=== design 1 ===
Figure 1. Cell placement (design 1).
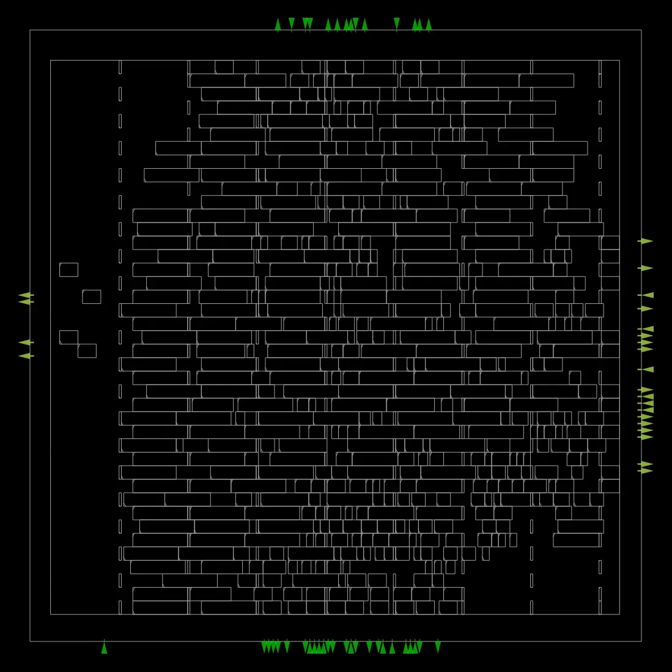

`src/rtl/pc_stack.sv`:
```
// Program counter with a hardware return-address stack.
// ret > call > load > inc > hold; sticky overflow/underflow cleared only by reset.
module pc_stack #(
    parameter int WIDTH = 16,
    parameter int DEPTH = 8,
    parameter int STEP  = 1
) (
    input  logic                         clk,
    input  logic                         reset,
    input  logic [WIDTH-1:0]             in,
    input  logic                         load,
    input  logic                         inc,
    input  logic                         call,
    input  logic                         ret,
    output logic [WIDTH-1:0]             out,
    output logic [WIDTH-1:0]             top,
    output logic [$clog2(DEPTH+1)-1:0]   sp,
    output logic                         full,
    output logic                         empty,
    output logic                         overflow,
    output logic                         underflow
);

    localparam int SPW = $clog2(DEPTH + 1);
    localparam int AW  = (DEPTH > 1) ? $clog2(DEPTH) : 1;

    logic [WIDTH-1:0] stack [DEPTH];
    logic [WIDTH-1:0] next_seq;
    logic [AW-1:0]    wr_idx;
    logic [AW-1:0]    rd_idx;
    logic             do_call;
    logic             do_push;
    logic             do_pop;

    assign full     = (sp == SPW'(DEPTH));
    assign empty    = (sp == '0);
    assign next_seq = out + WIDTH'(STEP);
    assign wr_idx   = AW'(sp);
    assign rd_idx   = AW'(sp - SPW'(1));

    // A simultaneous ret swallows the call entirely, including its overflow check.
    assign do_call  = call & ~ret;
    assign do_push  = do_call & ~full;
    assign do_pop   = ret & ~empty;

    assign top = empty ? '0 : stack[rd_idx];

    // Storage has no reset; an empty stack is expressed purely through sp.
    always_ff @(posedge clk) begin
        if (do_push && !reset) begin
            stack[wr_idx] <= next_seq;
        end
    end

    always_ff @(posedge clk or posedge reset) begin
        if (reset) begin
            out       <= '0;
            sp        <= '0;
            overflow  <= 1'b0;
            underflow <= 1'b0;
        end else if (ret) begin
            if (do_pop) begin
                out <= stack[rd_idx];
                sp  <= sp - SPW'(1);
            end else begin
                underflow <= 1'b1;
            end
        end else if (do_call) begin
            out <= in;
            if (do_push) begin
                sp <= sp + SPW'(1);
            end else begin
                overflow <= 1'b1;
            end
        end else if (load) begin
            out <= in;
        end else if (inc) begin
            out <= next_seq;
        end
    end

endmodule
```
`config.mk`:
```
export PLATFORM = sky130hd
export DESIGN_NAME = pc_stack
export DESIGN_NICKNAME = d
export VERILOG_FILES = /design/src/rtl/pc_stack.sv
export SDC_FILE = /design/constraint.sdc
export NUM_CORES = 1
export LEC_CHECK = 0
export ABC_CLOCK_PERIOD_IN_PS = 4800
export CAP_MARGIN = 20
export CORE_MARGIN = 4
export CORE_UTILIZATION = 50
export DETAILED_ROUTE_END_ITERATION = 10
export PLACE_DENSITY = 0.82
export SLEW_MARGIN = 30
export SYNTH_ARGS = -nofsm -noshare
export SYNTH_HDL_FRONTEND = slang
export SYNTH_SLANG_ARGS = --single-unit
```
`constraint.sdc`:
```
create_clock -name clk -period 4.8 [get_ports clk]
set_clock_uncertainty 0.2 [all_clocks]
set_input_delay 0.96 -clock clk [delete_from_list [all_inputs] [get_ports clk]]
set_output_delay 0.96 -clock clk [all_outputs]
set_load 0.01 [all_outputs]
```
=== design 2 ===
### src/rtl/sap_core.sv
// sap_core: SAP-1 style accumulator CPU with a front-panel program/clear port.
// Define SAP_CORE_FLAGS_EN to build the Z/C flags and the JZ/JC opcodes.
module sap_core #(
    parameter int DW = 8,
    parameter int AW = 4
) (
    input  logic          clk,
    input  logic          fp_clear,
    input  logic          fp_prog,
    input  logic          fp_write,
    input  logic [AW-1:0] fp_adr,
    input  logic [DW-1:0] fp_data,
    output logic [DW-1:0] o_out,
    output logic          hlt,
    output logic [5:0]    t_state,
    output logic [AW-1:0] pc_out,
    output logic [1:0]    flags
);
    localparam logic [6:0] T1   = 7'b0000001;
    localparam logic [6:0] T2   = 7'b0000010;
    localparam logic [6:0] T3   = 7'b0000100;
    localparam logic [6:0] T4   = 7'b0001000;
    localparam logic [6:0] T5   = 7'b0010000;
    localparam logic [6:0] T6   = 7'b0100000;
    localparam logic [6:0] HALT = 7'b1000000;

    localparam logic [3:0] OP_LDA = 4'h0;
    localparam logic [3:0] OP_ADD = 4'h1;
    localparam logic [3:0] OP_SUB = 4'h2;
    localparam logic [3:0] OP_STA = 4'h3;
    localparam logic [3:0] OP_LDI = 4'h4;
    localparam logic [3:0] OP_JMP = 4'h5;
    localparam logic [3:0] OP_JZ  = 4'h6;
    localparam logic [3:0] OP_JC  = 4'h7;
    localparam logic [3:0] OP_OUT = 4'hE;
    localparam logic [3:0] OP_HLT = 4'hF;

    logic [6:0]    state;
    logic [AW-1:0] pc;
    logic [AW-1:0] mar;
    logic [DW-1:0] ir;
    logic [DW-1:0] a;
    logic [DW-1:0] b;
    logic [DW-1:0] mem [2**AW];
    logic [AW-1:0] addr;
    logic [DW-1:0] rdata;
    logic [3:0]    op;
    logic [AW-1:0] operand;
    logic          sub;
    logic          alu_op;
    logic          take;
    logic          sta_we;
    logic [DW-1:0] res;

    assign op      = ir[DW-1:DW-4];
    assign operand = ir[AW-1:0];
    assign sub     = op == OP_SUB;
    assign alu_op  = op == OP_ADD || sub;
    assign addr    = fp_prog ? fp_adr : mar;
    assign rdata   = mem[addr];
    assign t_state = state[5:0];
    assign hlt     = state[6];
    assign pc_out  = pc;
    assign sta_we  = !fp_clear && !fp_prog && state == T5 && op == OP_STA;

`ifdef SAP_CORE_FLAGS_EN
    logic [DW:0] sum;
    logic        z;
    logic        c;
    // SUB is A + ~B + 1, so the carry-out doubles as not-borrow
    assign sum   = {1'b0, a} + {1'b0, sub ? ~b : b} + (DW+1)'(sub);
    assign res   = sum[DW-1:0];
    assign flags = {c, z};
    assign take  = (op == OP_JZ && z) || (op == OP_JC && c);
    always_ff @(posedge clk) begin
        if (fp_clear) begin
            z <= 1'b0;
            c <= 1'b0;
        end else if (!fp_prog && state == T6) begin
            z <= res == '0;
            c <= sum[DW];
        end
    end
`else
    assign res   = a + (sub ? ~b : b) + DW'(sub);
    assign flags = 2'b00;
    assign take  = 1'b0;
`endif

    always_ff @(posedge clk) begin
        if (fp_clear) begin
            state <= T1;
            pc    <= '0;
            mar   <= '0;
            ir    <= '0;
            a     <= '0;
            b     <= '0;
            o_out <= '0;
        end else if (!fp_prog) begin
            case (state)
                T1: begin
                    mar   <= pc;
                    state <= T2;
                end
                T2: begin
                    pc    <= pc + 1'b1;
                    state <= T3;
                end
                T3: begin
                    ir    <= rdata;
                    state <= T4;
                end
                T4: begin
                    state <= T1;
                    case (op)
                        OP_LDA, OP_ADD, OP_SUB, OP_STA: begin
                            mar   <= operand;
                            state <= T5;
                        end
                        OP_LDI: a <= DW'(operand);
                        OP_JMP: pc <= operand;
                        OP_JZ, OP_JC: if (take) pc <= operand;
                        OP_OUT: o_out <= a;
                        OP_HLT: state <= HALT;
                        default: ;
                    endcase
                end
                T5: begin
                    state <= alu_op ? T6 : T1;
                    if (op == OP_LDA) a <= rdata;
                    if (alu_op) b <= rdata;
                end
                T6: begin
                    a     <= res;
                    state <= T1;
                end
                default: state <= HALT;
            endcase
        end
    end

    // memory is deliberately outside the reset domain
    always_ff @(posedge clk) begin
        if (fp_prog && fp_write) mem[fp_adr] <= fp_data;
        else if (sta_we) mem[mar] <= a;
    end
endmodule

### config.mk
export PLATFORM = sky130hd
export DESIGN_NAME = sap_core
export DESIGN_NICKNAME = d
export VERILOG_FILES = /design/src/rtl/sap_core.sv
export SDC_FILE = /design/constraint.sdc
export NUM_CORES = 1
export LEC_CHECK = 0
export CAP_MARGIN = 0
export CORE_ASPECT_RATIO = 0.75
export CORE_MARGIN = 2
export CORE_UTILIZATION = 60
export CTS_BUF_LIST = sky130_fd_sc_hd__clkbuf_4
export DETAILED_ROUTE_END_ITERATION = 8
export PLACE_DENSITY_LB_ADDON = 0.12
export SYNTH_ARGS = -nofsm -noshare
export SYNTH_HDL_FRONTEND = slang
export SYNTH_SLANG_ARGS = --single-unit
### constraint.sdc
create_clock -name clk -period 7.7 [get_ports clk]
set_input_delay 1.925 -clock clk [delete_from_list [all_inputs] [get_ports clk]]
set_output_delay 1.925 -clock clk [all_outputs]
set_load 0.03 [all_outputs]
=== design 3 ===
$ cat src/rtl/dtcore32_trap_ctrl.sv
// Machine-mode trap controller beside the WB stage. Accepts a trap or mret
// reaching WB, commits the M-mode trap CSRs, and issues a one-cycle PC redirect
// to the IF PC mux. Also hosts those CSRs for the CSR read/write path.
//
// state    | meaning
// ---------+-------------------------------------------------------------
// IDLE     | waiting for a trap or mret in WB; CSR writes accepted here
// COMMIT   | write mepc/mcause/mtval/mstatus from the holding registers
// REDIRECT | one-cycle redirect to the trap vector (mtvec)
// MRET     | one-cycle redirect to mepc; restore MIE from MPIE
module dtcore32_trap_ctrl #(
   parameter logic [31:0] RESET_MTVEC = 32'h0000_0000
) (
   input  logic        clk_i,
   input  logic        rst_i,
   input  logic        WB_trap_valid_i,
   input  logic [31:0] WB_trap_pc_i,
   input  logic [31:0] WB_trap_mcause_i,
   input  logic [31:0] WB_trap_mtval_i,
   input  logic        WB_mret_i,
   input  logic        csr_wr_en_i,
   input  logic [11:0] csr_wr_addr_i,
   input  logic [31:0] csr_wr_data_i,
   input  logic [11:0] csr_rd_addr_i,
   output logic [31:0] csr_rd_data_o,
   output logic        trap_busy_o,
   output logic        redirect_valid_o,
   output logic [31:0] redirect_pc_o
);

   localparam logic [11:0] ADDR_MSTATUS  = 12'h300;
   localparam logic [11:0] ADDR_MTVEC    = 12'h305;
   localparam logic [11:0] ADDR_MSCRATCH = 12'h340;
   localparam logic [11:0] ADDR_MEPC     = 12'h341;
   localparam logic [11:0] ADDR_MCAUSE   = 12'h342;
   localparam logic [11:0] ADDR_MTVAL    = 12'h343;
   localparam logic [31:0] ALIGN_MASK    = 32'hFFFF_FFFC;

   typedef enum logic [1:0] {
      IDLE     = 2'd0,
      COMMIT   = 2'd1,
      REDIRECT = 2'd2,
      MRET     = 2'd3
   } state_t;

   state_t      state;
   state_t      state_next;
   logic [31:0] hold_pc;
   logic [31:0] hold_mcause;
   logic [31:0] hold_mtval;
   logic [31:0] mtvec;
   logic [31:0] mepc;
   logic [31:0] mcause;
   logic [31:0] mtval;
   logic [31:0] mscratch;
   logic        mie;
   logic        mpie;
   logic        csr_wr_ok;

   // A trapping instruction must not retire, so its CSR write is dropped.
   assign csr_wr_ok = csr_wr_en_i && (state == IDLE) && !WB_trap_valid_i;

   // State register.
   always_ff @(posedge clk_i or posedge rst_i) begin
      if (rst_i) state <= IDLE;
      else       state <= state_next;
   end

   // Next-state logic; trap outranks mret, both ignored outside IDLE.
   always_comb begin
      state_next = state;
      case (state)
         IDLE: begin
            if (WB_trap_valid_i) state_next = COMMIT;
            else if (WB_mret_i)  state_next = MRET;
         end
         COMMIT:   state_next = REDIRECT;
         REDIRECT: state_next = IDLE;
         MRET:     state_next = IDLE;
         default:  state_next = IDLE;
      endcase
   end

   // Outputs decoded straight from state and CSR flops, so they change only on clock edges.
   always_comb begin
      trap_busy_o      = (state != IDLE);
      redirect_valid_o = 1'b0;
      redirect_pc_o    = 32'h0;
      if (state == REDIRECT) begin
         redirect_valid_o = 1'b1;
         redirect_pc_o    = mtvec;
      end else if (state == MRET) begin
         redirect_valid_o = 1'b1;
         redirect_pc_o    = mepc;
      end
   end

   // Capture the trapping instruction's details for the commit cycle.
   always_ff @(posedge clk_i or posedge rst_i) begin
      if (rst_i) begin
         hold_pc     <= 32'h0;
         hold_mcause <= 32'h0;
         hold_mtval  <= 32'h0;
      end else if (state == IDLE && WB_trap_valid_i) begin
         hold_pc     <= WB_trap_pc_i;
         hold_mcause <= WB_trap_mcause_i;
         hold_mtval  <= WB_trap_mtval_i;
      end
   end

   // Trap CSRs: software writes in IDLE, hardware updates in COMMIT and MRET.
   always_ff @(posedge clk_i or posedge rst_i) begin
      if (rst_i) begin
         mtvec    <= RESET_MTVEC & ALIGN_MASK;
         mepc     <= 32'h0;
         mcause   <= 32'h0;
         mtval    <= 32'h0;
         mscratch <= 32'h0;
         mie      <= 1'b0;
         mpie     <= 1'b0;
      end else if (state == COMMIT) begin
         mepc   <= hold_pc & ALIGN_MASK;
         mcause <= hold_mcause;
         mtval  <= hold_mtval;
         mpie   <= mie;
         mie    <= 1'b0;
      end else if (state == MRET) begin
         mie  <= mpie;
         mpie <= 1'b1;
      end else if (csr_wr_ok) begin
         case (csr_wr_addr_i)
            ADDR_MSTATUS: begin
               mie  <= csr_wr_data_i[3];
               mpie <= csr_wr_data_i[7];
            end
            ADDR_MTVEC:    mtvec    <= csr_wr_data_i & ALIGN_MASK;
            ADDR_MSCRATCH: mscratch <= csr_wr_data_i;
            ADDR_MEPC:     mepc     <= csr_wr_data_i & ALIGN_MASK;
            ADDR_MCAUSE:   mcause   <= csr_wr_data_i;
            ADDR_MTVAL:    mtval    <= csr_wr_data_i;
            default: ;
         endcase
      end
   end

   // Combinational read mux; MPP is hardwired to machine mode.
   always_comb begin
      csr_rd_data_o = 32'h0;
      case (csr_rd_addr_i)
         ADDR_MSTATUS:  csr_rd_data_o = {19'h0, 2'b11, 3'b000, mpie, 3'b000, mie, 3'b000};
         ADDR_MTVEC:    csr_rd_data_o = mtvec;
         ADDR_MSCRATCH: csr_rd_data_o = mscratch;
         ADDR_MEPC:     csr_rd_data_o = mepc;
         ADDR_MCAUSE:   csr_rd_data_o = mcause;
         ADDR_MTVAL:    csr_rd_data_o = mtval;
         default:       csr_rd_data_o = 32'h0;
      endcase
   end

endmodule

$ cat config.mk
export PLATFORM = sky130hd
export DESIGN_NAME = dtcore32_trap_ctrl
export DESIGN_NICKNAME = d
export VERILOG_FILES = /design/src/rtl/dtcore32_trap_ctrl.sv
export SDC_FILE = /design/constraint.sdc
export NUM_CORES = 1
export LEC_CHECK = 0
export CORE_MARGIN = 2
export CORE_UTILIZATION = 38
export DETAILED_ROUTE_END_ITERATION = 10
export PLACE_DENSITY_LB_ADDON = 0.05
export SLEW_MARGIN = 20
export SYNTH_ARGS = -nofsm -noshare
export SYNTH_HDL_FRONTEND = slang
export SYNTH_SLANG_ARGS = --single-unit
export TNS_END_PERCENT = 20
$ cat constraint.sdc
create_clock -name clk_i -period 18.8 [get_ports clk_i]
set_clock_uncertainty 0.2 [all_clocks]
set_input_delay 2.82 -clock clk_i [delete_from_list [all_inputs] [get_ports clk_i]]
set_output_delay 2.82 -clock clk_i [all_outputs]
set_load 0.005 [all_outputs]

==> screenshots <==
Cells colored by class.
picture 1
Scale: 2 px per um.
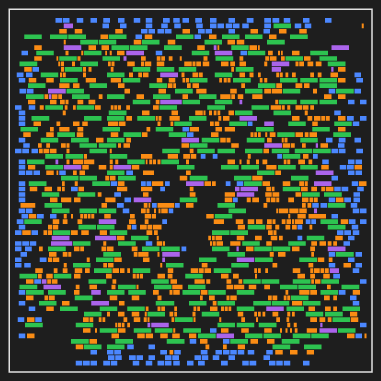
picture 2
Scale: 3 px per um.
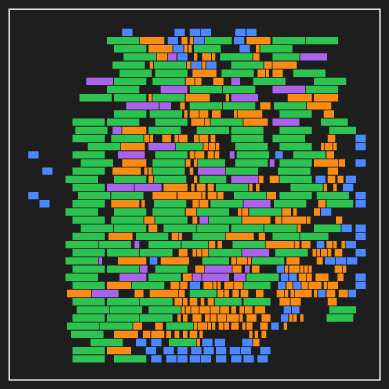
picture 3
Scale: 3 px per um.
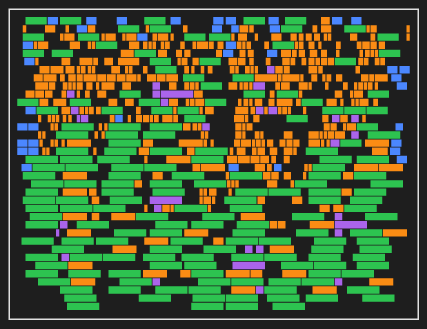
The one with the fewest cells is picture 2.
Picture 2 is design 1.
Picture 3 is design 2.
Picture 1 is design 3.

Figure 2. Cell placement (design 3).
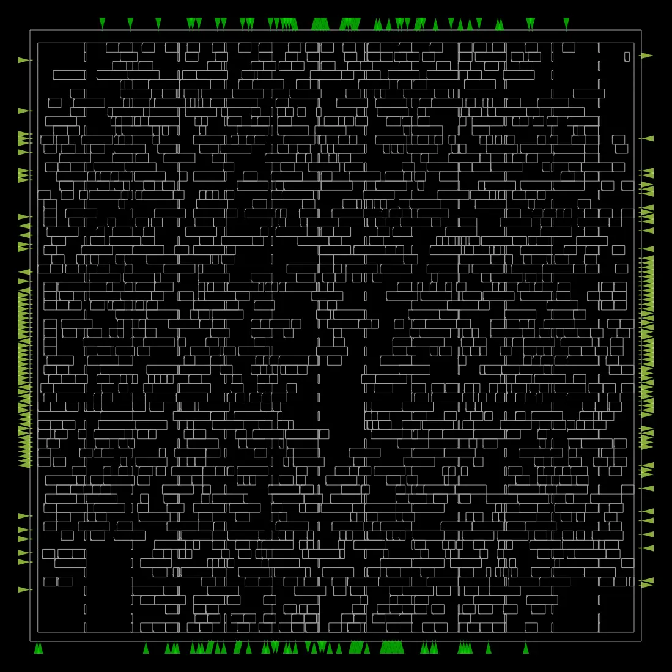
Finished Layout Cells: 1574
Core Region: 30700 um2
Rows: 64
fill count: 2739
sequential cell area share: 0.414

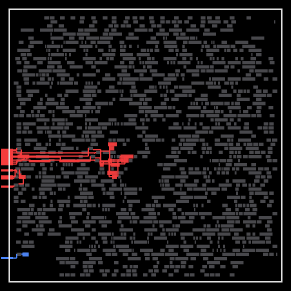
Figure 3: design 3, nets reached from selected ports.
Scale: 1.5 px per um.
[red] csr_wr_addr_i | bits: 12 | direction: input | end cells: 14 | buffers: 12 | wire: 474 um
[blue] rst_i | bits: 1 | direction: input | end cells: 1 | buffers: 1 | wire: 7.80 um

==> qor.txt, design 3 <==
Net Sw Power: 719 uW
Crit path max-delay cell type: nor2b_4
Crit Reg-Reg Endpoint: hold_mtval[16]$_DFFE_PP0P_
CP top delay family: buffers and inverters
CP Launch Type: input pin
IO Port Bufs: 218
CP arrival: 6.33 ns
Hold path cells: 2
Yosys Warn Count: 0
Post-synth top area cell: dfrtp_1
Critical Path Max Stage Delay: 0.94 ns
Total tool warning count: 31
List of most frequent post-synthesis cells: dfrtp_1 (254), mux2_2 (126), nand3_1 (98)
CP startpoint: csr_rd_addr_i[6]
Distinct cells, synth: 46
Register Area: 6360 um2
Outcome: finished, final reports clean
Fin worst setup slack: 9.45 ns
Cts bufs inserted: 29
Chip area: 32600 um2
## design 3: metrics by stage
stage,power (mW),area (um2),hold slack [ns],instances,utilization
6_report,2.16,15400,0.286,1574,0.501
5_1_grt,2.28,15400,0.316,1573,0.501
4_1_cts,2.18,15400,0.290,1573,0.501
3_5_place_dp,1.60,14400,0.274,1522,0.470
3_3_place_gp,1.58,14400,0.270,1522,0.470
2_1_floorplan,1.32,11900,0.258,976,-
## design 3: layout make-up
class / instances / area share
Inverter: 4 / 0.00147
Sequential cell: 254 / 0.414
Clock inverter: 12 / 0.00912
Tap cell: 396 / 0.0323
Multi-Input combinational cell: 629 / 0.338
Clock buffer: 39 / 0.0529
Antenna cell: 1 / 0.000163
Timing Repair Buffer: 239 / 0.152
## design 3: worst register-to-register path, stage by stage, from the launching register on
cell and delay (ns):
dfrtp_2 0.73, nor2_1 0.36, and2_4 0.56, buf_4 0.75, mux2_2 0.45
## design 3: flip-flops by register name, indices dropped and copies added (netlist names)
signal / cells
hold_mcause: 32
hold_mtval: 32
hold_pc: 30
mcause: 32
mepc: 30
mie: 1
mpie: 1
mscratch: 32
mtval: 32
mtvec: 30
state: 2
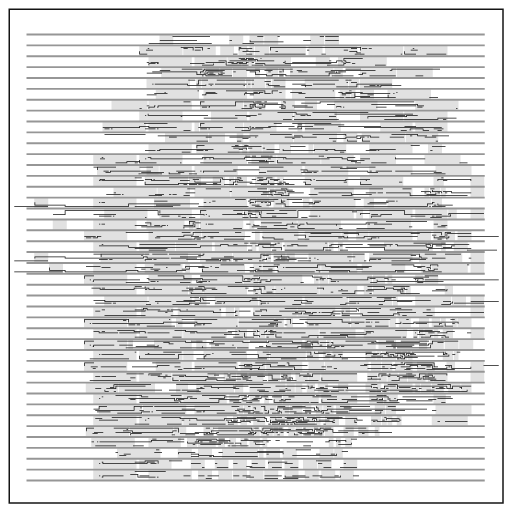
Figure 4: design 1, metal 1.
Scale: 4 px per um. Supply wires on this layer in gray.
share of all routed wire: 37%
main direction: horizontal
nets with wire on the layer: 478

About Figure 1:
Final Util: 0.627
Finished Layout Cells: 675
flip-flops: 150
sequential cell area share: 0.549

==> qor.txt, design 1 <==
Fp_density: 0.518
Multi-input gates: 236
Core Region: 12800 um2
Largest net degree at the start of global routing: 38
Area Overhead vs Synth: 21.0%
Worst r2r src: sp[1]$_DFFE_PP0P_
Non-clk invs: 10
PD cells: 722 nW/um2
Simple share: 0.0830
Slew HR: 0.306
DRT iter0 DRCs: 602
Fill count: 858
Vias in the first global route: 4324
Vias per cell: 6.26
Outcome: finished, final reports clean
Dominant kind of combinational cell: multiplexers
Setup WS pre-CTS: 0.794 ns
Total congestion overflow: 0
# Cells Yosys: 421
Buffers excl. clock: 75
Tot Pwr: 5.79 mW
Hold path start: underflow$_DFFE_PP0N_
Switch share: 0.354
CP Launch Type: flop
Residual DRC: 0
Reg with most FFs: stack
Max FFs per register: 128
Post-Synth AOI/OAI Area: 0.0680
[design 1: worst max-delay path, cell delays in order (launching register included)]
cell and delay, ns:
dfrtp_1 0.51, inv_1 0.13, ha_1 0.74, buf_4 0.34, mux4_2 0.32, mux2i_1 0.21
nor2_1 0.08, clkdlybuf4s50_1 0.49
[design 1: cell usage after synthesis (3+ instances only)]
| library cell | count |
|---|---|
| a211oi_1 | 6 |
| a21o_1 | 4 |
| a21oi_1 | 13 |
| a22o_1 | 5 |
| and2_1 | 5 |
| and4_1 | 3 |
| buf_2 | 9 |
| buf_6 | 4 |
| clkbuf_1 | 9 |
| dfrtp_1 | 22 |
| edfxtp_1 | 128 |
| ha_1 | 3 |
| inv_1 | 10 |
| mux2i_1 | 8 |
| mux4_1 | 8 |
| mux4_2 | 24 |
| nand2_1 | 34 |
| nand2b_1 | 8 |
| nand3_1 | 5 |
| nand4_1 | 6 |
| nor2_1 | 26 |
| nor3_1 | 9 |
| nor3b_1 | 3 |
| o211ai_1 | 6 |
| o21ai_0 | 5 |
| o311a_1 | 3 |
| o311ai_0 | 3 |
| xnor2_1 | 12 |
| xor2_1 | 7 |
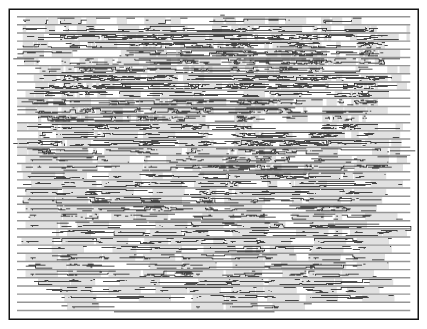
Figure 5: design 2, metal 1.
Scale: 3 px per um. Supply wires on this layer in gray.
nets with wire on the layer: 616
wire length on this layer: 8230 um
main direction: horizontal

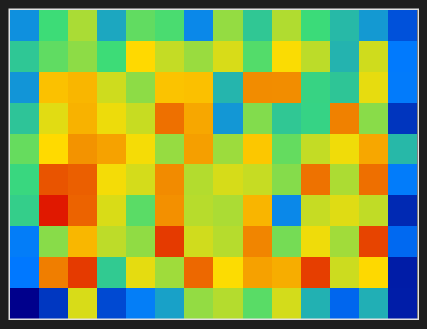
Figure 6: design 2, local utilization.
Scale: 3 px per um. 14 x 10 tiles, from dark blue (low) to red (high), 0 to 100% covered.
tiles over 75% full: 26%
fullest tile: 97%
mean over tiles: 60%
nearly empty tiles: 0.70%

==> qor.txt, design 2 <==
Max FFs per register: 128
CP top delay family: buffers and inverters
Total tool warning count: 28
WL met2: 7710 um
Residual DRC: 0
Tot Pwr: 1.76 mW
DRT antenna net count: 0
Max-Cap Viols: 0
Grt met2 use: 0.381
CTS resizes: 0
Cts hold-fix bufs: 0
CP required: 8.16 ns
Antenna Cells: 0
Combinational Power Share: 0.087
Worst r2r path cells: 6
Placed instance count: 777
Hold path cells: 2
Top sig layer: met4
H-tree depth: 4
Outcome: finished, final reports clean
Commonest flop: edfxtp_1
MI comb area: 2850 um2
Sequential cell area share: 0.558
#FFs+latches synth: 175
Global Route Usage Sum: 0.276
Core Region: 12800 um2
IO Port Bufs: 34
Clock buffers: 18
Worst-path clk slew: 0.15 ns
Slew @ Worst Pin: 1.29 ns
==> design 2: cells in the final DEF, fill, tap and decap left out, types with 3 or more instances in the layout <==
master           Yosys  routed
mux4_2              26      26
dfxtp_1             47      47
nand3_1             10      10
buf_4                4       4
nor2_1              62      62
mux2i_1             24      24
a21oi_1             22      22
edfxtp_1           128     128
a22o_1               9       9
inv_1                9       9
nand2b_1             5       5
a22oi_1             16      16
o21ai_0             16      16
a311oi_1             3       3
clkbuf_4             0      18
nand3b_1             3       3
nand4_1              5       5
bufinv_16            0       4
o211ai_1             3       3
a31oi_1             12      12
clkdlybuf4s50_1      0      34
a211oi_1             5       5
nor2b_1             11      11
xnor2_1              7       7
nor3_1              21      21
nand2_1             57      57
and2_1               3       3
xor2_1              10      10
ha_1                 9       9
clkinvlp_4           0       4
and3_1               3       3
mux2_2               3       3
==> design 2: kinds of logic after synthesis <==
group / after synthesis / share of synthesized area
flops: 175 / 0.612
mux: 55 / 0.114
simple gates: 194 / 0.119
xor+xnor: 17 / 0.0190
buf+inv: 44 / 0.0254
other cells: 1 / 0.000480
fa+ha+maj: 10 / 0.0170
compound gates: 106 / 0.0935

=== design 4 ===
Figure 7. Cells colored by class (design 4).
Scale: 3 px per um.
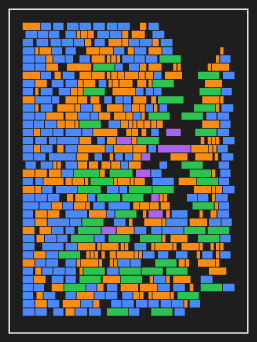

`src/rtl/private_ram_master.sv`:
```
`default_nettype none
// ============================================================================
// Module      : private_ram_master
// Description : Single-initiator front end for a private RAM bank, with an
//               optional zero-fill after reset and a one-cycle response path.
// Revision    : 1.0 - initial release
// ============================================================================
module private_ram_master #(
   parameter int ADDR_WIDTH = 12,
   parameter bit INIT_ZERO  = 1'b1
) (
   input  logic                  clk_i,
   input  logic                  rst_i,
   input  logic                  req_i,
   output logic                  gnt_o,
   input  logic [ADDR_WIDTH-1:0] addr_i,
   input  logic                  wen_i,
   input  logic [3:0]            be_i,
   input  logic [31:0]           wdata_i,
   output logic                  r_valid_o,
   output logic [31:0]           r_rdata_o,
   output logic                  init_done_o,
   output logic                  mem_csn_o,
   output logic                  mem_wen_o,
   output logic [3:0]            mem_be_o,
   output logic [ADDR_WIDTH-1:0] mem_addr_o,
   output logic [31:0]           mem_wdata_o,
   input  logic [31:0]           mem_rdata_i
);

   typedef enum logic [0:0] {
      ST_INIT = 1'b0,
      ST_RUN  = 1'b1
   } state_e;

   localparam state_e                RST_STATE = INIT_ZERO ? ST_INIT : ST_RUN;
   localparam logic [ADDR_WIDTH-1:0] LAST_ADDR = '1;

   state_e                  state_q, state_d;
   logic [ADDR_WIDTH-1:0]   fill_q, fill_d;
   logic                    pend_q;
   logic                    rd_q;
   logic [31:0]             hold_q;
   logic                    rd_resp;

   always_comb begin
      state_d     = state_q;
      fill_d      = fill_q;
      gnt_o       = 1'b0;
      mem_csn_o   = 1'b1;
      mem_wen_o   = 1'b1;
      mem_be_o    = 4'h0;
      mem_addr_o  = '0;
      mem_wdata_o = 32'h0;
      if (!rst_i) begin
         case (state_q)
            ST_INIT: begin
               mem_csn_o  = 1'b0;
               mem_wen_o  = 1'b0;
               mem_be_o   = 4'hF;
               mem_addr_o = fill_q;
               // Counter parks on the last address so it never wraps to 0.
               if (fill_q == LAST_ADDR) begin
                  state_d = ST_RUN;
               end else begin
                  fill_d = fill_q + 1'b1;
               end
            end
            ST_RUN: begin
               gnt_o = req_i;
               if (req_i) begin
                  mem_csn_o   = 1'b0;
                  mem_wen_o   = wen_i;
                  mem_be_o    = be_i;
                  mem_addr_o  = addr_i;
                  mem_wdata_o = wdata_i;
               end
            end
            default: state_d = RST_STATE;
         endcase
      end
   end

   always_ff @(posedge clk_i) begin
      if (rst_i) begin
         state_q <= RST_STATE;
         fill_q  <= '0;
         pend_q  <= 1'b0;
         rd_q    <= 1'b0;
         hold_q  <= 32'h0;
      end else begin
         state_q <= state_d;
         fill_q  <= fill_d;
         pend_q  <= gnt_o;
         if (gnt_o) begin
            rd_q <= wen_i;
         end
         if (rd_resp) begin
            hold_q <= mem_rdata_i;
         end
      end
   end

   assign rd_resp     = pend_q && rd_q;
   assign r_valid_o   = pend_q && !rst_i;
   assign r_rdata_o   = rst_i ? 32'h0 : (rd_resp ? mem_rdata_i : hold_q);
   assign init_done_o = rst_i ? !INIT_ZERO : (state_q == ST_RUN);

endmodule
`default_nettype wire

```
`config.mk`:
```
export PLATFORM = sky130hd
export DESIGN_NAME = private_ram_master
export DESIGN_NICKNAME = d
export VERILOG_FILES = /design/src/rtl/private_ram_master.sv
export SDC_FILE = /design/constraint.sdc
export NUM_CORES = 1
export LEC_CHECK = 0
export CAP_MARGIN = 20
export CORE_ASPECT_RATIO = 1.4
export CORE_MARGIN = 4
export CORE_UTILIZATION = 32
export CTS_BUF_LIST = sky130_fd_sc_hd__clkbuf_8
export DETAILED_ROUTE_END_ITERATION = 8
export PLACE_DENSITY = 0.79
export SLEW_MARGIN = 40
export SYNTH_ARGS = -nofsm -noshare
export SYNTH_HDL_FRONTEND = slang
export SYNTH_SLANG_ARGS = --single-unit
```
`constraint.sdc`:
```
create_clock -name clk_i -period 1.5 [get_ports clk_i]
set_input_delay 0.3 -clock clk_i [delete_from_list [all_inputs] [get_ports clk_i]]
set_output_delay 0.3 -clock clk_i [all_outputs]
set_load 0.03 [all_outputs]
```
=== design 5 ===
### src/rtl/klp32_dbg_pkg.sv
// Shared types and default constants for the KLP32 execution-control (debug) logic.
package klp32_dbg_pkg;

  typedef enum logic [1:0] {
    PAUSED,
    RUN,
    STEP,
    HALTED
  } step_state_t;

  localparam int DEBOUNCE_CYCLES_DEFAULT = 1_000_000;
  localparam int SYNC_STAGES_DEFAULT     = 2;

endpackage

### src/rtl/klp32_step_ctrl_if.sv
// Core-facing bundle of the step controller: board inputs, breakpoint compare, step outputs.
interface klp32_step_ctrl_if;
  logic        i_run_sw;
  logic        i_step_btn;
  logic        i_bp_en;
  logic [31:0] i_bp_addr;
  logic [31:0] i_pc;
  logic        o_step_en;
  logic        o_running;
  logic        o_bp_hit;
  logic [31:0] o_step_count;

  modport master (
    output i_run_sw, i_step_btn, i_bp_en, i_bp_addr, i_pc,
    input  o_step_en, o_running, o_bp_hit, o_step_count
  );

  modport slave (
    input  i_run_sw, i_step_btn, i_bp_en, i_bp_addr, i_pc,
    output o_step_en, o_running, o_bp_hit, o_step_count
  );
endinterface

### src/rtl/klp32_debounce.sv
// Synchronizer chain followed by a level debouncer for one asynchronous board input.
module klp32_debounce
  import klp32_dbg_pkg::*;
#(
    parameter logic RESET_VAL       = 1'b0,
    parameter int   SYNC_STAGES     = SYNC_STAGES_DEFAULT,
    parameter int   DEBOUNCE_CYCLES = DEBOUNCE_CYCLES_DEFAULT
) (
    input  logic clk,
    input  logic reset,
    input  logic rawIn,
    output logic level
);
    localparam int CntW = $clog2(DEBOUNCE_CYCLES + 1);

    if (SYNC_STAGES < 2) begin : gSyncCheck
        $error("klp32_debounce: SYNC_STAGES must be at least 2");
    end
    if (DEBOUNCE_CYCLES < 1) begin : gDebCheck
        $error("klp32_debounce: DEBOUNCE_CYCLES must be at least 1");
    end

    logic [SYNC_STAGES-1:0] syncQ;
    logic [CntW-1:0]        stableCnt;
    logic                   sampled;

    assign sampled = syncQ[SYNC_STAGES-1];

    // The counter tracks consecutive samples that disagree with the accepted level;
    // any sample matching the accepted level restarts it.
    always_ff @(posedge clk or posedge reset) begin
        if (reset) begin
            syncQ     <= {SYNC_STAGES{RESET_VAL}};
            stableCnt <= '0;
            level     <= RESET_VAL;
        end else begin
            // NOTE: non-blocking assignments so every flop in the chain samples the pre-edge value.
            syncQ <= {syncQ[SYNC_STAGES-2:0], rawIn};
            if (sampled == level) begin
                stableCnt <= '0;
            end else if (stableCnt == CntW'(DEBOUNCE_CYCLES - 1)) begin
                level     <= sampled;
                stableCnt <= '0;
            end else begin
                stableCnt <= stableCnt + CntW'(1);
            end
        end
    end
endmodule

### src/rtl/klp32_step_ctrl.sv
// Execution-control stage: turns run switch, step button and PC breakpoint into a one-cycle step enable.
module klp32_step_ctrl
  import klp32_dbg_pkg::*;
#(
    parameter int CLK_HZ          = 50_000_000,
    parameter int STEP_HZ         = 2,
    parameter int DEBOUNCE_CYCLES = DEBOUNCE_CYCLES_DEFAULT,
    parameter int SYNC_STAGES     = SYNC_STAGES_DEFAULT
) (
    input  logic clk,
    input  logic reset,
    klp32_step_ctrl_if.slave bus
);
    localparam int DIV  = CLK_HZ / STEP_HZ;
    localparam int DivW = (DIV < 2) ? 1 : $clog2(DIV);

    if (DIV < 2) begin : gDivCheck
        $error("klp32_step_ctrl: CLK_HZ/STEP_HZ must be at least 2");
    end

    step_state_t     state;
    logic            runDb, btnDb, btnPrev, press;
    logic            bpArmed, bpMatch, tick, fire;
    logic [DivW-1:0] divCnt;
    logic            stepEn, running, bpHit;
    logic [31:0]     stepCount;

    klp32_debounce #(
        .RESET_VAL(1'b0), .SYNC_STAGES(SYNC_STAGES), .DEBOUNCE_CYCLES(DEBOUNCE_CYCLES)
    ) uRunDb (
        .clk(clk), .reset(reset), .rawIn(bus.i_run_sw), .level(runDb)
    );

    klp32_debounce #(
        .RESET_VAL(1'b1), .SYNC_STAGES(SYNC_STAGES), .DEBOUNCE_CYCLES(DEBOUNCE_CYCLES)
    ) uBtnDb (
        .clk(clk), .reset(reset), .rawIn(bus.i_step_btn), .level(btnDb)
    );

    // The button idles high, so a press is the debounced falling edge only.
    assign press   = btnPrev & ~btnDb;
    assign bpMatch = bus.i_bp_en & bpArmed & (bus.i_pc == bus.i_bp_addr);
    assign tick    = (divCnt == DivW'(DIV - 1));
    assign fire    = ((state == PAUSED) && !runDb && press) ||
                     ((state == HALTED) && press) ||
                     ((state == RUN) && !bpMatch && runDb && tick);

    always_ff @(posedge clk or posedge reset) begin
        if (reset) begin
            btnPrev <= 1'b1;
            bpArmed <= 1'b1;
        end else begin
            btnPrev <= btnDb;
            // Leaving the breakpoint PC re-arms; the halting PC itself never re-triggers.
            if (bus.i_pc != bus.i_bp_addr)
                bpArmed <= 1'b1;
            else if ((state == RUN) && bpMatch)
                bpArmed <= 1'b0;
        end
    end

    always_ff @(posedge clk or posedge reset) begin
        if (reset) begin
            state     <= PAUSED;
            stepEn    <= 1'b0;
            running   <= 1'b0;
            bpHit     <= 1'b0;
            divCnt    <= '0;
            stepCount <= '0;
        end else begin
            stepEn    <= fire;
            stepCount <= stepCount + {31'b0, fire};
            divCnt    <= '0;
            unique case (state)
                PAUSED: begin
                    if (runDb) begin
                        state   <= RUN;
                        running <= 1'b1;
                    end else if (press) begin
                        state <= STEP;
                    end
                end
                STEP: state <= PAUSED;
                RUN: begin
                    if (bpMatch) begin
                        state   <= HALTED;
                        running <= 1'b0;
                        bpHit   <= 1'b1;
                    end else if (!runDb) begin
                        state   <= PAUSED;
                        running <= 1'b0;
                    end else begin
                        divCnt <= tick ? '0 : divCnt + DivW'(1);
                    end
                end
                HALTED: begin
                    if (press) begin
                        state <= STEP;
                        bpHit <= 1'b0;
                    end else if (!runDb) begin
                        state <= PAUSED;
                        bpHit <= 1'b0;
                    end
                end
                default: state <= PAUSED;
            endcase
        end
    end

    assign bus.o_step_en    = stepEn;
    assign bus.o_running    = running;
    assign bus.o_bp_hit     = bpHit;
    assign bus.o_step_count = stepCount;
endmodule
### src/flat_wrapper.sv
// flat-port wrapper written by rule: the top's interface ports become plain ports
module klp32_step_ctrl_flat import klp32_dbg_pkg::*;
#(
    parameter int CLK_HZ          = 50_000_000,
    parameter int STEP_HZ         = 2,
    parameter int DEBOUNCE_CYCLES = DEBOUNCE_CYCLES_DEFAULT,
    parameter int SYNC_STAGES     = SYNC_STAGES_DEFAULT
)
  (clk, reset, bus_i_run_sw, bus_i_step_btn, bus_i_bp_en, bus_i_bp_addr, bus_i_pc, bus_o_step_en, bus_o_running, bus_o_bp_hit, bus_o_step_count);
  klp32_step_ctrl_if bus_i ();
  input  logic clk;
  input  logic reset;
  input wire logic [$bits(bus_i.i_run_sw)-1:0] bus_i_run_sw;
  input wire logic [$bits(bus_i.i_step_btn)-1:0] bus_i_step_btn;
  input wire logic [$bits(bus_i.i_bp_en)-1:0] bus_i_bp_en;
  input wire logic [$bits(bus_i.i_bp_addr)-1:0] bus_i_bp_addr;
  input wire logic [$bits(bus_i.i_pc)-1:0] bus_i_pc;
  output wire logic [$bits(bus_i.o_step_en)-1:0] bus_o_step_en;
  output wire logic [$bits(bus_i.o_running)-1:0] bus_o_running;
  output wire logic [$bits(bus_i.o_bp_hit)-1:0] bus_o_bp_hit;
  output wire logic [$bits(bus_i.o_step_count)-1:0] bus_o_step_count;
  assign bus_i.i_run_sw = bus_i_run_sw;
  assign bus_i.i_step_btn = bus_i_step_btn;
  assign bus_i.i_bp_en = bus_i_bp_en;
  assign bus_i.i_bp_addr = bus_i_bp_addr;
  assign bus_i.i_pc = bus_i_pc;
  assign bus_o_step_en = bus_i.o_step_en;
  assign bus_o_running = bus_i.o_running;
  assign bus_o_bp_hit = bus_i.o_bp_hit;
  assign bus_o_step_count = bus_i.o_step_count;
  klp32_step_ctrl #(.CLK_HZ(CLK_HZ), .STEP_HZ(STEP_HZ), .DEBOUNCE_CYCLES(DEBOUNCE_CYCLES), .SYNC_STAGES(SYNC_STAGES)) u_core (.clk(clk), .reset(reset), .bus(bus_i));
endmodule
### config.mk
export PLATFORM = sky130hd
export DESIGN_NAME = klp32_step_ctrl_flat
export DESIGN_NICKNAME = d
export VERILOG_FILES = /design/src/rtl/klp32_dbg_pkg.sv /design/src/rtl/klp32_step_ctrl_if.sv /design/src/rtl/klp32_debounce.sv /design/src/rtl/klp32_step_ctrl.sv /design/src/flat_wrapper.sv
export SDC_FILE = /design/constraint.sdc
export NUM_CORES = 1
export LEC_CHECK = 0
export ABC_AREA = 1
export CORE_MARGIN = 2
export CORE_UTILIZATION = 45
export CTS_CLUSTER_SIZE = 20
export DETAILED_ROUTE_END_ITERATION = 10
export PLACE_DENSITY = 0.69
export SYNTH_ARGS = -nofsm -noshare
export SYNTH_HDL_FRONTEND = slang
export SYNTH_SLANG_ARGS = --single-unit
### constraint.sdc
create_clock -name clk -period 6.8 [get_ports clk]
set_input_delay 1.36 -clock clk [delete_from_list [all_inputs] [get_ports clk]]
set_output_delay 1.36 -clock clk [all_outputs]
set_load 0.03 [all_outputs]
=== design 6 ===
$ cat src/rtl/buffer_wr_arbiter.sv
// Write-port arbiter: NREQ producers share one circular-buffer write port.
// Round-robin grant with a per-grant burst limit. The owner's request and
// data are muxed straight through to the buffer port.
module buffer_wr_arbiter #(
  parameter int unsigned SIZE      = 8,
  parameter int unsigned PAR_WRITE = 1,
  parameter int unsigned NREQ      = 4,
  parameter int unsigned BURST     = 2,
  localparam int unsigned DW       = PAR_WRITE * SIZE,
  localparam int unsigned GW       = $clog2(NREQ),
  localparam int unsigned CW       = $clog2(BURST + 1)
) (
  input  logic               clk,
  input  logic               rst,
  input  logic [NREQ-1:0]    req,
  input  logic [NREQ*DW-1:0] din_all,
  input  logic               buf_ready,
  output logic [NREQ-1:0]    ack,
  output logic               wen,
  output logic [DW-1:0]      din,
  output logic [GW-1:0]      grant_id,
  output logic               busy
);

  typedef enum logic {
    ST_IDLE  = 1'b0,
    ST_WRITE = 1'b1
  } state_e;

  state_e        state_q;
  logic [GW-1:0] ptr_q;
  logic [GW-1:0] grant_q;
  logic [CW-1:0] beat_cnt_q;

  logic [GW-1:0] ptr_d;
  logic          win_found;
  logic [GW-1:0] win_idx;
  logic [GW-1:0] scan_idx;
  int unsigned   scan_v;
  logic          owner_req;
  logic          accept;

  // Round-robin search: first set request at or above ptr, wrapping.
  always_comb begin
    win_found = 1'b0;
    win_idx   = '0;
    scan_v    = 0;
    scan_idx  = '0;
    for (int unsigned k = 0; k < NREQ; k++) begin
      scan_v   = (32'(ptr_q) + k) % NREQ;
      scan_idx = GW'(scan_v);
      if (!win_found && req[scan_idx]) begin
        win_found = 1'b1;
        win_idx   = scan_idx;
      end
    end
  end

  // Priority moves to the producer just after the one releasing the port.
  always_comb begin
    ptr_d = (grant_q == GW'(NREQ - 1)) ? '0 : grant_q + GW'(1);
  end

  // Owner-side handshake; reset gates everything off immediately.
  always_comb begin
    busy      = (state_q == ST_WRITE) && !rst;
    owner_req = req[grant_q];
    wen       = busy && owner_req;
    accept    = wen && buf_ready;
    ack       = '0;
    if (accept) begin
      ack[grant_q] = 1'b1;
    end
  end

  // Data mux selecting the owner's slice.
  always_comb begin
    din = '0;
    for (int unsigned i = 0; i < NREQ; i++) begin
      if (grant_q == GW'(i)) begin
        din = din_all[i*DW +: DW];
      end
    end
  end

  assign grant_id = grant_q;

  // Arbitration FSM: IDLE picks a winner, WRITE streams up to BURST beats.
  always_ff @(posedge clk) begin
    if (rst) begin
      state_q    <= ST_IDLE;
      ptr_q      <= '0;
      grant_q    <= '0;
      beat_cnt_q <= '0;
    end else begin
      case (state_q)
        ST_IDLE: begin
          if (win_found) begin
            grant_q    <= win_idx;
            beat_cnt_q <= '0;
            state_q    <= ST_WRITE;
          end
        end
        ST_WRITE: begin
          if (!owner_req) begin
            state_q <= ST_IDLE;
            ptr_q   <= ptr_d;
          end else if (buf_ready) begin
            beat_cnt_q <= beat_cnt_q + CW'(1);
            if (beat_cnt_q == CW'(BURST - 1)) begin
              state_q <= ST_IDLE;
              ptr_q   <= ptr_d;
            end
          end
        end
        default: state_q <= ST_IDLE;
      endcase
    end
  end

endmodule

$ cat config.mk
export PLATFORM = sky130hd
export DESIGN_NAME = buffer_wr_arbiter
export DESIGN_NICKNAME = d
export VERILOG_FILES = /design/src/rtl/buffer_wr_arbiter.sv
export SDC_FILE = /design/constraint.sdc
export NUM_CORES = 1
export LEC_CHECK = 0
export ABC_AREA = 1
export CAP_MARGIN = 40
export CELL_PAD_IN_SITES_DETAIL_PLACEMENT = 1
export CELL_PAD_IN_SITES_GLOBAL_PLACEMENT = 1
export CORE_MARGIN = 5
export CORE_UTILIZATION = 24
export DETAILED_ROUTE_END_ITERATION = 7
export GPL_TIMING_DRIVEN = 0
export PLACE_DENSITY_LB_ADDON = 0.1
export SLEW_MARGIN = 10
export SYNTH_ARGS = -nofsm -noshare
export SYNTH_HDL_FRONTEND = slang
export SYNTH_SLANG_ARGS = --single-unit
$ cat constraint.sdc
create_clock -name clk -period 2.5 [get_ports clk]
set_clock_uncertainty 0.1 [all_clocks]
set_input_delay 0.75 -clock clk [delete_from_list [all_inputs] [get_ports clk]]
set_output_delay 0.75 -clock clk [all_outputs]
set_load 0.05 [all_outputs]
=== design 7 ===
## src/rtl/tdm_pkg.sv

```systemverilog
// Shared TDM constants and types for the 1x16 demux and its transmitter.
package tdm_pkg;

  localparam int NUM_CH = 16;
  localparam int SEL_W  = 4;

  typedef logic [SEL_W-1:0]  sel_t;
  typedef logic [NUM_CH-1:0] ch_vec_t;

  function automatic sel_t sel_next(sel_t s);
    return sel_t'(s + sel_t'(1));
  endfunction

endpackage

```

## src/rtl/demux1x16_dec.sv

```systemverilog
// One-hot shadow write-enable decode for the 1x16 TDM demux.
module demux1x16_dec
  import tdm_pkg::*;
(
  input  sel_t    sel_i,
  input  logic    valid_i,
  output ch_vec_t we_o
);

  always_comb begin
    we_o = '0;
    if (valid_i) we_o[sel_i] = 1'b1;
  end

endmodule

```

## src/rtl/tdm_demux1x16.sv

```systemverilog
// Serial TDM to 16-bit frame demux; sync_err output exists only when
// TDM_SYNC_ERR_EN is defined.
module tdm_demux1x16
  import tdm_pkg::*;
(
  input  logic              clk,
  input  logic              rst_n,
  input  logic              in,
  input  logic              in_valid,
  input  logic              sync,
  output logic [NUM_CH-1:0] out,
  output logic [SEL_W-1:0]  sel,
  output logic              frame_valid
`ifdef TDM_SYNC_ERR_EN
  ,
  output logic              sync_err
`endif
);

  sel_t    sel_q, sel_d, sel_eff;
  ch_vec_t shadow_q, shadow_d;
  ch_vec_t out_q, out_d;
  ch_vec_t we;
  logic    fv_q, fv_d;
  logic    last;

  assign sel_eff = sync ? '0 : sel_q;
  assign last    = in_valid && (sel_eff == sel_t'(NUM_CH - 1));

  demux1x16_dec u_dec (
    .sel_i   (sel_eff),
    .valid_i (in_valid),
    .we_o    (we)
  );

  always_comb begin
    shadow_d = shadow_q;
    for (int i = 0; i < NUM_CH; i++) begin
      if (we[i]) shadow_d[i] = in;
    end
    sel_d = in_valid ? sel_next(sel_eff) : sel_q;
    // shadow_d already holds the final bit in slot 15
    out_d = last ? shadow_d : out_q;
    fv_d  = last;
  end

  always_ff @(posedge clk or negedge rst_n) begin
    if (!rst_n) begin
      sel_q    <= '0;
      shadow_q <= '0;
      out_q    <= '0;
      fv_q     <= 1'b0;
    end else begin
      sel_q    <= sel_d;
      shadow_q <= shadow_d;
      out_q    <= out_d;
      fv_q     <= fv_d;
    end
  end

  assign out         = out_q;
  assign sel         = sel_q;
  assign frame_valid = fv_q;

`ifdef TDM_SYNC_ERR_EN
  logic err_q, err_d;

  assign err_d = in_valid && sync && (sel_q != '0);

  always_ff @(posedge clk or negedge rst_n) begin
    if (!rst_n) err_q <= 1'b0;
    else        err_q <= err_d;
  end

  assign sync_err = err_q;
`endif

endmodule

```

## config.mk

```make
export PLATFORM = sky130hd
export DESIGN_NAME = tdm_demux1x16
export DESIGN_NICKNAME = d
export VERILOG_FILES = /design/src/rtl/tdm_pkg.sv /design/src/rtl/demux1x16_dec.sv /design/src/rtl/tdm_demux1x16.sv
export SDC_FILE = /design/constraint.sdc
export NUM_CORES = 1
export LEC_CHECK = 0
export CAP_MARGIN = 25
export CORE_MARGIN = 2
export CORE_UTILIZATION = 56
export CTS_BUF_LIST = sky130_fd_sc_hd__clkbuf_16
export CTS_CLUSTER_SIZE = 40
export DETAILED_ROUTE_END_ITERATION = 7
export PLACE_DENSITY = 0.83
export SYNTH_ARGS = -nofsm -noshare
export SYNTH_HDL_FRONTEND = slang
export SYNTH_SLANG_ARGS = --single-unit
```

## constraint.sdc

```tcl
create_clock -name clk -period 3.3 [get_ports clk]
set_input_delay 0.33 -clock clk [delete_from_list [all_inputs] [get_ports clk]]
set_output_delay 0.33 -clock clk [all_outputs]
set_load 0.01 [all_outputs]
```

Figure 8. Cell placement (design 7).
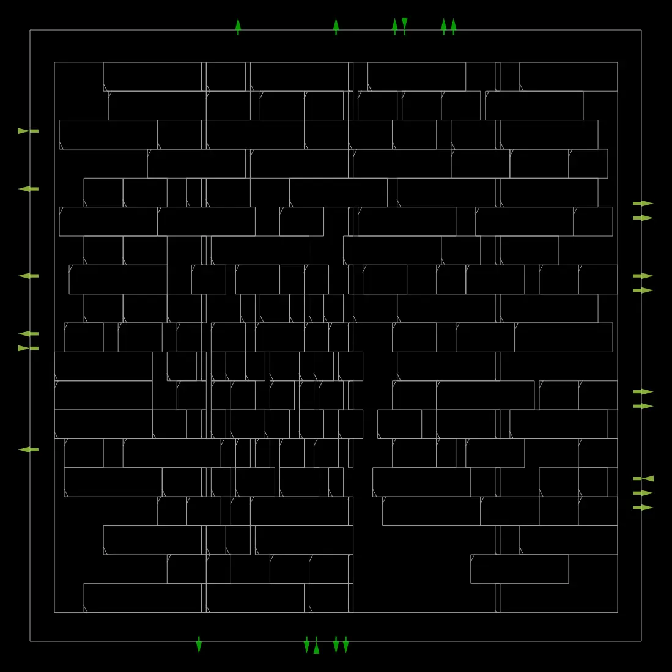
Final Util: 0.735
Finished Layout Cells: 178
flip-flops: 36

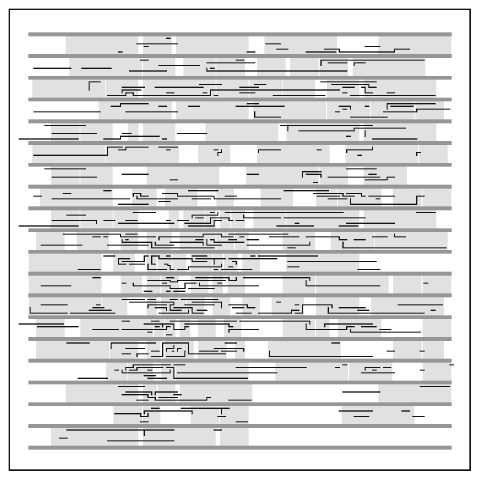
Figure 9: design 7, metal 1.
Scale: 8 px per um. Supply wires on this layer in gray.
nets with wire on the layer: 131
main direction: horizontal
wire length on this layer: 1190 um

==> qor.txt, design 7 <==
Top-area cell type share of the netlist area: 0.563
Slew @ Worst Pin: 0.497 ns
Most numerous logic cell after layout: dfrtp_1
Simple share: 0.135
Outcome: finished, final reports clean
Routed WL per cell: 15.6 um
Chip area: 3300 um2
Dominant kind of combinational cell: multiplexers
Switch share: 0.241
Combinational Power Share: 0.139
Worst r2r path cells: 4
Endpoints failing hold: 0
Vias per cell: 5.92
Placed cell areas: 1850 um2
Final WL: 2780 um
Post-CTS Setup Bufs: 0
==> design 7: power by group through the flow <==
stage	sequential [mW]	clock [mW]	combinational, mW
after floorplan	0.548	0	0.137
after global placement	0.572	0	0.172
after detailed placement	0.578	0	0.177
after CTS	0.569	0.529	0.178
after global routing	0.580	0.549	0.193
final	0.571	0.519	0.176
==> design 7: worst max-delay path by stage <==
stage / start / to / slack [ns] / depth (start not counted)
after detailed placement: in_valid / out[10]$_DFFE_PN0P_ / 0.71 / 5
after floorplan: sel[1]$_DFFE_PN0P_ / out[10]$_DFFE_PN0P_ / 1.76 / 6
final: in_valid / out[14]$_DFFE_PN0P_ / 0.98 / 5
after global placement: in_valid / out[8]$_DFFE_PN0P_ / 0.79 / 5
after global routing: in_valid / out[10]$_DFFE_PN0P_ / 0.85 / 5
after CTS: in_valid / out[10]$_DFFE_PN0P_ / 1.00 / 5
==> design 7: per-stage QoR <==
stage	std cells	util
4_1_cts	178	0.735
3_3_place_gp	170	0.676
5_1_grt	178	0.735
6_report	178	0.735
3_5_place_dp	170	0.676
2_1_floorplan	122	-
==> design 7: kinds of logic after synthesis <==
family	count (synthesis)
mux	28
simple gates	37
flops	36
buf+inv	11
compound gates	10
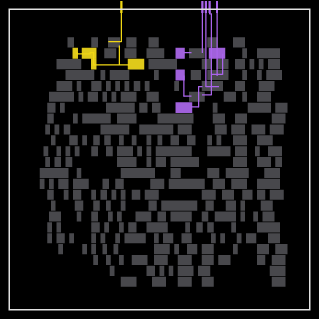
Figure 10: design 6, nets reached from selected ports.
Scale: 4 px per um.
[purple] ack | bits: 4 | direction: output | end cells: 4 | buffers: 4 | wire: 96.8 um
[yellow] rst | bits: 1 | direction: input | end cells: 4 | buffers: 1 | wire: 32.4 um

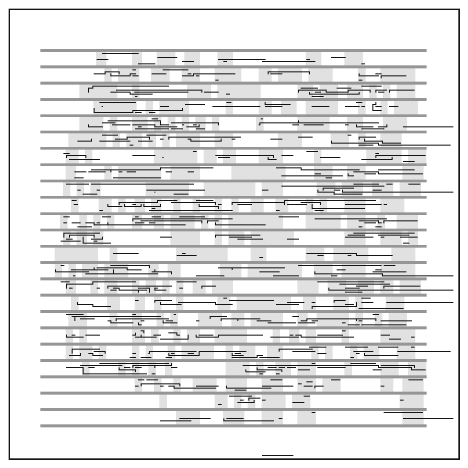
Figure 11: design 6, metal 1.
Scale: 6 px per um. Supply wires on this layer in gray.
nets with wire on the layer: 254
main direction: horizontal
share of all routed wire: 40%

==> qor.txt, design 6 <==
Outcome: finished, final reports clean
RSZ-0062 raised after global routing: true
Yosys Warn Count: 0
DR pass1 iterations: 4
Hold slack: 0.379 ns
Crit path max-delay cell type: clkdlybuf4s50_1
Placed instance count: 282
Global Route Usage Sum: 0.149
Yosys chip area: 1010 um2
Final WL: 4100 um
Distinct cells, synth: 25
PD cells: 1180 nW/um2
Vias per cell: 4.70
Hold path cells: 2
#FFs+latches synth: 7
Total tool warning count: 32
CP startpoint: din_all[17]
Die width: 74.7 um
==> design 6: routing by layer <==
metal,GRT usage,part of all wire,up-vias
li1,-,-,703
met1,0.166,0.40,629
met2,0.289,0.52,39
met3,0.0227,0.063,7
met4,0.0415,0.015,0
met5,0,0,-
==> design 6: cell families after synthesis <==
kind of cell,Yosys count,share of synthesized area
flip-flops,7,0.139
AND/OR/NAND/NOR,103,0.475
buffers and inverters,27,0.108
adder cells (fa/ha/maj),5,0.0622
AND-OR/OR-AND,36,0.215
==> design 6: through the flow <==
step | total power [mW] | utilization | cell area [um2]
3_3_place_gp | 1.90 | 0.422 | 1700
5_1_grt | 2.53 | 0.493 | 1980
2_1_floorplan | 1.46 | - | 1100
3_5_place_dp | 1.95 | 0.422 | 1700
6_report | 2.35 | 0.493 | 1980
4_1_cts | 2.32 | 0.467 | 1880
==> design 6: repair_timing <==
item                                    4_1_cts  5_1_grt
gates resized                               159       23
setup buffers                                 6        3
pin swaps                                    23        8
endpoints found under the setup margin       14       12
==> design 6: power by group <==
part | switching [mW] | internal (mW)
clock network | 0.0492 | 0.110
logic | 1.22 | 0.766
registers | 0.0557 | 0.153
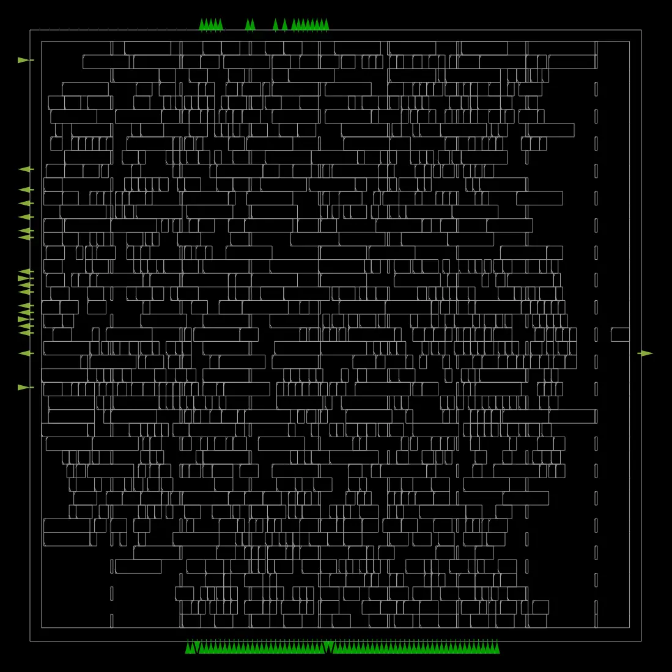
Figure 12: design 5, cell placement.
Core Region: 13700 um2
Finished Layout Cells: 1098
fill count: 1257
Final Util: 0.570
TAP cells: 180

==> qor.txt, design 5 <==
Outcome: finished, final reports clean
Setup WS pre-CTS: 2.47 ns
Total tool warning count: 26
Grt met2 use: 0.335
Comb pwr: 91.2 uW
Fin crit share: 0.586
Combinational Power Share: 0.070
DR vias: 5336
Post-synthesis area per instance: 7.81 um2
Most numerous cell in the Yosys netlist: nand2_1
Pint: 1.03 mW
Max FFs per register: 32
Placed cell areas: 7510 um2
Clock tree buffer depth: 2
F_max: 251 MHz
Hold path start: u_core.uRunDb.syncQ[0]$_DFF_PP0_
Chip area: 14900 um2
Commonest flop: dfrtp_1
Final WL: 14000 um
Nets: 987
Busiest grt layer: met2
Vias per cell: 4.86
Clock share of power: 0.425
Met3 usage: 0.0393
Endpoints failing hold: 0
Worst r2r src: u_core.divCnt[0]$_DFF_PP0_
Net Sw Power: 273 uW
Distinct cells, synth: 40
Crit Path Class: input pin to flop
==> design 5: kinds of logic after synthesis <==
family          after synthesis  synth area share
simple gates                472             0.349
buf+inv                     111            0.0675
flops                       110             0.441
xor+xnor                     74             0.103
compound gates               28            0.0260
fa+ha+maj                     5           0.00999
mux                           2           0.00360
==> design 5: metal layers <==
layer,vias to the layer above,share of wire
met5,-,0
met4,0,0.016
met3,17,0.043
met2,100,0.48
met1,2449,0.46
li1,2770,-
==> design 5: cell type report <==
class	instances	area, um2	share of cell area
multi-input combinational	581	3080	0.394
sequential	110	2760	0.353
timing repair buffer	104	1040	0.133
inverter	107	404	0.0517
clock buffer	12	236	0.0302
tap	180	225	0.0288
clock inverter	4	73.8	0.00944
==> design 5: critical path: stages <==
cell and delay [ns]:
clkdlybuf4s50_1 0.49, inv_1 0.05, nand2_1 0.05, nand2_1 0.05
nand2_1 0.06, nor2_1 0.04, nand2_1 0.07, nor2_1 0.06
nand3_1 0.15, nand2_2 0.24, o21ai_0 0.30, ha_1 0.22
ha_1 0.18, inv_1 0.10, nor3_4 0.21, nand3_2 0.16
nor4_2 0.29, xor2_1 0.17
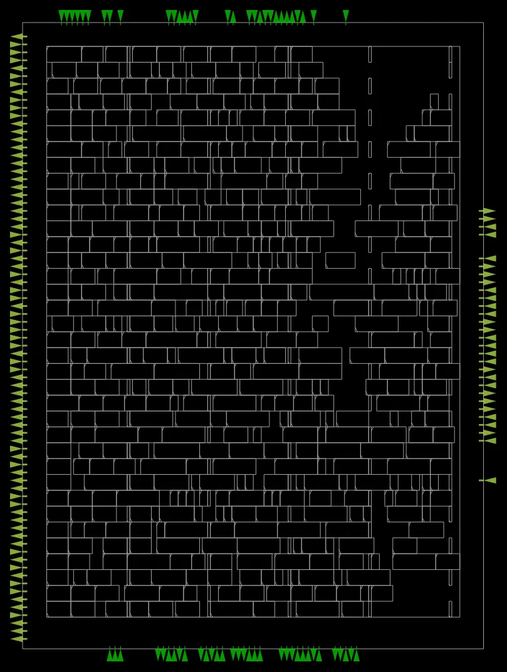
Figure 13: design 4, cell placement.
Final Util: 0.791
Rows: 36

About Figure 7:
[purple] clock drivers and dummy loads | cells: 8
[green] flip-flops | cells: 47
[blue] other buffers and delay cells | cells: 217
[orange] all other logic | cells: 232

==> qor.txt, design 4 <==
Fill count: 419
Share of cells above drive strength 1: 0.522
Fin worst setup slack: -0.288 ns
Crit Reg-Reg Endpoint: fill_q[9]$_SDFFE_PP0P_
Cts bufs inserted: 5
Sequential power: 1.26 mW
Fin. max-slew vios: 0
Outcome: finished, violations left
H-tree depth: 2
CTS resizes: 153
Worst clock skew: 0.0110 ns
Synth Cell Area: 2260 um2
Failing checks: negative setup slack
MI comb area: 1930 um2
Register Area: 957 um2
Finish-stage setup viols: 86
DR vias: 3128
Final WL: 11200 um
Simple share: 0.343
Met1 global-route usage: 0.229
Top-area cell type share of the netlist area: 0.416
==> design 4: cells in the final DEF, fill, tap and decap left out, types with 3 or more instances in the layout <==
cell,Yosys,routed
and3_4,0,23
buf_6,0,91
nor2b_1,3,3
a21oi_4,0,34
and3_1,34,10
a21oi_2,0,4
clkbuf_8,0,5
a21oi_1,41,3
buf_12,0,9
nand2_2,0,8
nor2_2,0,9
and2_4,0,3
a22oi_2,0,9
nor4_2,0,3
nand2_1,70,61
nor2_4,0,3
buf_8,0,4
nor3_1,5,5
inv_1,7,6
nor2_1,23,11
clkdlybuf4s50_1,0,81
dfxtp_2,0,7
dfxtp_1,47,38
buf_4,0,30
==> design 4: per-stage QoR <==
step	setup TNS, ns	std cells	worst slack [ns]	utilization
after detailed placement	-10.47	578	-0.343	0.648
final	-16.57	599	-0.288	0.791
after floorplan	0	302	0.00616	-
after global routing	-20.79	599	-0.311	0.791
after global placement	-9.22	578	-0.296	0.648
after CTS	-14.36	595	-0.217	0.758
==> design 4: critical path: cells and delay by family (launching register included) <==
kind / cells / cell delay [ns]
buffers and inverters: 4 / 0.47
AND/OR/NAND/NOR: 2 / 0.31
flip-flops: 1 / 0.40

==> gallery <==
Cells colored by class.
(a)
Scale: 4 px per um.
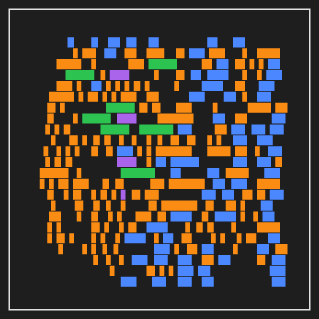
(b)
Scale: 6 px per um.
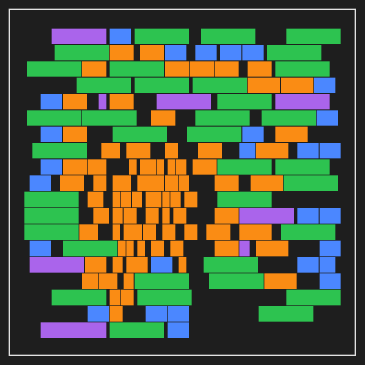
(c)
Scale: 3 px per um.
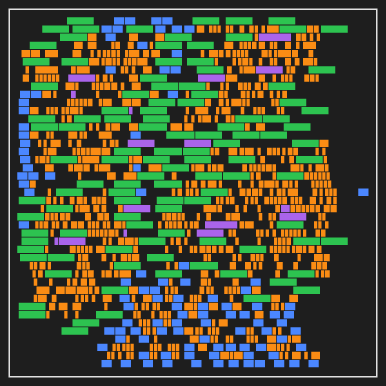
design 7 -> (b)
design 6 -> (a)
design 5 -> (c)


=== design 8 ===
Figure 14. Nets reached from selected ports (design 8).
Scale: 4 px per um.
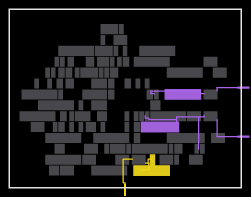

### src/rtl/apu_frame_ctrl.sv
// apu_frame_ctrl: $4017 write capture with delayed apply, $4015 read-clear, frame IRQ flag.
// Optional APU_FRAME_CTRL_DMC_IRQ_EN adds a dmc_irq input merged into irq_n.
module apu_frame_ctrl #(
  parameter int unsigned WRITE_DELAY = 2
) (
  input  logic       clk,
  input  logic       rst,
  input  logic       apu_clk_pulse,
  input  logic       wr_4017,
  input  logic [1:0] wr_data,
  input  logic       rd_4015,
  input  logic       f_pulse,
`ifdef APU_FRAME_CTRL_DMC_IRQ_EN
  input  logic       dmc_irq,
`endif
  output logic [1:0] fc_to_apu,
  output logic       fc_mode_wren,
  output logic       e_imm,
  output logic       l_imm,
  output logic       frame_irq,
  output logic       irq_n,
  output logic       busy
);
  typedef enum logic [1:0] {IDLE, DELAY, APPLY} state_t;
  localparam logic [3:0] DLY = 4'(WRITE_DELAY);
  state_t     r_state;
  logic       r_wr_prev, r_rd_prev, r_inhibit;
  logic [1:0] r_hold;
  logic [3:0] r_cnt;
  logic       w_wr_rise, w_rd_fall, w_go, w_irq_next, w_irq_any;
  assign w_wr_rise  = wr_4017 & ~r_wr_prev;
  assign w_rd_fall  = ~rd_4015 & r_rd_prev;
  assign w_go       = (r_state == DELAY) && ((r_cnt == 4'd0) || (apu_clk_pulse && r_cnt == 4'd1));
  // set beats clear when both land in the same clk
  assign w_irq_next = (f_pulse & ~r_inhibit) | (frame_irq & ~(w_rd_fall | (w_wr_rise & wr_data[0])));
`ifdef APU_FRAME_CTRL_DMC_IRQ_EN
  assign w_irq_any  = w_irq_next | dmc_irq;
`else
  assign w_irq_any  = w_irq_next;
`endif
  always_ff @(posedge clk or negedge rst) begin
    if (!rst) begin
      r_state      <= IDLE;
      r_wr_prev    <= 1'b0;
      r_rd_prev    <= 1'b0;
      r_inhibit    <= 1'b1;
      r_hold       <= 2'b00;
      r_cnt        <= 4'd0;
      fc_to_apu    <= 2'b01;
      fc_mode_wren <= 1'b0;
      e_imm        <= 1'b0;
      l_imm        <= 1'b0;
      frame_irq    <= 1'b0;
      irq_n        <= 1'b1;
      busy         <= 1'b0;
    end else begin
      r_wr_prev    <= wr_4017;
      r_rd_prev    <= rd_4015;
      fc_mode_wren <= 1'b0;
      e_imm        <= 1'b0;
      l_imm        <= 1'b0;
      frame_irq    <= w_irq_next;
      irq_n        <= ~w_irq_any;
      // a new capture always discards any pending write, even in the apply clk
      if (w_wr_rise) begin
        r_hold  <= wr_data;
        r_cnt   <= DLY;
        r_state <= DELAY;
        busy    <= 1'b1;
      end else if (w_go) begin
        r_state      <= APPLY;
        fc_to_apu    <= r_hold;
        fc_mode_wren <= 1'b1;
        e_imm        <= r_hold[1];
        l_imm        <= r_hold[1];
        r_inhibit    <= r_hold[0];
      end else if (r_state == APPLY) begin
        r_state <= IDLE;
        busy    <= 1'b0;
      end else if (r_state == DELAY && apu_clk_pulse) begin
        r_cnt <= r_cnt - 4'd1;
      end
    end
  end
endmodule

### config.mk
export PLATFORM = sky130hd
export DESIGN_NAME = apu_frame_ctrl
export DESIGN_NICKNAME = d
export VERILOG_FILES = /design/src/rtl/apu_frame_ctrl.sv
export SDC_FILE = /design/constraint.sdc
export NUM_CORES = 1
export LEC_CHECK = 0
export ABC_AREA = 1
export ABC_CLOCK_PERIOD_IN_PS = 1830
export CELL_PAD_IN_SITES_DETAIL_PLACEMENT = 0
export CELL_PAD_IN_SITES_GLOBAL_PLACEMENT = 1
export CORE_ASPECT_RATIO = 0.75
export CORE_MARGIN = 2
export CORE_UTILIZATION = 37
export CTS_CLUSTER_DIAMETER = 60
export CTS_CLUSTER_SIZE = 25
export DETAILED_ROUTE_END_ITERATION = 16
export GPL_ROUTABILITY_DRIVEN = 0
export PLACE_DENSITY = 0.79
export SYNTH_ARGS = -nofsm -noshare
export SYNTH_HDL_FRONTEND = slang
export SYNTH_SLANG_ARGS = --single-unit
### constraint.sdc
create_clock -name clk -period 1.83 [get_ports clk]
set_clock_uncertainty 0.2 [all_clocks]
set_input_delay 0.183 -clock clk [delete_from_list [all_inputs] [get_ports clk]]
set_output_delay 0.183 -clock clk [all_outputs]
set_load 0.01 [all_outputs]
=== design 9 ===
[config.mk]
export PLATFORM = sky130hd
export DESIGN_NAME = serial_deser
export DESIGN_NICKNAME = d
export VERILOG_FILES = /design/src/rtl/serial_deser_pkg.sv /design/src/rtl/serial_deser_out_reg.sv /design/src/rtl/serial_deser.sv
export SDC_FILE = /design/constraint.sdc
export NUM_CORES = 1
export LEC_CHECK = 0
export ABC_CLOCK_PERIOD_IN_PS = 1500
export CORE_AREA = 2 2 69 71
export DETAILED_ROUTE_END_ITERATION = 8
export DIE_AREA = 0 0 71 73
export GPL_TIMING_DRIVEN = 0
export PLACE_DENSITY = 0.68
export SLEW_MARGIN = 20
export SYNTH_ARGS = -nofsm -noshare
export SYNTH_HDL_FRONTEND = slang
export SYNTH_SLANG_ARGS = --single-unit
[constraint.sdc]
create_clock -name clk -period 1.5 [get_ports clk]
set_clock_uncertainty 0.2 [all_clocks]
set_input_delay 0.15 -clock clk [delete_from_list [all_inputs] [get_ports clk]]
set_output_delay 0.15 -clock clk [all_outputs]
set_load 0.005 [all_outputs]
[src/rtl/serial_deser_pkg.sv]
// Shared types and constants for the serial deserialiser.
package serial_deser_pkg;

    typedef enum logic {
        IDLE  = 1'b0,
        SHIFT = 1'b1
    } deser_state_e;

    localparam logic MSB_FIRST = 1'b1;
    localparam logic LSB_FIRST = 1'b0;

endpackage

[src/rtl/serial_deser_out_reg.sv]
// Valid/ready holding register for completed words, with sticky overrun flag.
module deser_out_reg #(
    parameter int n = 16
) (
    input  logic         clk,
    input  logic         reset,
    input  logic         in_valid,
    input  logic [n-1:0] in_data,
    input  logic         data_ready,
    input  logic         clr_flags,
    output logic [n-1:0] data_out,
    output logic         data_valid,
    output logic         overrun
);

    logic [n-1:0] data_q, data_d;
    logic         valid_q, valid_d;
    logic         overrun_q, overrun_d;

    // A new word is dropped only when the held word is unconsumed and not being taken now
    always_comb begin
        data_d    = data_q;
        valid_d   = valid_q;
        overrun_d = clr_flags ? 1'b0 : overrun_q;
        if (in_valid) begin
            if (!valid_q || data_ready) begin
                data_d  = in_data;
                valid_d = 1'b1;
            end else begin
                overrun_d = 1'b1;
            end
        end else if (valid_q && data_ready) begin
            valid_d = 1'b0;
        end
    end

    always_ff @(posedge clk or negedge reset) begin
        if (!reset) begin
            data_q    <= '0;
            valid_q   <= 1'b0;
            overrun_q <= 1'b0;
        end else begin
            data_q    <= data_d;
            valid_q   <= valid_d;
            overrun_q <= overrun_d;
        end
    end

    assign data_out   = data_q;
    assign data_valid = valid_q;
    assign overrun    = overrun_q;

endmodule

[src/rtl/serial_deser.sv]
// Serial-to-parallel deserialiser with per-frame bit order and a registered output stage.
module serial_deser
    import serial_deser_pkg::*;
#(
    parameter int n = 16
) (
    input  logic         clk,
    input  logic         reset,
    input  logic         ser_in,
    input  logic         ser_valid,
    input  logic         frame_start,
    input  logic         msb_first,
    input  logic         data_ready,
    input  logic         clr_flags,
    output logic [n-1:0] data_out,
    output logic         data_valid,
    output logic         busy,
    output logic         overrun,
    output logic         frame_err
);

    localparam int CW = $clog2(n + 1);

    deser_state_e  state_q, state_d;
    logic [CW-1:0] cnt_q, cnt_d;
    logic [n-1:0]  shift_q, shift_d;
    logic          order_q, order_d;
    logic          done_q, done_d;
    logic          frame_err_q, frame_err_d;

    always_ff @(posedge clk or negedge reset) begin
        if (!reset) begin
            state_q     <= IDLE;
            cnt_q       <= '0;
            shift_q     <= '0;
            order_q     <= MSB_FIRST;
            done_q      <= 1'b0;
            frame_err_q <= 1'b0;
        end else begin
            state_q     <= state_d;
            cnt_q       <= cnt_d;
            shift_q     <= shift_d;
            order_q     <= order_d;
            done_q      <= done_d;
            frame_err_q <= frame_err_d;
        end
    end

    // frame_start always restarts the word; seen mid-frame it also flags the abort
    always_comb begin
        state_d     = state_q;
        cnt_d       = cnt_q;
        shift_d     = shift_q;
        order_d     = order_q;
        done_d      = 1'b0;
        frame_err_d = clr_flags ? 1'b0 : frame_err_q;
        if (ser_valid) begin
            if (frame_start) begin
                if (state_q == SHIFT) begin
                    frame_err_d = 1'b1;
                end
                state_d = SHIFT;
                cnt_d   = CW'(1);
                order_d = msb_first;
                if (msb_first == MSB_FIRST) begin
                    shift_d = {{(n-1){1'b0}}, ser_in};
                end else begin
                    shift_d = {ser_in, {(n-1){1'b0}}};
                end
            end else if (state_q == SHIFT) begin
                case (order_q)
                    MSB_FIRST: shift_d = {shift_q[n-2:0], ser_in};
                    LSB_FIRST: shift_d = {ser_in, shift_q[n-1:1]};
                    default:   shift_d = shift_q;
                endcase
                if (cnt_q == CW'(n - 1)) begin
                    state_d = IDLE;
                    cnt_d   = '0;
                    done_d  = 1'b1;
                end else begin
                    cnt_d = cnt_q + CW'(1);
                end
            end
        end
    end

    always_comb begin
        busy      = (state_q == SHIFT);
        frame_err = frame_err_q;
    end

    // done_q delays the hand-off so the output stage sees the completed shift register
    deser_out_reg #(
        .n(n)
    ) u_out_reg (
        .clk        (clk),
        .reset      (reset),
        .in_valid   (done_q),
        .in_data    (shift_q),
        .data_ready (data_ready),
        .clr_flags  (clr_flags),
        .data_out   (data_out),
        .data_valid (data_valid),
        .overrun    (overrun)
    );

endmodule

=== design 10 ===
### src/rtl/stack_sequencer.sv
// Stack push/pop sequencer for 16-bit register pairs: drives the register file,
// the SP pair and a byte-wide memory, popping through WZ before copying to the pair.
package stack_sequencer_pkg;
    typedef enum logic [3:0] {
        REG_B = 4'd0, REG_C, REG_D, REG_E, REG_H, REG_L, REG_A, REG_F, REG_W, REG_Z
    } register_n_t;

    typedef enum logic [2:0] {
        RR_BC = 3'd0, RR_DE, RR_HL, RR_AF, RR_SP, RR_PC, RR_WZ
    } register_nn_t;

    typedef enum logic [2:0] {
        COPY_NONE = 3'd0, COPY_WZ_TO_BC, COPY_WZ_TO_DE, COPY_WZ_TO_HL,
        COPY_WZ_TO_AF, COPY_WZ_TO_SP, COPY_WZ_TO_PC
    } copy_wz_to_rr_op_t;
endpackage

module stack_sequencer
    import stack_sequencer_pkg::*;
#(
    parameter int CHECK_PAIR = 1
) (
    input  logic              clk,
    input  logic              rst,
    input  logic              start,
    input  logic              op_pop,
    input  copy_wz_to_rr_op_t pair,
    output logic              busy,
    output logic              done,
    output logic              err,
    output logic              read_r,
    output register_n_t       read_reg_r,
    input  logic [7:0]        data_out_r,
    output logic              read_rr,
    output register_nn_t      read_reg_rr,
    input  logic [15:0]       data_out_rr,
    output logic              write_r,
    output register_n_t       write_reg_r,
    output logic [7:0]        data_in_r,
    output logic              write_rr,
    output register_nn_t      write_reg_rr,
    output logic [15:0]       data_in_rr,
    output copy_wz_to_rr_op_t copy_wz_to_rr_op,
    output logic [15:0]       mem_addr,
    output logic [7:0]        mem_wdata,
    output logic              mem_we,
    output logic              mem_re,
    input  logic [7:0]        mem_rdata
);

    typedef enum logic [2:0] {
        IDLE, PUSH_HI, PUSH_LO, POP_LO, POP_HI, POP_W, POP_COPY
    } state_t;

    typedef struct packed {
        logic              busy;
        logic              done;
        logic              err;
        logic              read_r;
        register_n_t       read_reg_r;
        logic              read_rr;
        register_nn_t      read_reg_rr;
        logic              write_r;
        register_n_t       write_reg_r;
        logic              write_rr;
        register_nn_t      write_reg_rr;
        copy_wz_to_rr_op_t copy_op;
        logic              mem_we;
        logic              mem_re;
    } ctl_t;

    state_t            state_q, state_d;
    copy_wz_to_rr_op_t pair_q, pair_d;
    ctl_t              ctl_q, ctl_d;
    logic              pair_ok;
    logic [15:0]       sp_dec, sp_inc;

    function automatic register_n_t hi_reg(input copy_wz_to_rr_op_t p);
        case (p)
            COPY_WZ_TO_DE: hi_reg = REG_D;
            COPY_WZ_TO_HL: hi_reg = REG_H;
            COPY_WZ_TO_AF: hi_reg = REG_A;
            default:       hi_reg = REG_B;
        endcase
    endfunction

    function automatic register_n_t lo_reg(input copy_wz_to_rr_op_t p);
        case (p)
            COPY_WZ_TO_DE: lo_reg = REG_E;
            COPY_WZ_TO_HL: lo_reg = REG_L;
            COPY_WZ_TO_AF: lo_reg = REG_F;
            default:       lo_reg = REG_C;
        endcase
    endfunction

    assign pair_ok = pair inside {COPY_WZ_TO_BC, COPY_WZ_TO_DE, COPY_WZ_TO_HL, COPY_WZ_TO_AF};
    assign sp_dec  = data_out_rr - 16'd1;
    assign sp_inc  = data_out_rr + 16'd1;

    // Control outputs are decoded from the next state so they leave a flop
    // aligned with the state they belong to.
    always_comb begin
        state_d = state_q;
        pair_d  = pair_q;
        ctl_d   = '0;
        case (state_q)
            IDLE: begin
                if (start) begin
                    if (CHECK_PAIR != 0 && !pair_ok) begin
                        ctl_d.err = 1'b1;
                    end else begin
                        pair_d  = pair;
                        state_d = op_pop ? POP_LO : PUSH_HI;
                    end
                end
            end
            PUSH_HI:  state_d = PUSH_LO;
            PUSH_LO:  state_d = IDLE;
            POP_LO:   state_d = POP_HI;
            POP_HI:   state_d = POP_W;
            POP_W:    state_d = POP_COPY;
            POP_COPY: state_d = IDLE;
            default:  state_d = IDLE;
        endcase

        ctl_d.busy    = (state_d != IDLE);
        ctl_d.read_rr = ctl_d.busy;
        if (ctl_d.busy) begin
            ctl_d.read_reg_rr = RR_SP;
        end
        case (state_d)
            PUSH_HI, PUSH_LO: begin
                ctl_d.read_r       = 1'b1;
                ctl_d.read_reg_r   = (state_d == PUSH_HI) ? hi_reg(pair_d) : lo_reg(pair_d);
                ctl_d.mem_we       = 1'b1;
                ctl_d.write_rr     = 1'b1;
                ctl_d.write_reg_rr = RR_SP;
                ctl_d.done         = (state_d == PUSH_LO);
            end
            POP_LO, POP_HI: begin
                ctl_d.mem_re       = 1'b1;
                ctl_d.write_rr     = 1'b1;
                ctl_d.write_reg_rr = RR_SP;
                ctl_d.write_r      = (state_d == POP_HI);
                if (state_d == POP_HI) begin
                    ctl_d.write_reg_r = REG_Z;
                end
            end
            POP_W: begin
                ctl_d.write_r     = 1'b1;
                ctl_d.write_reg_r = REG_W;
            end
            POP_COPY: begin
                ctl_d.copy_op      = pair_d;
                ctl_d.write_reg_rr = RR_PC;
                ctl_d.done         = 1'b1;
            end
            default: ;
        endcase
    end

    always_ff @(posedge clk) begin
        if (rst) begin
            state_q <= IDLE;
            pair_q  <= COPY_NONE;
            ctl_q   <= '0;
        end else begin
            state_q <= state_d;
            pair_q  <= pair_d;
            ctl_q   <= ctl_d;
        end
    end

    // Address and data follow the live SP read, so they stay combinational.
    always_comb begin
        mem_addr   = '0;
        mem_wdata  = '0;
        data_in_r  = '0;
        data_in_rr = '0;
        case (state_q)
            PUSH_HI, PUSH_LO: begin
                mem_addr   = sp_dec;
                mem_wdata  = data_out_r;
                data_in_rr = sp_dec;
            end
            POP_LO: begin
                mem_addr   = data_out_rr;
                data_in_rr = sp_inc;
            end
            POP_HI: begin
                mem_addr   = data_out_rr;
                data_in_rr = sp_inc;
                data_in_r  = mem_rdata;
            end
            POP_W:   data_in_r = mem_rdata;
            default: ;
        endcase
    end

    assign busy             = ctl_q.busy;
    assign done             = ctl_q.done;
    assign err              = ctl_q.err;
    assign read_r           = ctl_q.read_r;
    assign read_reg_r       = ctl_q.read_reg_r;
    assign read_rr          = ctl_q.read_rr;
    assign read_reg_rr      = ctl_q.read_reg_rr;
    assign write_r          = ctl_q.write_r;
    assign write_reg_r      = ctl_q.write_reg_r;
    assign write_rr         = ctl_q.write_rr;
    assign write_reg_rr     = ctl_q.write_reg_rr;
    assign copy_wz_to_rr_op = ctl_q.copy_op;
    assign mem_we           = ctl_q.mem_we;
    assign mem_re           = ctl_q.mem_re;

endmodule

### config.mk
export PLATFORM = sky130hd
export DESIGN_NAME = stack_sequencer
export DESIGN_NICKNAME = d
export VERILOG_FILES = /design/src/rtl/stack_sequencer.sv
export SDC_FILE = /design/constraint.sdc
export NUM_CORES = 1
export LEC_CHECK = 0
export ABC_CLOCK_PERIOD_IN_PS = 4100
export CORE_ASPECT_RATIO = 1.2
export CORE_MARGIN = 10
export CORE_UTILIZATION = 39
export DETAILED_ROUTE_END_ITERATION = 6
export PLACE_DENSITY = 0.79
export SYNTH_ARGS = -nofsm -noshare
export SYNTH_HDL_FRONTEND = slang
export SYNTH_SLANG_ARGS = --single-unit
### constraint.sdc
create_clock -name clk -period 4.1 [get_ports clk]
set_clock_uncertainty 0.2 [all_clocks]
set_input_delay 0.82 -clock clk [delete_from_list [all_inputs] [get_ports clk]]
set_output_delay 0.82 -clock clk [all_outputs]
set_load 0.1 [all_outputs]
=== design 11 ===
## src/rtl/counter_rr_scheduler.sv

```systemverilog
// Shared signed counter with a round-robin arbiter in front of it.
// Each cycle at most one requester is granted; its delta is added to the
// counter and the pre-add value is returned one cycle later.
module counter_rr_scheduler #(
  parameter int unsigned      N_REQ = 4,
  parameter int unsigned      WIDTH = 16,
  parameter logic [WIDTH-1:0] INIT  = '0
) (
  input  logic                     CLK,
  input  logic                     ASYNCRESETN,
  input  logic [N_REQ-1:0]         req_valid,
  input  logic [N_REQ*WIDTH-1:0]   req_delta,
  output logic [N_REQ-1:0]         req_ready,
  input  logic                     clear,
  input  logic                     hold,
  output logic [WIDTH-1:0]         count,
  output logic                     resp_valid,
  output logic [$clog2(N_REQ)-1:0] resp_id,
  output logic [WIDTH-1:0]         resp_value,
  output logic                     overflow
);

  localparam int unsigned IdW = $clog2(N_REQ);

  logic [WIDTH-1:0] count_q, count_d;
  logic [IdW-1:0]   rr_ptr_q, rr_ptr_d;
  logic             resp_valid_q, resp_valid_d;
  logic [IdW-1:0]   resp_id_q, resp_id_d;
  logic [WIDTH-1:0] resp_value_q, resp_value_d;
  logic             overflow_q, overflow_d;

  logic [N_REQ-1:0] grant;
  logic [IdW-1:0]   grant_id;
  logic             transfer;
  logic [WIDTH-1:0] sel_delta;
  logic [WIDTH-1:0] sum;
  logic             ovf_now;

  // Round-robin search starting at rr_ptr; blocked entirely by clear or hold.
  always_comb begin
    logic           found;
    logic [IdW-1:0] cand;
    grant    = '0;
    grant_id = '0;
    found    = 1'b0;
    cand     = '0;
    if (!clear && !hold) begin
      for (int unsigned k = 0; k < N_REQ; k++) begin
        cand = IdW'((32'(rr_ptr_q) + k) % N_REQ);
        if (!found && req_valid[cand]) begin
          grant[cand] = 1'b1;
          grant_id    = cand;
          found       = 1'b1;
        end
      end
    end
  end

  // Ready is forced low while reset is asserted, even between clock edges.
  assign req_ready = grant & {N_REQ{ASYNCRESETN}};
  assign transfer  = |req_ready;

  // Adder datapath and signed-overflow detection on the granted delta.
  assign sel_delta = req_delta[grant_id*WIDTH +: WIDTH];
  assign sum       = count_q + sel_delta;
  assign ovf_now   = (count_q[WIDTH-1] == sel_delta[WIDTH-1]) &&
                     (sum[WIDTH-1] != count_q[WIDTH-1]);

  // Next-state: clear has priority; otherwise a transfer updates everything.
  always_comb begin
    count_d      = count_q;
    rr_ptr_d     = rr_ptr_q;
    resp_valid_d = 1'b0;
    resp_id_d    = resp_id_q;
    resp_value_d = resp_value_q;
    overflow_d   = overflow_q;
    if (clear) begin
      count_d    = INIT;
      rr_ptr_d   = '0;
      overflow_d = 1'b0;
    end else if (transfer) begin
      count_d      = sum;
      rr_ptr_d     = (grant_id == IdW'(N_REQ - 1)) ? '0 : grant_id + 1'b1;
      resp_valid_d = 1'b1;
      resp_id_d    = grant_id;
      resp_value_d = count_q;
      overflow_d   = overflow_q | ovf_now;
    end
  end

  // State registers with asynchronous active-low reset.
  always_ff @(posedge CLK or negedge ASYNCRESETN) begin
    if (!ASYNCRESETN) begin
      count_q      <= INIT;
      rr_ptr_q     <= '0;
      resp_valid_q <= 1'b0;
      resp_id_q    <= '0;
      resp_value_q <= '0;
      overflow_q   <= 1'b0;
    end else begin
      count_q      <= count_d;
      rr_ptr_q     <= rr_ptr_d;
      resp_valid_q <= resp_valid_d;
      resp_id_q    <= resp_id_d;
      resp_value_q <= resp_value_d;
      overflow_q   <= overflow_d;
    end
  end

  assign count      = count_q;
  assign resp_valid = resp_valid_q;
  assign resp_id    = resp_id_q;
  assign resp_value = resp_value_q;
  assign overflow   = overflow_q;

endmodule

```

## config.mk

```make
export PLATFORM = sky130hd
export DESIGN_NAME = counter_rr_scheduler
export DESIGN_NICKNAME = d
export VERILOG_FILES = /design/src/rtl/counter_rr_scheduler.sv
export SDC_FILE = /design/constraint.sdc
export NUM_CORES = 1
export LEC_CHECK = 0
export CORE_MARGIN = 2
export CORE_UTILIZATION = 50
export CTS_CLUSTER_SIZE = 20
export DETAILED_ROUTE_END_ITERATION = 16
export HOLD_SLACK_MARGIN = 0.02
export PLACE_DENSITY = 0.87
export SLEW_MARGIN = 15
export SYNTH_ARGS = -nofsm -noshare
export SYNTH_HDL_FRONTEND = slang
export SYNTH_SLANG_ARGS = --single-unit
export TNS_END_PERCENT = 20
```

## constraint.sdc

```tcl
create_clock -name CLK -period 15.2 [get_ports CLK]
set_clock_uncertainty 0.05 [all_clocks]
set_input_delay 3.04 -clock CLK [delete_from_list [all_inputs] [get_ports CLK]]
set_output_delay 3.04 -clock CLK [all_outputs]
set_load 0.05 [all_outputs]
```

=== design 12 ===
$ cat config.mk
export PLATFORM = sky130hd
export DESIGN_NAME = core_alu_sched
export DESIGN_NICKNAME = d
export VERILOG_FILES = /design/src/rtl/core_alu_sched.sv
export SDC_FILE = /design/constraint.sdc
export NUM_CORES = 1
export LEC_CHECK = 0
export ABC_CLOCK_PERIOD_IN_PS = 5200
export CORE_ASPECT_RATIO = 1.25
export CORE_MARGIN = 2
export CORE_UTILIZATION = 46
export DETAILED_ROUTE_END_ITERATION = 7
export PLACE_DENSITY = 0.88
export SLEW_MARGIN = 5
export SYNTH_ARGS = -nofsm -noshare
export SYNTH_HDL_FRONTEND = slang
export SYNTH_SLANG_ARGS = --single-unit
$ cat constraint.sdc
create_clock -name CLK -period 5.2 [get_ports CLK]
set_input_delay 0.52 -clock CLK [delete_from_list [all_inputs] [get_ports CLK]]
set_output_delay 0.52 -clock CLK [all_outputs]
set_load 0.05 [all_outputs]
$ cat src/rtl/core_alu_sched.sv
// core_alu_sched
//
// Single-issue scheduler that sits between decode and a one-cycle ALU.
// An op is accepted in IDLE (or in WB while the writeback is being
// consumed). It spends one cycle in EXEC while the ALU computes. It then
// either resolves as a branch pulse, retires silently (rd = 0), or is
// parked in WB until the writeback port takes it. A read-after-write
// hazard against the op still in flight blocks issue, because no
// forwarding path exists.
//
// Parameters
//   STALL_W        width of the saturating stall counter
//
// Ports
//   CLK            clock, all state updates on the rising edge
//   RST            synchronous active-high reset
//   ISSUE_VALID    decode presents an op
//   ISSUE_READY    scheduler accepts the op this cycle
//   ISSUE_RD       destination register index
//   ISSUE_RS1/RS2  source register indices
//   ISSUE_USE_RS1/RS2  the corresponding source is actually read
//   ISSUE_BRANCH   op is a conditional branch, so it has no writeback
//   ALU_GO         loads the ALU operand register (equals the issue handshake)
//   ALU_RESULT     ALU output, valid the cycle after ALU_GO
//   WB_VALID/WB_READY/WB_RD/WB_DATA  writeback handshake
//   BR_VALID/BR_TAKEN  one-cycle branch-resolution pulse
//   FLUSH          kills the op currently in EXEC
//   STALL_CNT      saturating count of cycles with ISSUE_VALID=1 and ISSUE_READY=0

module core_alu_sched #(
    parameter int STALL_W = 16
) (
    input  logic               CLK,
    input  logic               RST,
    input  logic               ISSUE_VALID,
    output logic               ISSUE_READY,
    input  logic [4:0]         ISSUE_RD,
    input  logic [4:0]         ISSUE_RS1,
    input  logic [4:0]         ISSUE_RS2,
    input  logic               ISSUE_USE_RS1,
    input  logic               ISSUE_USE_RS2,
    input  logic               ISSUE_BRANCH,
    output logic               ALU_GO,
    input  logic [31:0]        ALU_RESULT,
    output logic               WB_VALID,
    input  logic               WB_READY,
    output logic [4:0]         WB_RD,
    output logic [31:0]        WB_DATA,
    output logic               BR_VALID,
    output logic               BR_TAKEN,
    input  logic               FLUSH,
    output logic [STALL_W-1:0] STALL_CNT
);

    typedef enum logic [1:0] {
        IDLE = 2'd0,
        EXEC = 2'd1,
        WB   = 2'd2
    } state_t;

    state_t     state;
    logic [4:0] pend_rd;
    logic       pend_br;
    logic       hazard;
    logic       issue_go;

    localparam logic [STALL_W-1:0] STALL_MAX = {STALL_W{1'b1}};
    localparam logic [STALL_W-1:0] STALL_ONE = {{(STALL_W-1){1'b0}}, 1'b1};

    // Only an op that will write a real register can cause a hazard. The
    // check is gated by ISSUE_VALID so that source fields of a non-op
    // cannot influence anything.
    assign hazard = ISSUE_VALID
                 && (state == EXEC || state == WB)
                 && (pend_rd != 5'd0) && !pend_br
                 && ((ISSUE_USE_RS1 && ISSUE_RS1 == pend_rd)
                  || (ISSUE_USE_RS2 && ISSUE_RS2 == pend_rd));

    // Accept in IDLE, or in WB on the cycle the writeback is consumed, so
    // that back-to-back ops run without a bubble.
    assign ISSUE_READY = !RST && !FLUSH && !hazard
                      && (state == IDLE || (state == WB && WB_READY));

    assign issue_go = ISSUE_VALID && ISSUE_READY;
    assign ALU_GO   = issue_go;

    always_ff @(posedge CLK) begin
        if (RST) begin
            state     <= IDLE;
            pend_rd   <= 5'd0;
            pend_br   <= 1'b0;
            WB_VALID  <= 1'b0;
            WB_RD     <= 5'd0;
            WB_DATA   <= 32'd0;
            BR_VALID  <= 1'b0;
            BR_TAKEN  <= 1'b0;
            STALL_CNT <= '0;
        end else begin
            BR_VALID <= 1'b0;
            BR_TAKEN <= 1'b0;

            if (ISSUE_VALID && !ISSUE_READY && STALL_CNT != STALL_MAX) begin
                STALL_CNT <= STALL_CNT + STALL_ONE;
            end

            case (state)
                IDLE: begin
                    if (issue_go) begin
                        pend_rd <= ISSUE_RD;
                        pend_br <= ISSUE_BRANCH;
                        state   <= EXEC;
                    end
                end

                EXEC: begin
                    if (FLUSH) begin
                        state <= IDLE;
                    end else if (pend_br) begin
                        BR_VALID <= 1'b1;
                        BR_TAKEN <= ALU_RESULT[0];
                        state    <= IDLE;
                    end else if (pend_rd == 5'd0) begin
                        state <= IDLE;
                    end else begin
                        WB_VALID <= 1'b1;
                        WB_RD    <= pend_rd;
                        WB_DATA  <= ALU_RESULT;
                        state    <= WB;
                    end
                end

                WB: begin
                    // FLUSH does not reach an op that has already left EXEC.
                    if (WB_READY) begin
                        WB_VALID <= 1'b0;
                        if (issue_go) begin
                            pend_rd <= ISSUE_RD;
                            pend_br <= ISSUE_BRANCH;
                            state   <= EXEC;
                        end else begin
                            state <= IDLE;
                        end
                    end
                end

                default: state <= IDLE;
            endcase
        end
    end

endmodule

==> notes/layouts.md <==
Pictures saved along the way, in no particular order.

Local utilization.
shot_01.png
Scale: 4 px per um. 9 x 10 tiles, from dark blue (low) to red (high), 0 to 100% covered.
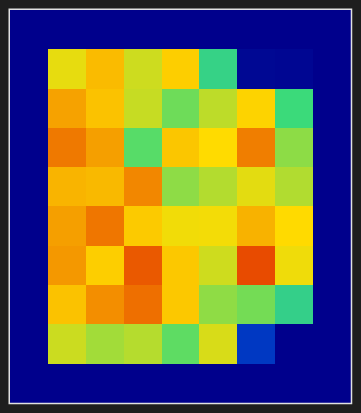
shot_02.png
Scale: 6 px per um. 12 x 9 tiles, from dark blue (low) to red (high), 0 to 100% covered.
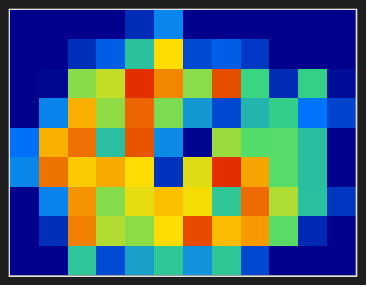
shot_03.png
Scale: 4 px per um. 7 x 9 tiles, from dark blue (low) to red (high), 0 to 100% covered.
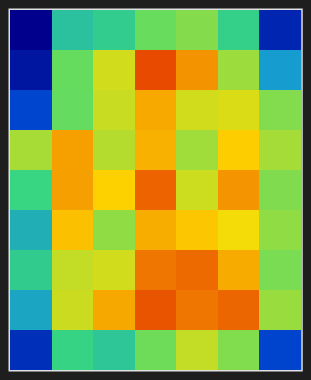
shot_04.png
Scale: 4 px per um. 8 x 8 tiles, from dark blue (low) to red (high), 0 to 100% covered.
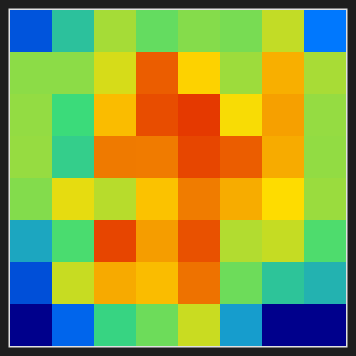
shot_05.png
Scale: 4 px per um. 7 x 7 tiles, from dark blue (low) to red (high), 0 to 100% covered.
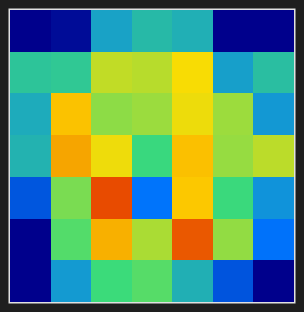
The one with the smallest die is shot_02.png.
The one with the largest die is shot_01.png.
| from | picture |
|---|---|
| design 8 | shot_02.png |
| design 10 | shot_01.png |
| design 11 | shot_04.png |
| design 9 | shot_05.png |
| design 12 | shot_03.png |

Key to shot_05.png:
tiles over 75% full: 14%
nearly empty tiles: 12%
mean over tiles: 46%

Figure 15. Cells colored by class (design 11).
Scale: 4 px per um.
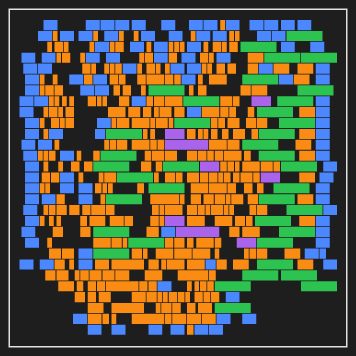
[purple] clock drivers and dummy loads | cells: 8
[green] flip-flops | cells: 38
[orange] all other logic | cells: 318
[blue] other buffers and delay cells | cells: 113

==> qor.txt, design 11 <==
Outcome: finished, final reports clean
Die height: 84.0 um
Flop2flop setup slack: 8.79 ns
Total tool warning count: 33
Clock tree buffer depth: 2
Pint: 392 uW
List of most frequent post-synthesis cells: nand2_1 (79), dfrtp_1 (38), o21ai_0 (26)
Non-Filler Cell Area, Final: 4460 um2
Dominant logic cell types in the final layout: clkdlybuf4s50_1 (110), nand2_1 (79), dfrtp_1 (38)
Area-dominant class: combinational gates
DR vias: 3157
Endpoints failing hold: 0
H-tree depth: 2
Cts hold-fix bufs: 0
Worst r2r path cells: 19
#FFs+latches synth: 38
Setup crit end: req_ready[1]
Worst-path clk slew: 0.07 ns
Fin worst setup slack: 6.00 ns
Buffers excl. clock: 113
Post-CTS Setup Bufs: 0
Most numerous cell in the Yosys netlist: nand2_1
HP Class: flop to flop
Combinational Power Share: 0.634
Synth Instances: 378
Signal buf overhead: 0.251
Net Sw Power: 356 uW
-- design 11: logic make-up (layout without fill, tap and decap cells) --
kind of cell	count (synthesis)	in the layout	share of synthesized area
adders and majority gates	25	25	0.100
and+or+nand+nor	154	154	0.246
muxes	25	25	0.100
AOI/OAI and AO/OA	91	91	0.182
buffers and inverters	34	133	0.0445
xor gates and xnor gates	11	11	0.0301
DFF	38	38	0.297
-- design 11: power by group through the flow --
stage | combinational, mW | clock [mW] | sequential, mW
5_1_grt | 0.517 | 0.111 | 0.174
3_3_place_gp | 0.456 | 0 | 0.167
2_1_floorplan | 0.243 | 0 | 0.259
4_1_cts | 0.473 | 0.107 | 0.167
3_5_place_dp | 0.470 | 0 | 0.169
6_report | 0.473 | 0.106 | 0.167
-- design 11: critical path, cell delays in order --
cell and delay, ns:
clkdlybuf4s50_1 0.76, nor3b_1 0.60, nand2_1 0.10, nor4_1 0.48
a32o_1 0.30, clkdlybuf4s50_1 0.84
-- design 11: state kept, by name (all words and copies together), names as in the netlist --
register	count
count	16
resp_value	16
resp_id	2
rr_ptr_q	2
overflow	1
resp_valid	1
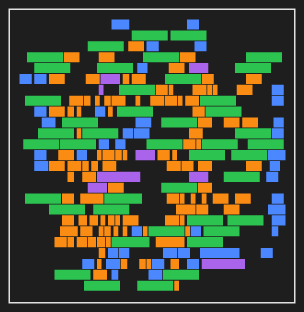
Figure 16: design 9, cells colored by class.
Scale: 4 px per um.
[blue] other buffers and delay cells | cells: 43
[green] flip-flops | cells: 43
[purple] clock drivers and dummy loads | cells: 8
[orange] all other logic | cells: 102

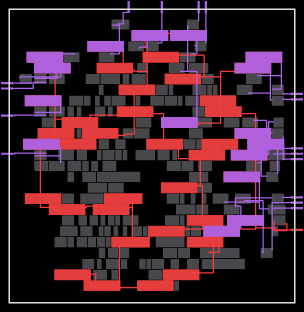
Figure 17: design 9, nets reached from selected ports.
Scale: 4 px per um.
[red] reset | bits: 1 | direction: input | end cells: 43 | buffers: 3 | wire: 364 um
[purple] data_out | bits: 16 | direction: output | end cells: 16 | buffers: 16 | wire: 329 um

==> qor.txt, design 9 <==
EDFF count, synth: 0
Flip-flops: 43
Routed WL per cell: 14.9 um
Outcome: finished, final reports clean
H-tree depth: 2
Clock tree buffer depth: 2
Post-layout min period: 1.45 ns
Core Region: 4540 um2
Comb/total area: 0.311
Final WL: 3720 um
Combinational Power Share: 0.096
Clock share of power: 0.417
Clock Latency Late Sink: 0.29 ns
Worst Hold Path EP: busy$_DFFE_PN0P_
Register Area: 1080 um2
Post-synthesis area per instance: 12.6 um2
Leak: 1.29 nW
design 9: tightest hold or removal path, cell delays in order:
cell and delay (ns):
buf_2 0.16, nand2_1 0.11, nand2_1 0.05
design 9: sequential cells by signal, indices dropped and copies added, names as in the netlist:
signal                cells
busy                      1
cnt_q                     5
done_q                    1
frame_err                 1
order_q                   1
shift_q                  16
u_out_reg.data_out       16
u_out_reg.data_valid      1
u_out_reg.overrun         1
design 9: stage by stage:
step	power [mW]	instance area [um2]	utilization	TNS [ns]	hold slack, ns
after global placement	1.46	2240	0.493	-44.16	0.260
after floorplan	1.39	1910	-	0	-0.346
final	2.53	2460	0.542	0	0.0101
after detailed placement	1.48	2260	0.498	-4.34	-0.0553
after CTS	2.58	2460	0.542	0	0.00222
after global routing	2.63	2460	0.542	0	0.0379
design 9: repair_timing:
item,CTS,global route
pin swaps,1,0
resized,22,5
endpoints found under the setup margin,28,15
hold endpoints to repair,37,0
hold buffers,1,0
setup buffers,8,2
gates cloned,0,0
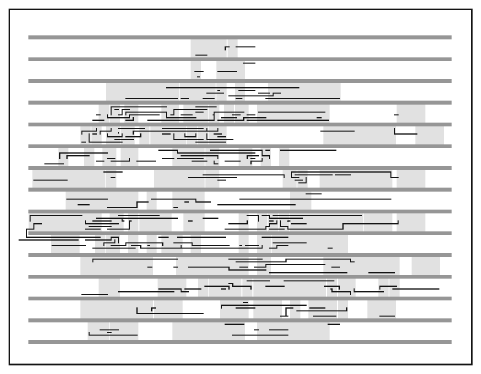
Figure 18: design 8, metal 1.
Scale: 8 px per um. Supply wires on this layer in gray.
longest straight run: 18.9 um
wire length on this layer: 724 um
nets with wire on the layer: 98
share of all routed wire: 53%
main direction: horizontal

Notes on Figure 14 above:
[yellow] rd_4015 | bits: 1 | direction: input | end cells: 2 | buffers: 1 | wire: 16.2 um
[purple] fc_to_apu | bits: 2 | direction: output | end cells: 2 | buffers: 2 | wire: 57.6 um

==> qor.txt, design 8 <==
Levels on crit path: 1
CP arrival: 1.36 ns
Critical Path Max Stage Delay: 0.55 ns
DRT antenna net count: 0
Sequential cell area share: 0.435
Worst r2r path cells: 7
Yosys Warn Count: 0
HP Class: input pin to async pin
Slew HR: 0.851
Slew @ Worst Pin: 0.221 ns
MI comb area: 293 um2
Fin crit share: 0.954
Worst path cell trace: clkdlybuf4s50_1
CTS tree: built
MUX share of area: 0
Reg with most FFs: r_cnt
CP required: 1.45 ns
Fin worst setup slack: 0.0851 ns
CTS resizes: 0
Outcome: finished, final reports clean
DR pass1 iterations: 4
Post-layout min period: 1.74 ns
Fin. max-slew vios: 0
Share of cells above drive strength 1: 0.140
## design 8: cell families (layout without fill, tap and decap cells)
logic type	after synthesis	after routing
AND/OR/NAND/NOR	38	38
flip-flops	17	17
buffers and inverters	16	33
AND-OR/OR-AND	9	9
adder cells (fa/ha/maj)	2	2
XOR/XNOR	1	1
## design 8: cells in the final DEF (no fill, tap or decap), types with 2 or more instances in the layout
master,Yosys,routed
clkdlybuf4s50_1,0,15
ha_1,2,2
dfstp_2,2,2
dfrtp_1,15,15
nand2_1,19,19
nand4_1,2,2
o21ai_0,4,4
nor2_1,4,4
nor2_4,3,3
clkbuf_4,0,3
nand3_1,6,6
a21oi_1,2,2
inv_1,12,12
## design 8: Yosys cell counts
library cell,number
nand3_1,6
nor2_1,4
ha_1,2
o31ai_1,1
nand2_4,1
nand3_4,1
a21oi_1,2
dfrtp_1,15
xor2_1,1
inv_2,1
clkbuf_8,1
o21ai_1,1
dfstp_2,2
nor2_2,1
a31oi_1,1
inv_1,12
buf_4,2
nor2_4,3
nand2_1,19
nand4_1,2
nand4_2,1
o21ai_0,4
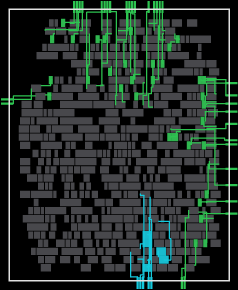
Figure 19: design 12, nets reached from selected ports.
Scale: 3 px per um.
[green] ALU_RESULT | bits: 32 | direction: input | end cells: 33 | buffers: 32 | wire: 684 um
[cyan] ISSUE_RS2 | bits: 5 | direction: input | end cells: 5 | buffers: 5 | wire: 137 um

==> qor.txt, design 12 <==
Global Route Usage Sum: 0.228
Fp_density: 0.474
Outcome: finished, final reports clean
Commonest flop: dfxtp_1
Syn nets: 394
Flop2flop setup slack: 2.88 ns
PD cells: 272 nW/um2
Most numerous logic cell after layout: clkdlybuf4s50_1
Metal3 WL: 430 um
CTS Root Cell: clkbuf_8
Post-Synth AOI/OAI Area: 0.177
Yosys chip area: 2720 um2
Placed instance count: 497
H-tree depth: 3
HP Class: flop to flop
Total tool warning count: 29
Fin crit share: 0.620
Comb pwr: 134 uW
Synth Cell Area: 2720 um2
Vias per cell: 5.39
Nets: 502
# Cells Yosys: 334
Worst r2r src: state[0]$_SDFFE_PP0P_
Critical path peak fanout: 4
[design 12: flip-flops by register name (all words and copies together), names as in the netlist]
name,cells
state,2
WB_RD,5
WB_DATA,32
pend_br,1
BR_TAKEN,1
pend_rd,5
BR_VALID,1
STALL_CNT,16
WB_VALID,1
[design 12: final cells by class]
| type | count | area [um2] |
|---|---|---|
| well taps | 66 | 82.6 |
| multi-input cells | 241 | 1320 |
| fillers | 488 | 1650 |
| inverters | 10 | 37.5 |
| clock inverters | 5 | 80.1 |
| clock buffers | 11 | 141 |
| repair buffers | 116 | 1150 |
| flip-flops and latches | 64 | 1280 |
[design 12: path summary, 6_finish.rpt]
kind                                              endpoint  depth (start not counted)
worst max-delay path                                ALU_GO                          7
worst min register to register    WB_DATA[17]$_SDFFE_PP0P_                          2
worst max register to register  STALL_CNT[15]$_SDFFE_PP0P_                          8
worst min-delay path              WB_DATA[17]$_SDFFE_PP0P_                          2
[design 12: critical path, stage by stage]
cell	delay (ns)
clkdlybuf4s50_1	0.50
xnor2_1	0.14
nand4_1	0.11
o22ai_1	0.42
a21oi_1	0.15
and2_1	0.18
clkdlybuf4s50_1	0.69
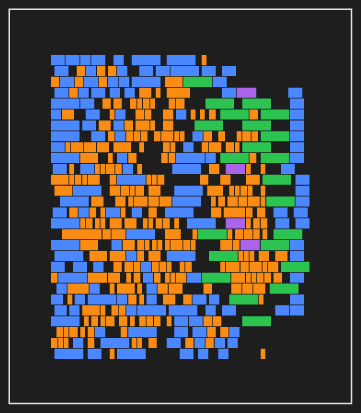
Figure 20: design 10, cells colored by class.
Scale: 4 px per um.
[orange] all other logic | cells: 244
[blue] other buffers and delay cells | cells: 133
[green] flip-flops | cells: 22
[purple] clock drivers and dummy loads | cells: 4

==> qor.txt, design 10 <==
Post-CTS Setup Bufs: 1
Hold slack: 0.427 ns
Share of cells above drive strength 1: 0.253
CP Launch Type: input pin
Area fraction in xor and xnor cells: 0.0396
TNS Setup: 0 ns
CP required: 3.08 ns
Outcome: finished, final reports clean
Fin crit share: 0.972
Sequential power: 230 uW
Post-synthesis area per instance: 6.69 um2
Critical path peak fanout: 7
Critical Path Max Stage Delay: 0.55 ns
HP Class: flop to flop
Crit Reg-Reg Endpoint: write_r$_SDFF_PP0_
Fin worst setup slack: 0.114 ns
Dominant logic cell types in the final layout: clkdlybuf4s50_1 (56), buf_4 (44), nor2_1 (40)
Top cells, area: dfxtp_1 (22%), nor2_1 (7.6%), o21ai_0 (6.0%), and2_1 (5.7%), nand2_1 (5.5%)
Final WL: 7660 um
-- design 10: cell families after synthesis --
kind of cell,after synthesis
AND/OR/NAND/NOR,133
other,1
buffers and inverters,43
AND-OR/OR-AND,87
adder cells (fa/ha/maj),2
flip-flops,22
XOR/XNOR,9
-- design 10: worst max-delay path, delay by kind of cell --
kind	cells	cell delay (ns)
simple gates	4	1.27
buf+inv	2	0.64
compound gates	1	0.24
-- design 10: area by class of cell --
cell class	instances	area (um2)
clock buffers	4	55.1
fillers	384	1350
inverters	7	26.3
multi-input cells	237	1460
flip-flops and latches	22	440
well taps	60	75.1
repair buffers	133	1530
-- design 10: worst max path at each step --
stage / to / startpoint / slack, ns / cells after the start
floorplan: data_in_rr[8] / data_out_rr[1] / -0.56 / 8
global placement: mem_addr[14] / data_out_rr[1] / -0.08 / 9
detailed placement: mem_addr[14] / data_out_rr[1] / -0.17 / 9
CTS: data_in_rr[12] / data_out_rr[3] / 0.11 / 7
global route: data_in_rr[10] / data_out_rr[3] / 0.01 / 9
finish: mem_addr[12] / data_out_rr[3] / 0.11 / 7

=== design 13 ===
Figure 21. Nets reached from selected ports (design 13).
Scale: 1.5 px per um.
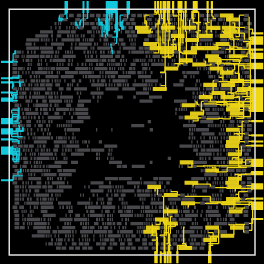
Figure 22. Metal 1 (design 13).
Scale: 3 px per um. Supply wires on this layer in gray.
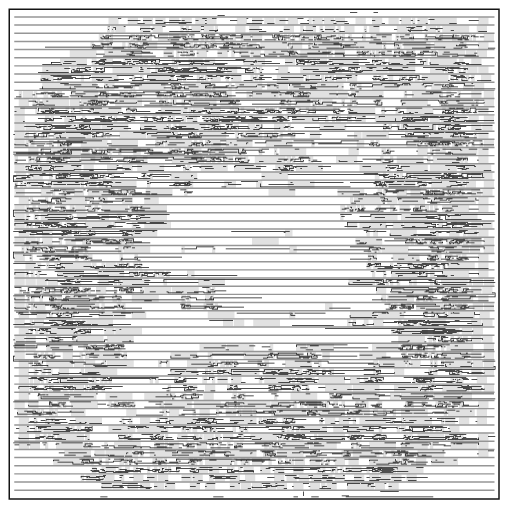
<file path="src/rtl/mem_pkg.sv">
// Shared field layout for the EXE/MEM (133-bit) and MEM/WB (71-bit) buses,
// plus the memory-stage FSM state type.
package mem_pkg;

   localparam int unsigned IN_W   = 133;
   localparam int unsigned WB_W   = 71;
   localparam int unsigned DATA_W = 32;

   // EXE/MEM bus fields
   localparam int unsigned IN_ZERO      = 0;
   localparam int unsigned IN_REGWR     = 1;
   localparam int unsigned IN_M2R       = 2;
   localparam int unsigned IN_MEMWR     = 3;
   localparam int unsigned IN_BEQ       = 4;
   localparam int unsigned IN_JUMP      = 5;
   localparam int unsigned IN_WREG_LSB  = 6;
   localparam int unsigned WREG_W       = 5;
   localparam int unsigned IN_ALU_LSB   = 11;
   localparam int unsigned IN_WDATA_LSB = 43;
   localparam int unsigned IN_PCB_LSB   = 75;
   localparam int unsigned IN_PCJ_LSB   = 107;
   localparam int unsigned PCJ_W        = 26;

   // MEM/WB bus fields
   localparam int unsigned WB_REGWR     = 0;
   localparam int unsigned WB_M2R       = 1;
   localparam int unsigned WB_WREG_LSB  = 2;
   localparam int unsigned WB_ALU_LSB   = 7;
   localparam int unsigned WB_RDATA_LSB = 39;

   typedef enum logic {IDLE, WAIT} state_e;

endpackage

</file>
<file path="src/rtl/mem_wb_reg.sv">
// MEM/WB pipeline register: asynchronous clear, load-enabled capture.
module mem_wb_reg
   import mem_pkg::*;
(
   input  logic            clk,
   input  logic            clr,
   input  logic            load,
   input  logic [WB_W-1:0] d,
   output logic [WB_W-1:0] q
);

   logic [WB_W-1:0] wb_q;

   always_ff @(posedge clk or posedge clr) begin
      if (clr)       wb_q <= '0;
      else if (load) wb_q <= d;
   end

   assign q = wb_q;

endmodule

</file>
<file path="src/rtl/mem_stage.sv">
// Memory stage: drives a req/ack data-memory port, stalls while an access is
// outstanding, resolves redirects. Optional alignment check: MEM_ALIGN_CHECK_EN.
module mem_stage
   import mem_pkg::*;
(
   input  logic              clk,
   input  logic              clr,
   input  logic [IN_W-1:0]   in_bus,
   input  logic [3:0]        pc4_hi,
   output logic              dmem_req,
   output logic              dmem_we,
   output logic [DATA_W-1:0] dmem_addr,
   output logic [DATA_W-1:0] dmem_wdata,
   input  logic              dmem_ack,
   input  logic [DATA_W-1:0] dmem_rdata,
   output logic              stall,
   output logic              redirect,
   output logic [DATA_W-1:0] redirect_pc,
   output logic [WB_W-1:0]   wb_bus
`ifdef MEM_ALIGN_CHECK_EN
   ,
   output logic              mem_misalign
`endif
);

   state_e          state_q, state_d;
   logic [IN_W-1:0] hold_q, hold_d;
   logic [IN_W-1:0] act;
   logic            mem_op, is_store, misal, complete, bubble, wb_load;
   logic [WB_W-1:0] wb_d;

   always_ff @(posedge clk or posedge clr) begin
      if (clr) begin
         state_q <= IDLE;
         hold_q  <= '0;
      end else begin
         state_q <= state_d;
         hold_q  <= hold_d;
      end
   end

   always_comb begin
      state_d = state_q;
      hold_d  = hold_q;

      act      = (state_q == WAIT) ? hold_q : in_bus;
      mem_op   = act[IN_M2R] | act[IN_MEMWR];
      is_store = act[IN_MEMWR];
`ifdef MEM_ALIGN_CHECK_EN
      misal    = mem_op & (act[IN_ALU_LSB +: 2] != 2'b00);
`else
      misal    = 1'b0;
`endif

      // clr gates the request combinationally so an abandoned access drops at once
      dmem_req   = ~clr & mem_op & ~misal;
      dmem_we    = dmem_req & is_store;
      dmem_addr  = act[IN_ALU_LSB +: DATA_W];
      dmem_wdata = act[IN_WDATA_LSB +: DATA_W];
      stall      = dmem_req & ~dmem_ack;

      complete = ~clr & (dmem_req ? dmem_ack : 1'b1);
      bubble   = (state_q == IDLE) & (in_bus == '0);
      wb_load  = complete | bubble;

      redirect    = 1'b0;
      redirect_pc = '0;
      if (complete) begin
         if (act[IN_JUMP]) begin
            redirect    = 1'b1;
            redirect_pc = {pc4_hi, act[IN_PCJ_LSB +: PCJ_W], 2'b00};
         end else if (act[IN_BEQ] & act[IN_ZERO]) begin
            redirect    = 1'b1;
            redirect_pc = act[IN_PCB_LSB +: DATA_W];
         end
      end

      wb_d = '0;
      wb_d[WB_REGWR]                 = act[IN_REGWR] & ~misal;
      wb_d[WB_M2R]                   = act[IN_M2R];
      wb_d[WB_WREG_LSB +: WREG_W]    = act[IN_WREG_LSB +: WREG_W];
      wb_d[WB_ALU_LSB +: DATA_W]     = act[IN_ALU_LSB +: DATA_W];
      wb_d[WB_RDATA_LSB +: DATA_W]   = (dmem_req & ~is_store) ? dmem_rdata : '0;

`ifdef MEM_ALIGN_CHECK_EN
      mem_misalign = ~clr & misal;
`endif

      case (state_q)
         IDLE: if (stall) begin
            state_d = WAIT;
            hold_d  = in_bus;
         end
         WAIT: if (dmem_ack) state_d = IDLE;
         default: state_d = IDLE;
      endcase
   end

   mem_wb_reg u_wb (
      .clk  (clk),
      .clr  (clr),
      .load (wb_load),
      .d    (wb_d),
      .q    (wb_bus)
   );

endmodule

</file>
<file path="config.mk">
export PLATFORM = sky130hd
export DESIGN_NAME = mem_stage
export DESIGN_NICKNAME = d
export VERILOG_FILES = /design/src/rtl/mem_pkg.sv /design/src/rtl/mem_wb_reg.sv /design/src/rtl/mem_stage.sv
export SDC_FILE = /design/constraint.sdc
export NUM_CORES = 1
export LEC_CHECK = 0
export ABC_AREA = 1
export CAP_MARGIN = 30
export CORE_MARGIN = 1
export CORE_UTILIZATION = 43
export CTS_BUF_LIST = sky130_fd_sc_hd__clkbuf_8 sky130_fd_sc_hd__clkbuf_16
export CTS_CLUSTER_DIAMETER = 150
export DETAILED_ROUTE_END_ITERATION = 12
export PLACE_DENSITY = 0.79
export SYNTH_ARGS = -nofsm -noshare
export SYNTH_HDL_FRONTEND = slang
export SYNTH_SLANG_ARGS = --single-unit
export TNS_END_PERCENT = 1
</file>
<file path="constraint.sdc">
create_clock -name clk -period 8.45 [get_ports clk]
set_input_delay 1.69 -clock clk [delete_from_list [all_inputs] [get_ports clk]]
set_output_delay 1.69 -clock clk [all_outputs]
set_load 0.05 [all_outputs]
</file>
==> qor.txt <==
Chip area: 26500 um2
CP top delay family: buffers and inverters
Initial antenna violation count: 2
Distinct cells, synth: 25
Worst r2r path cells: 14
Outcome: finished, final reports clean
Fin crit share: 0.757
DR vias: 10467
Dominant logic cell types in the final layout: nand2_1 (484), clkdlybuf4s50_1 (342), o21ai_0 (205)
Fin. max-slew vios: 0
Met3 usage: 0.0428
Area-dominant class: registers
Setup WS pre-CTS: 2.08 ns
Net Sw Power: 1.23 mW
Core Region: 25300 um2
Non-Filler Cell Area, Final: 14900 um2
Worst-path clk slew: 0.06 ns
Share of cells above drive strength 1: 0.0356
HP Class: flop to flop
Nets: 1930
Metal-1 WL: 13400 um
Clock tree buffer depth: 3
H-tree depth: 1
List of most frequent post-synthesis cells: nand2_1 (485), dfrtp_1 (205), o21ai_0 (205)
TNS Setup: 0 ns
Die width: 163 um
About Figure 21:
[cyan] redirect_pc | bits: 32 | direction: output | end cells: 32 | buffers: 32 | wire: 455 um
[yellow] wb_bus | bits: 71 | direction: output | end cells: 71 | buffers: 71 | wire: 2090 um

About Figure 22:
share of all routed wire: 42%
main direction: horizontal
longest straight run: 73.1 um
wire length on this layer: 13400 um
nets with wire on the layer: 1708

[power by group through the flow]
stage | sequential (mW) | combinational [mW] | clock, mW
6_report | 1.30 | 1.11 | 1.00
3_5_place_dp | 1.31 | 1.12 | 0
5_1_grt | 1.32 | 1.20 | 1.06
2_1_floorplan | 1.44 | 0.638 | 0
3_3_place_gp | 1.30 | 1.09 | 0
4_1_cts | 1.30 | 1.12 | 1.02
[how the worst max path moves through the flow]
stage	start	end	cells after the start
2_1_floorplan	clr	redirect_pc[0]	6
3_3_place_gp	in_bus[4]	redirect_pc[22]	8
3_5_place_dp	in_bus[4]	redirect_pc[26]	8
4_1_cts	in_bus[4]	redirect_pc[26]	8
5_1_grt	in_bus[4]	redirect_pc[17]	8
6_report	in_bus[4]	redirect_pc[26]	8
[stage by stage]
stage / power, mW / hold slack, ns / util
after floorplan: 2.08 / 0.442 / -
after global placement: 2.39 / 0.454 / 0.559
after detailed placement: 2.43 / 0.458 / 0.560
after CTS: 3.44 / 0.473 / 0.590
after global routing: 3.59 / 0.490 / 0.590
final: 3.41 / 0.471 / 0.590
[registers in the layout, indices dropped and copies added (netlist names)]
register / cells
u_wb.q: 71
hold_q: 133
state_q: 1


## Gallery

Metal 1.
image #1
Scale: 2 px per um. Supply wires on this layer in gray.
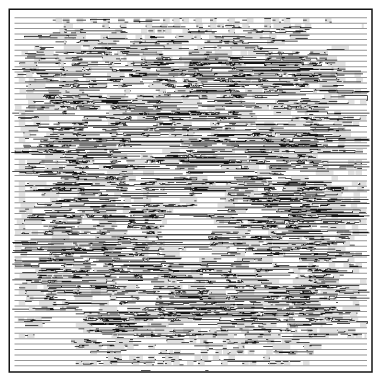
image #2
Scale: 6 px per um. Supply wires on this layer in gray.
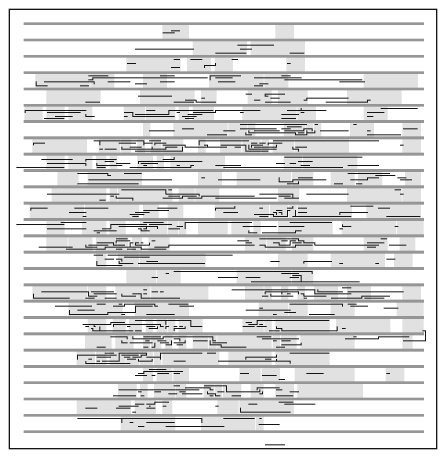
image #3
Scale: 4 px per um. Supply wires on this layer in gray.
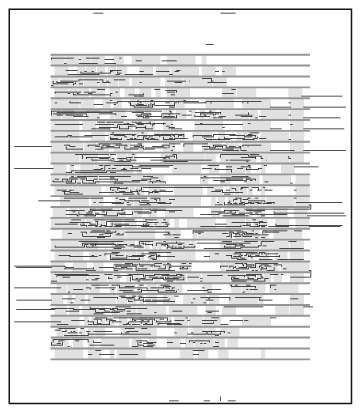
image #4
Scale: 4 px per um. Supply wires on this layer in gray.
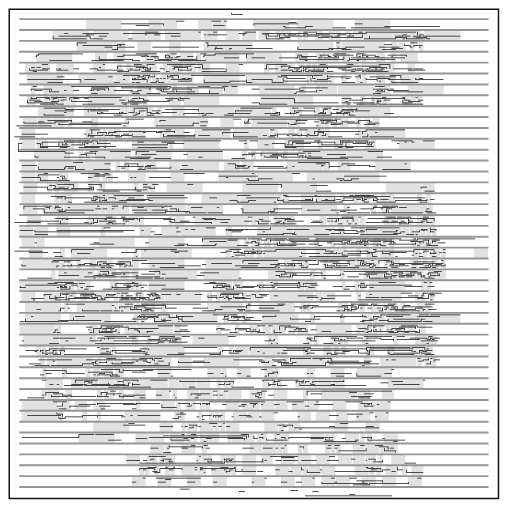
image #5
Scale: 6 px per um. Supply wires on this layer in gray.
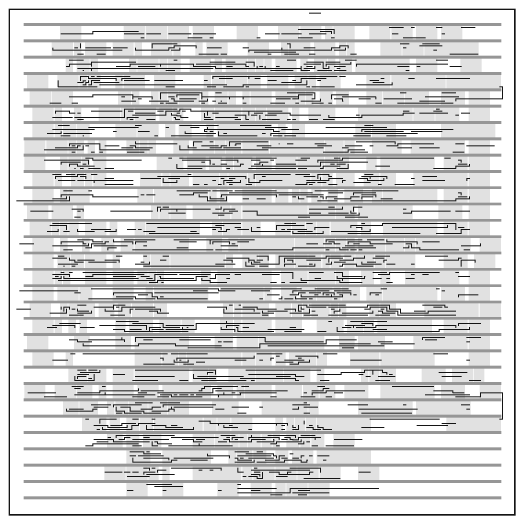
image #6
Scale: 4 px per um. Supply wires on this layer in gray.
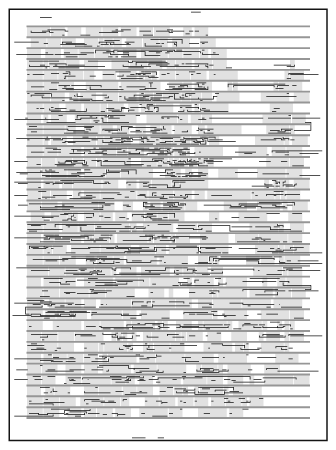
Of these, smallest die: image #2
Of these, largest die: image #1
Image #1 comes from design 3.
Image #4 comes from design 5.
Image #3 comes from design 10.
Image #2 comes from design 9.
Image #5 comes from design 11.
Image #6 comes from design 4.


==> notes/layouts.md <==
Pictures saved along the way, in no particular order.

Cell placement.
Plate I
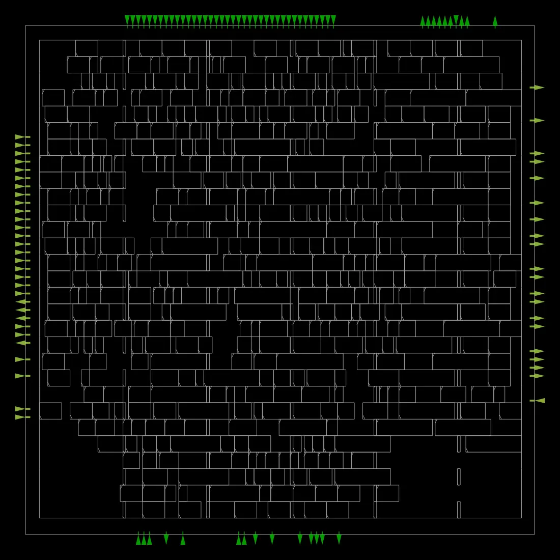
Plate II
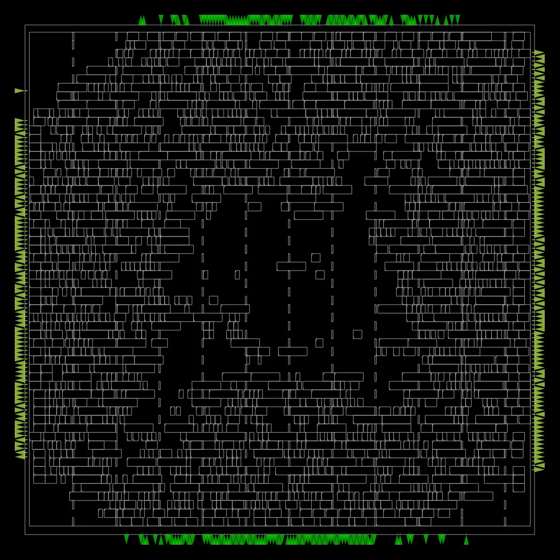
Plate III
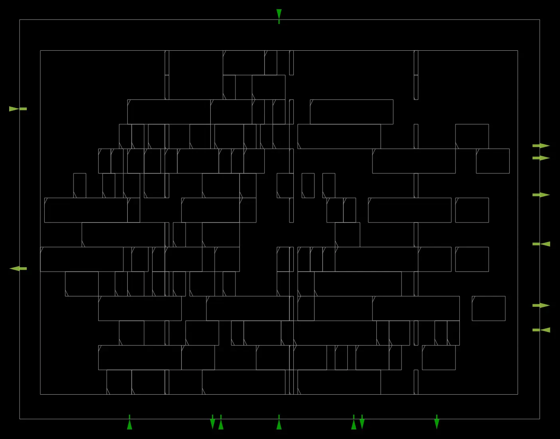
Plate IV
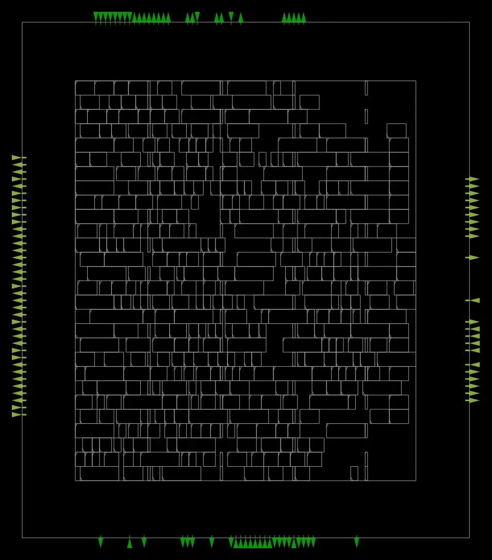
Plate V
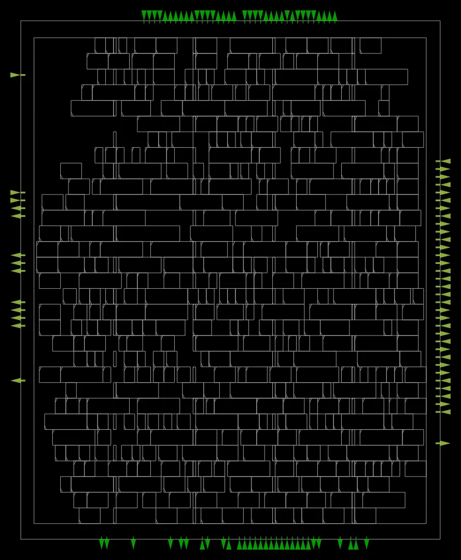
Plate VI
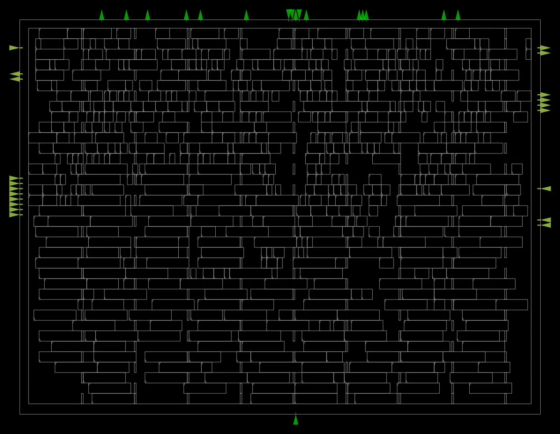
Of these, fewest cells: Plate III
Of these, most sequential cells: Plate II
| picture | from |
|---|---|
| Plate VI | design 2 |
| Plate IV | design 10 |
| Plate I | design 11 |
| Plate V | design 12 |
| Plate II | design 13 |
| Plate III | design 8 |

Power figures rest on the tool's default switching activity, not on a simulated workload.
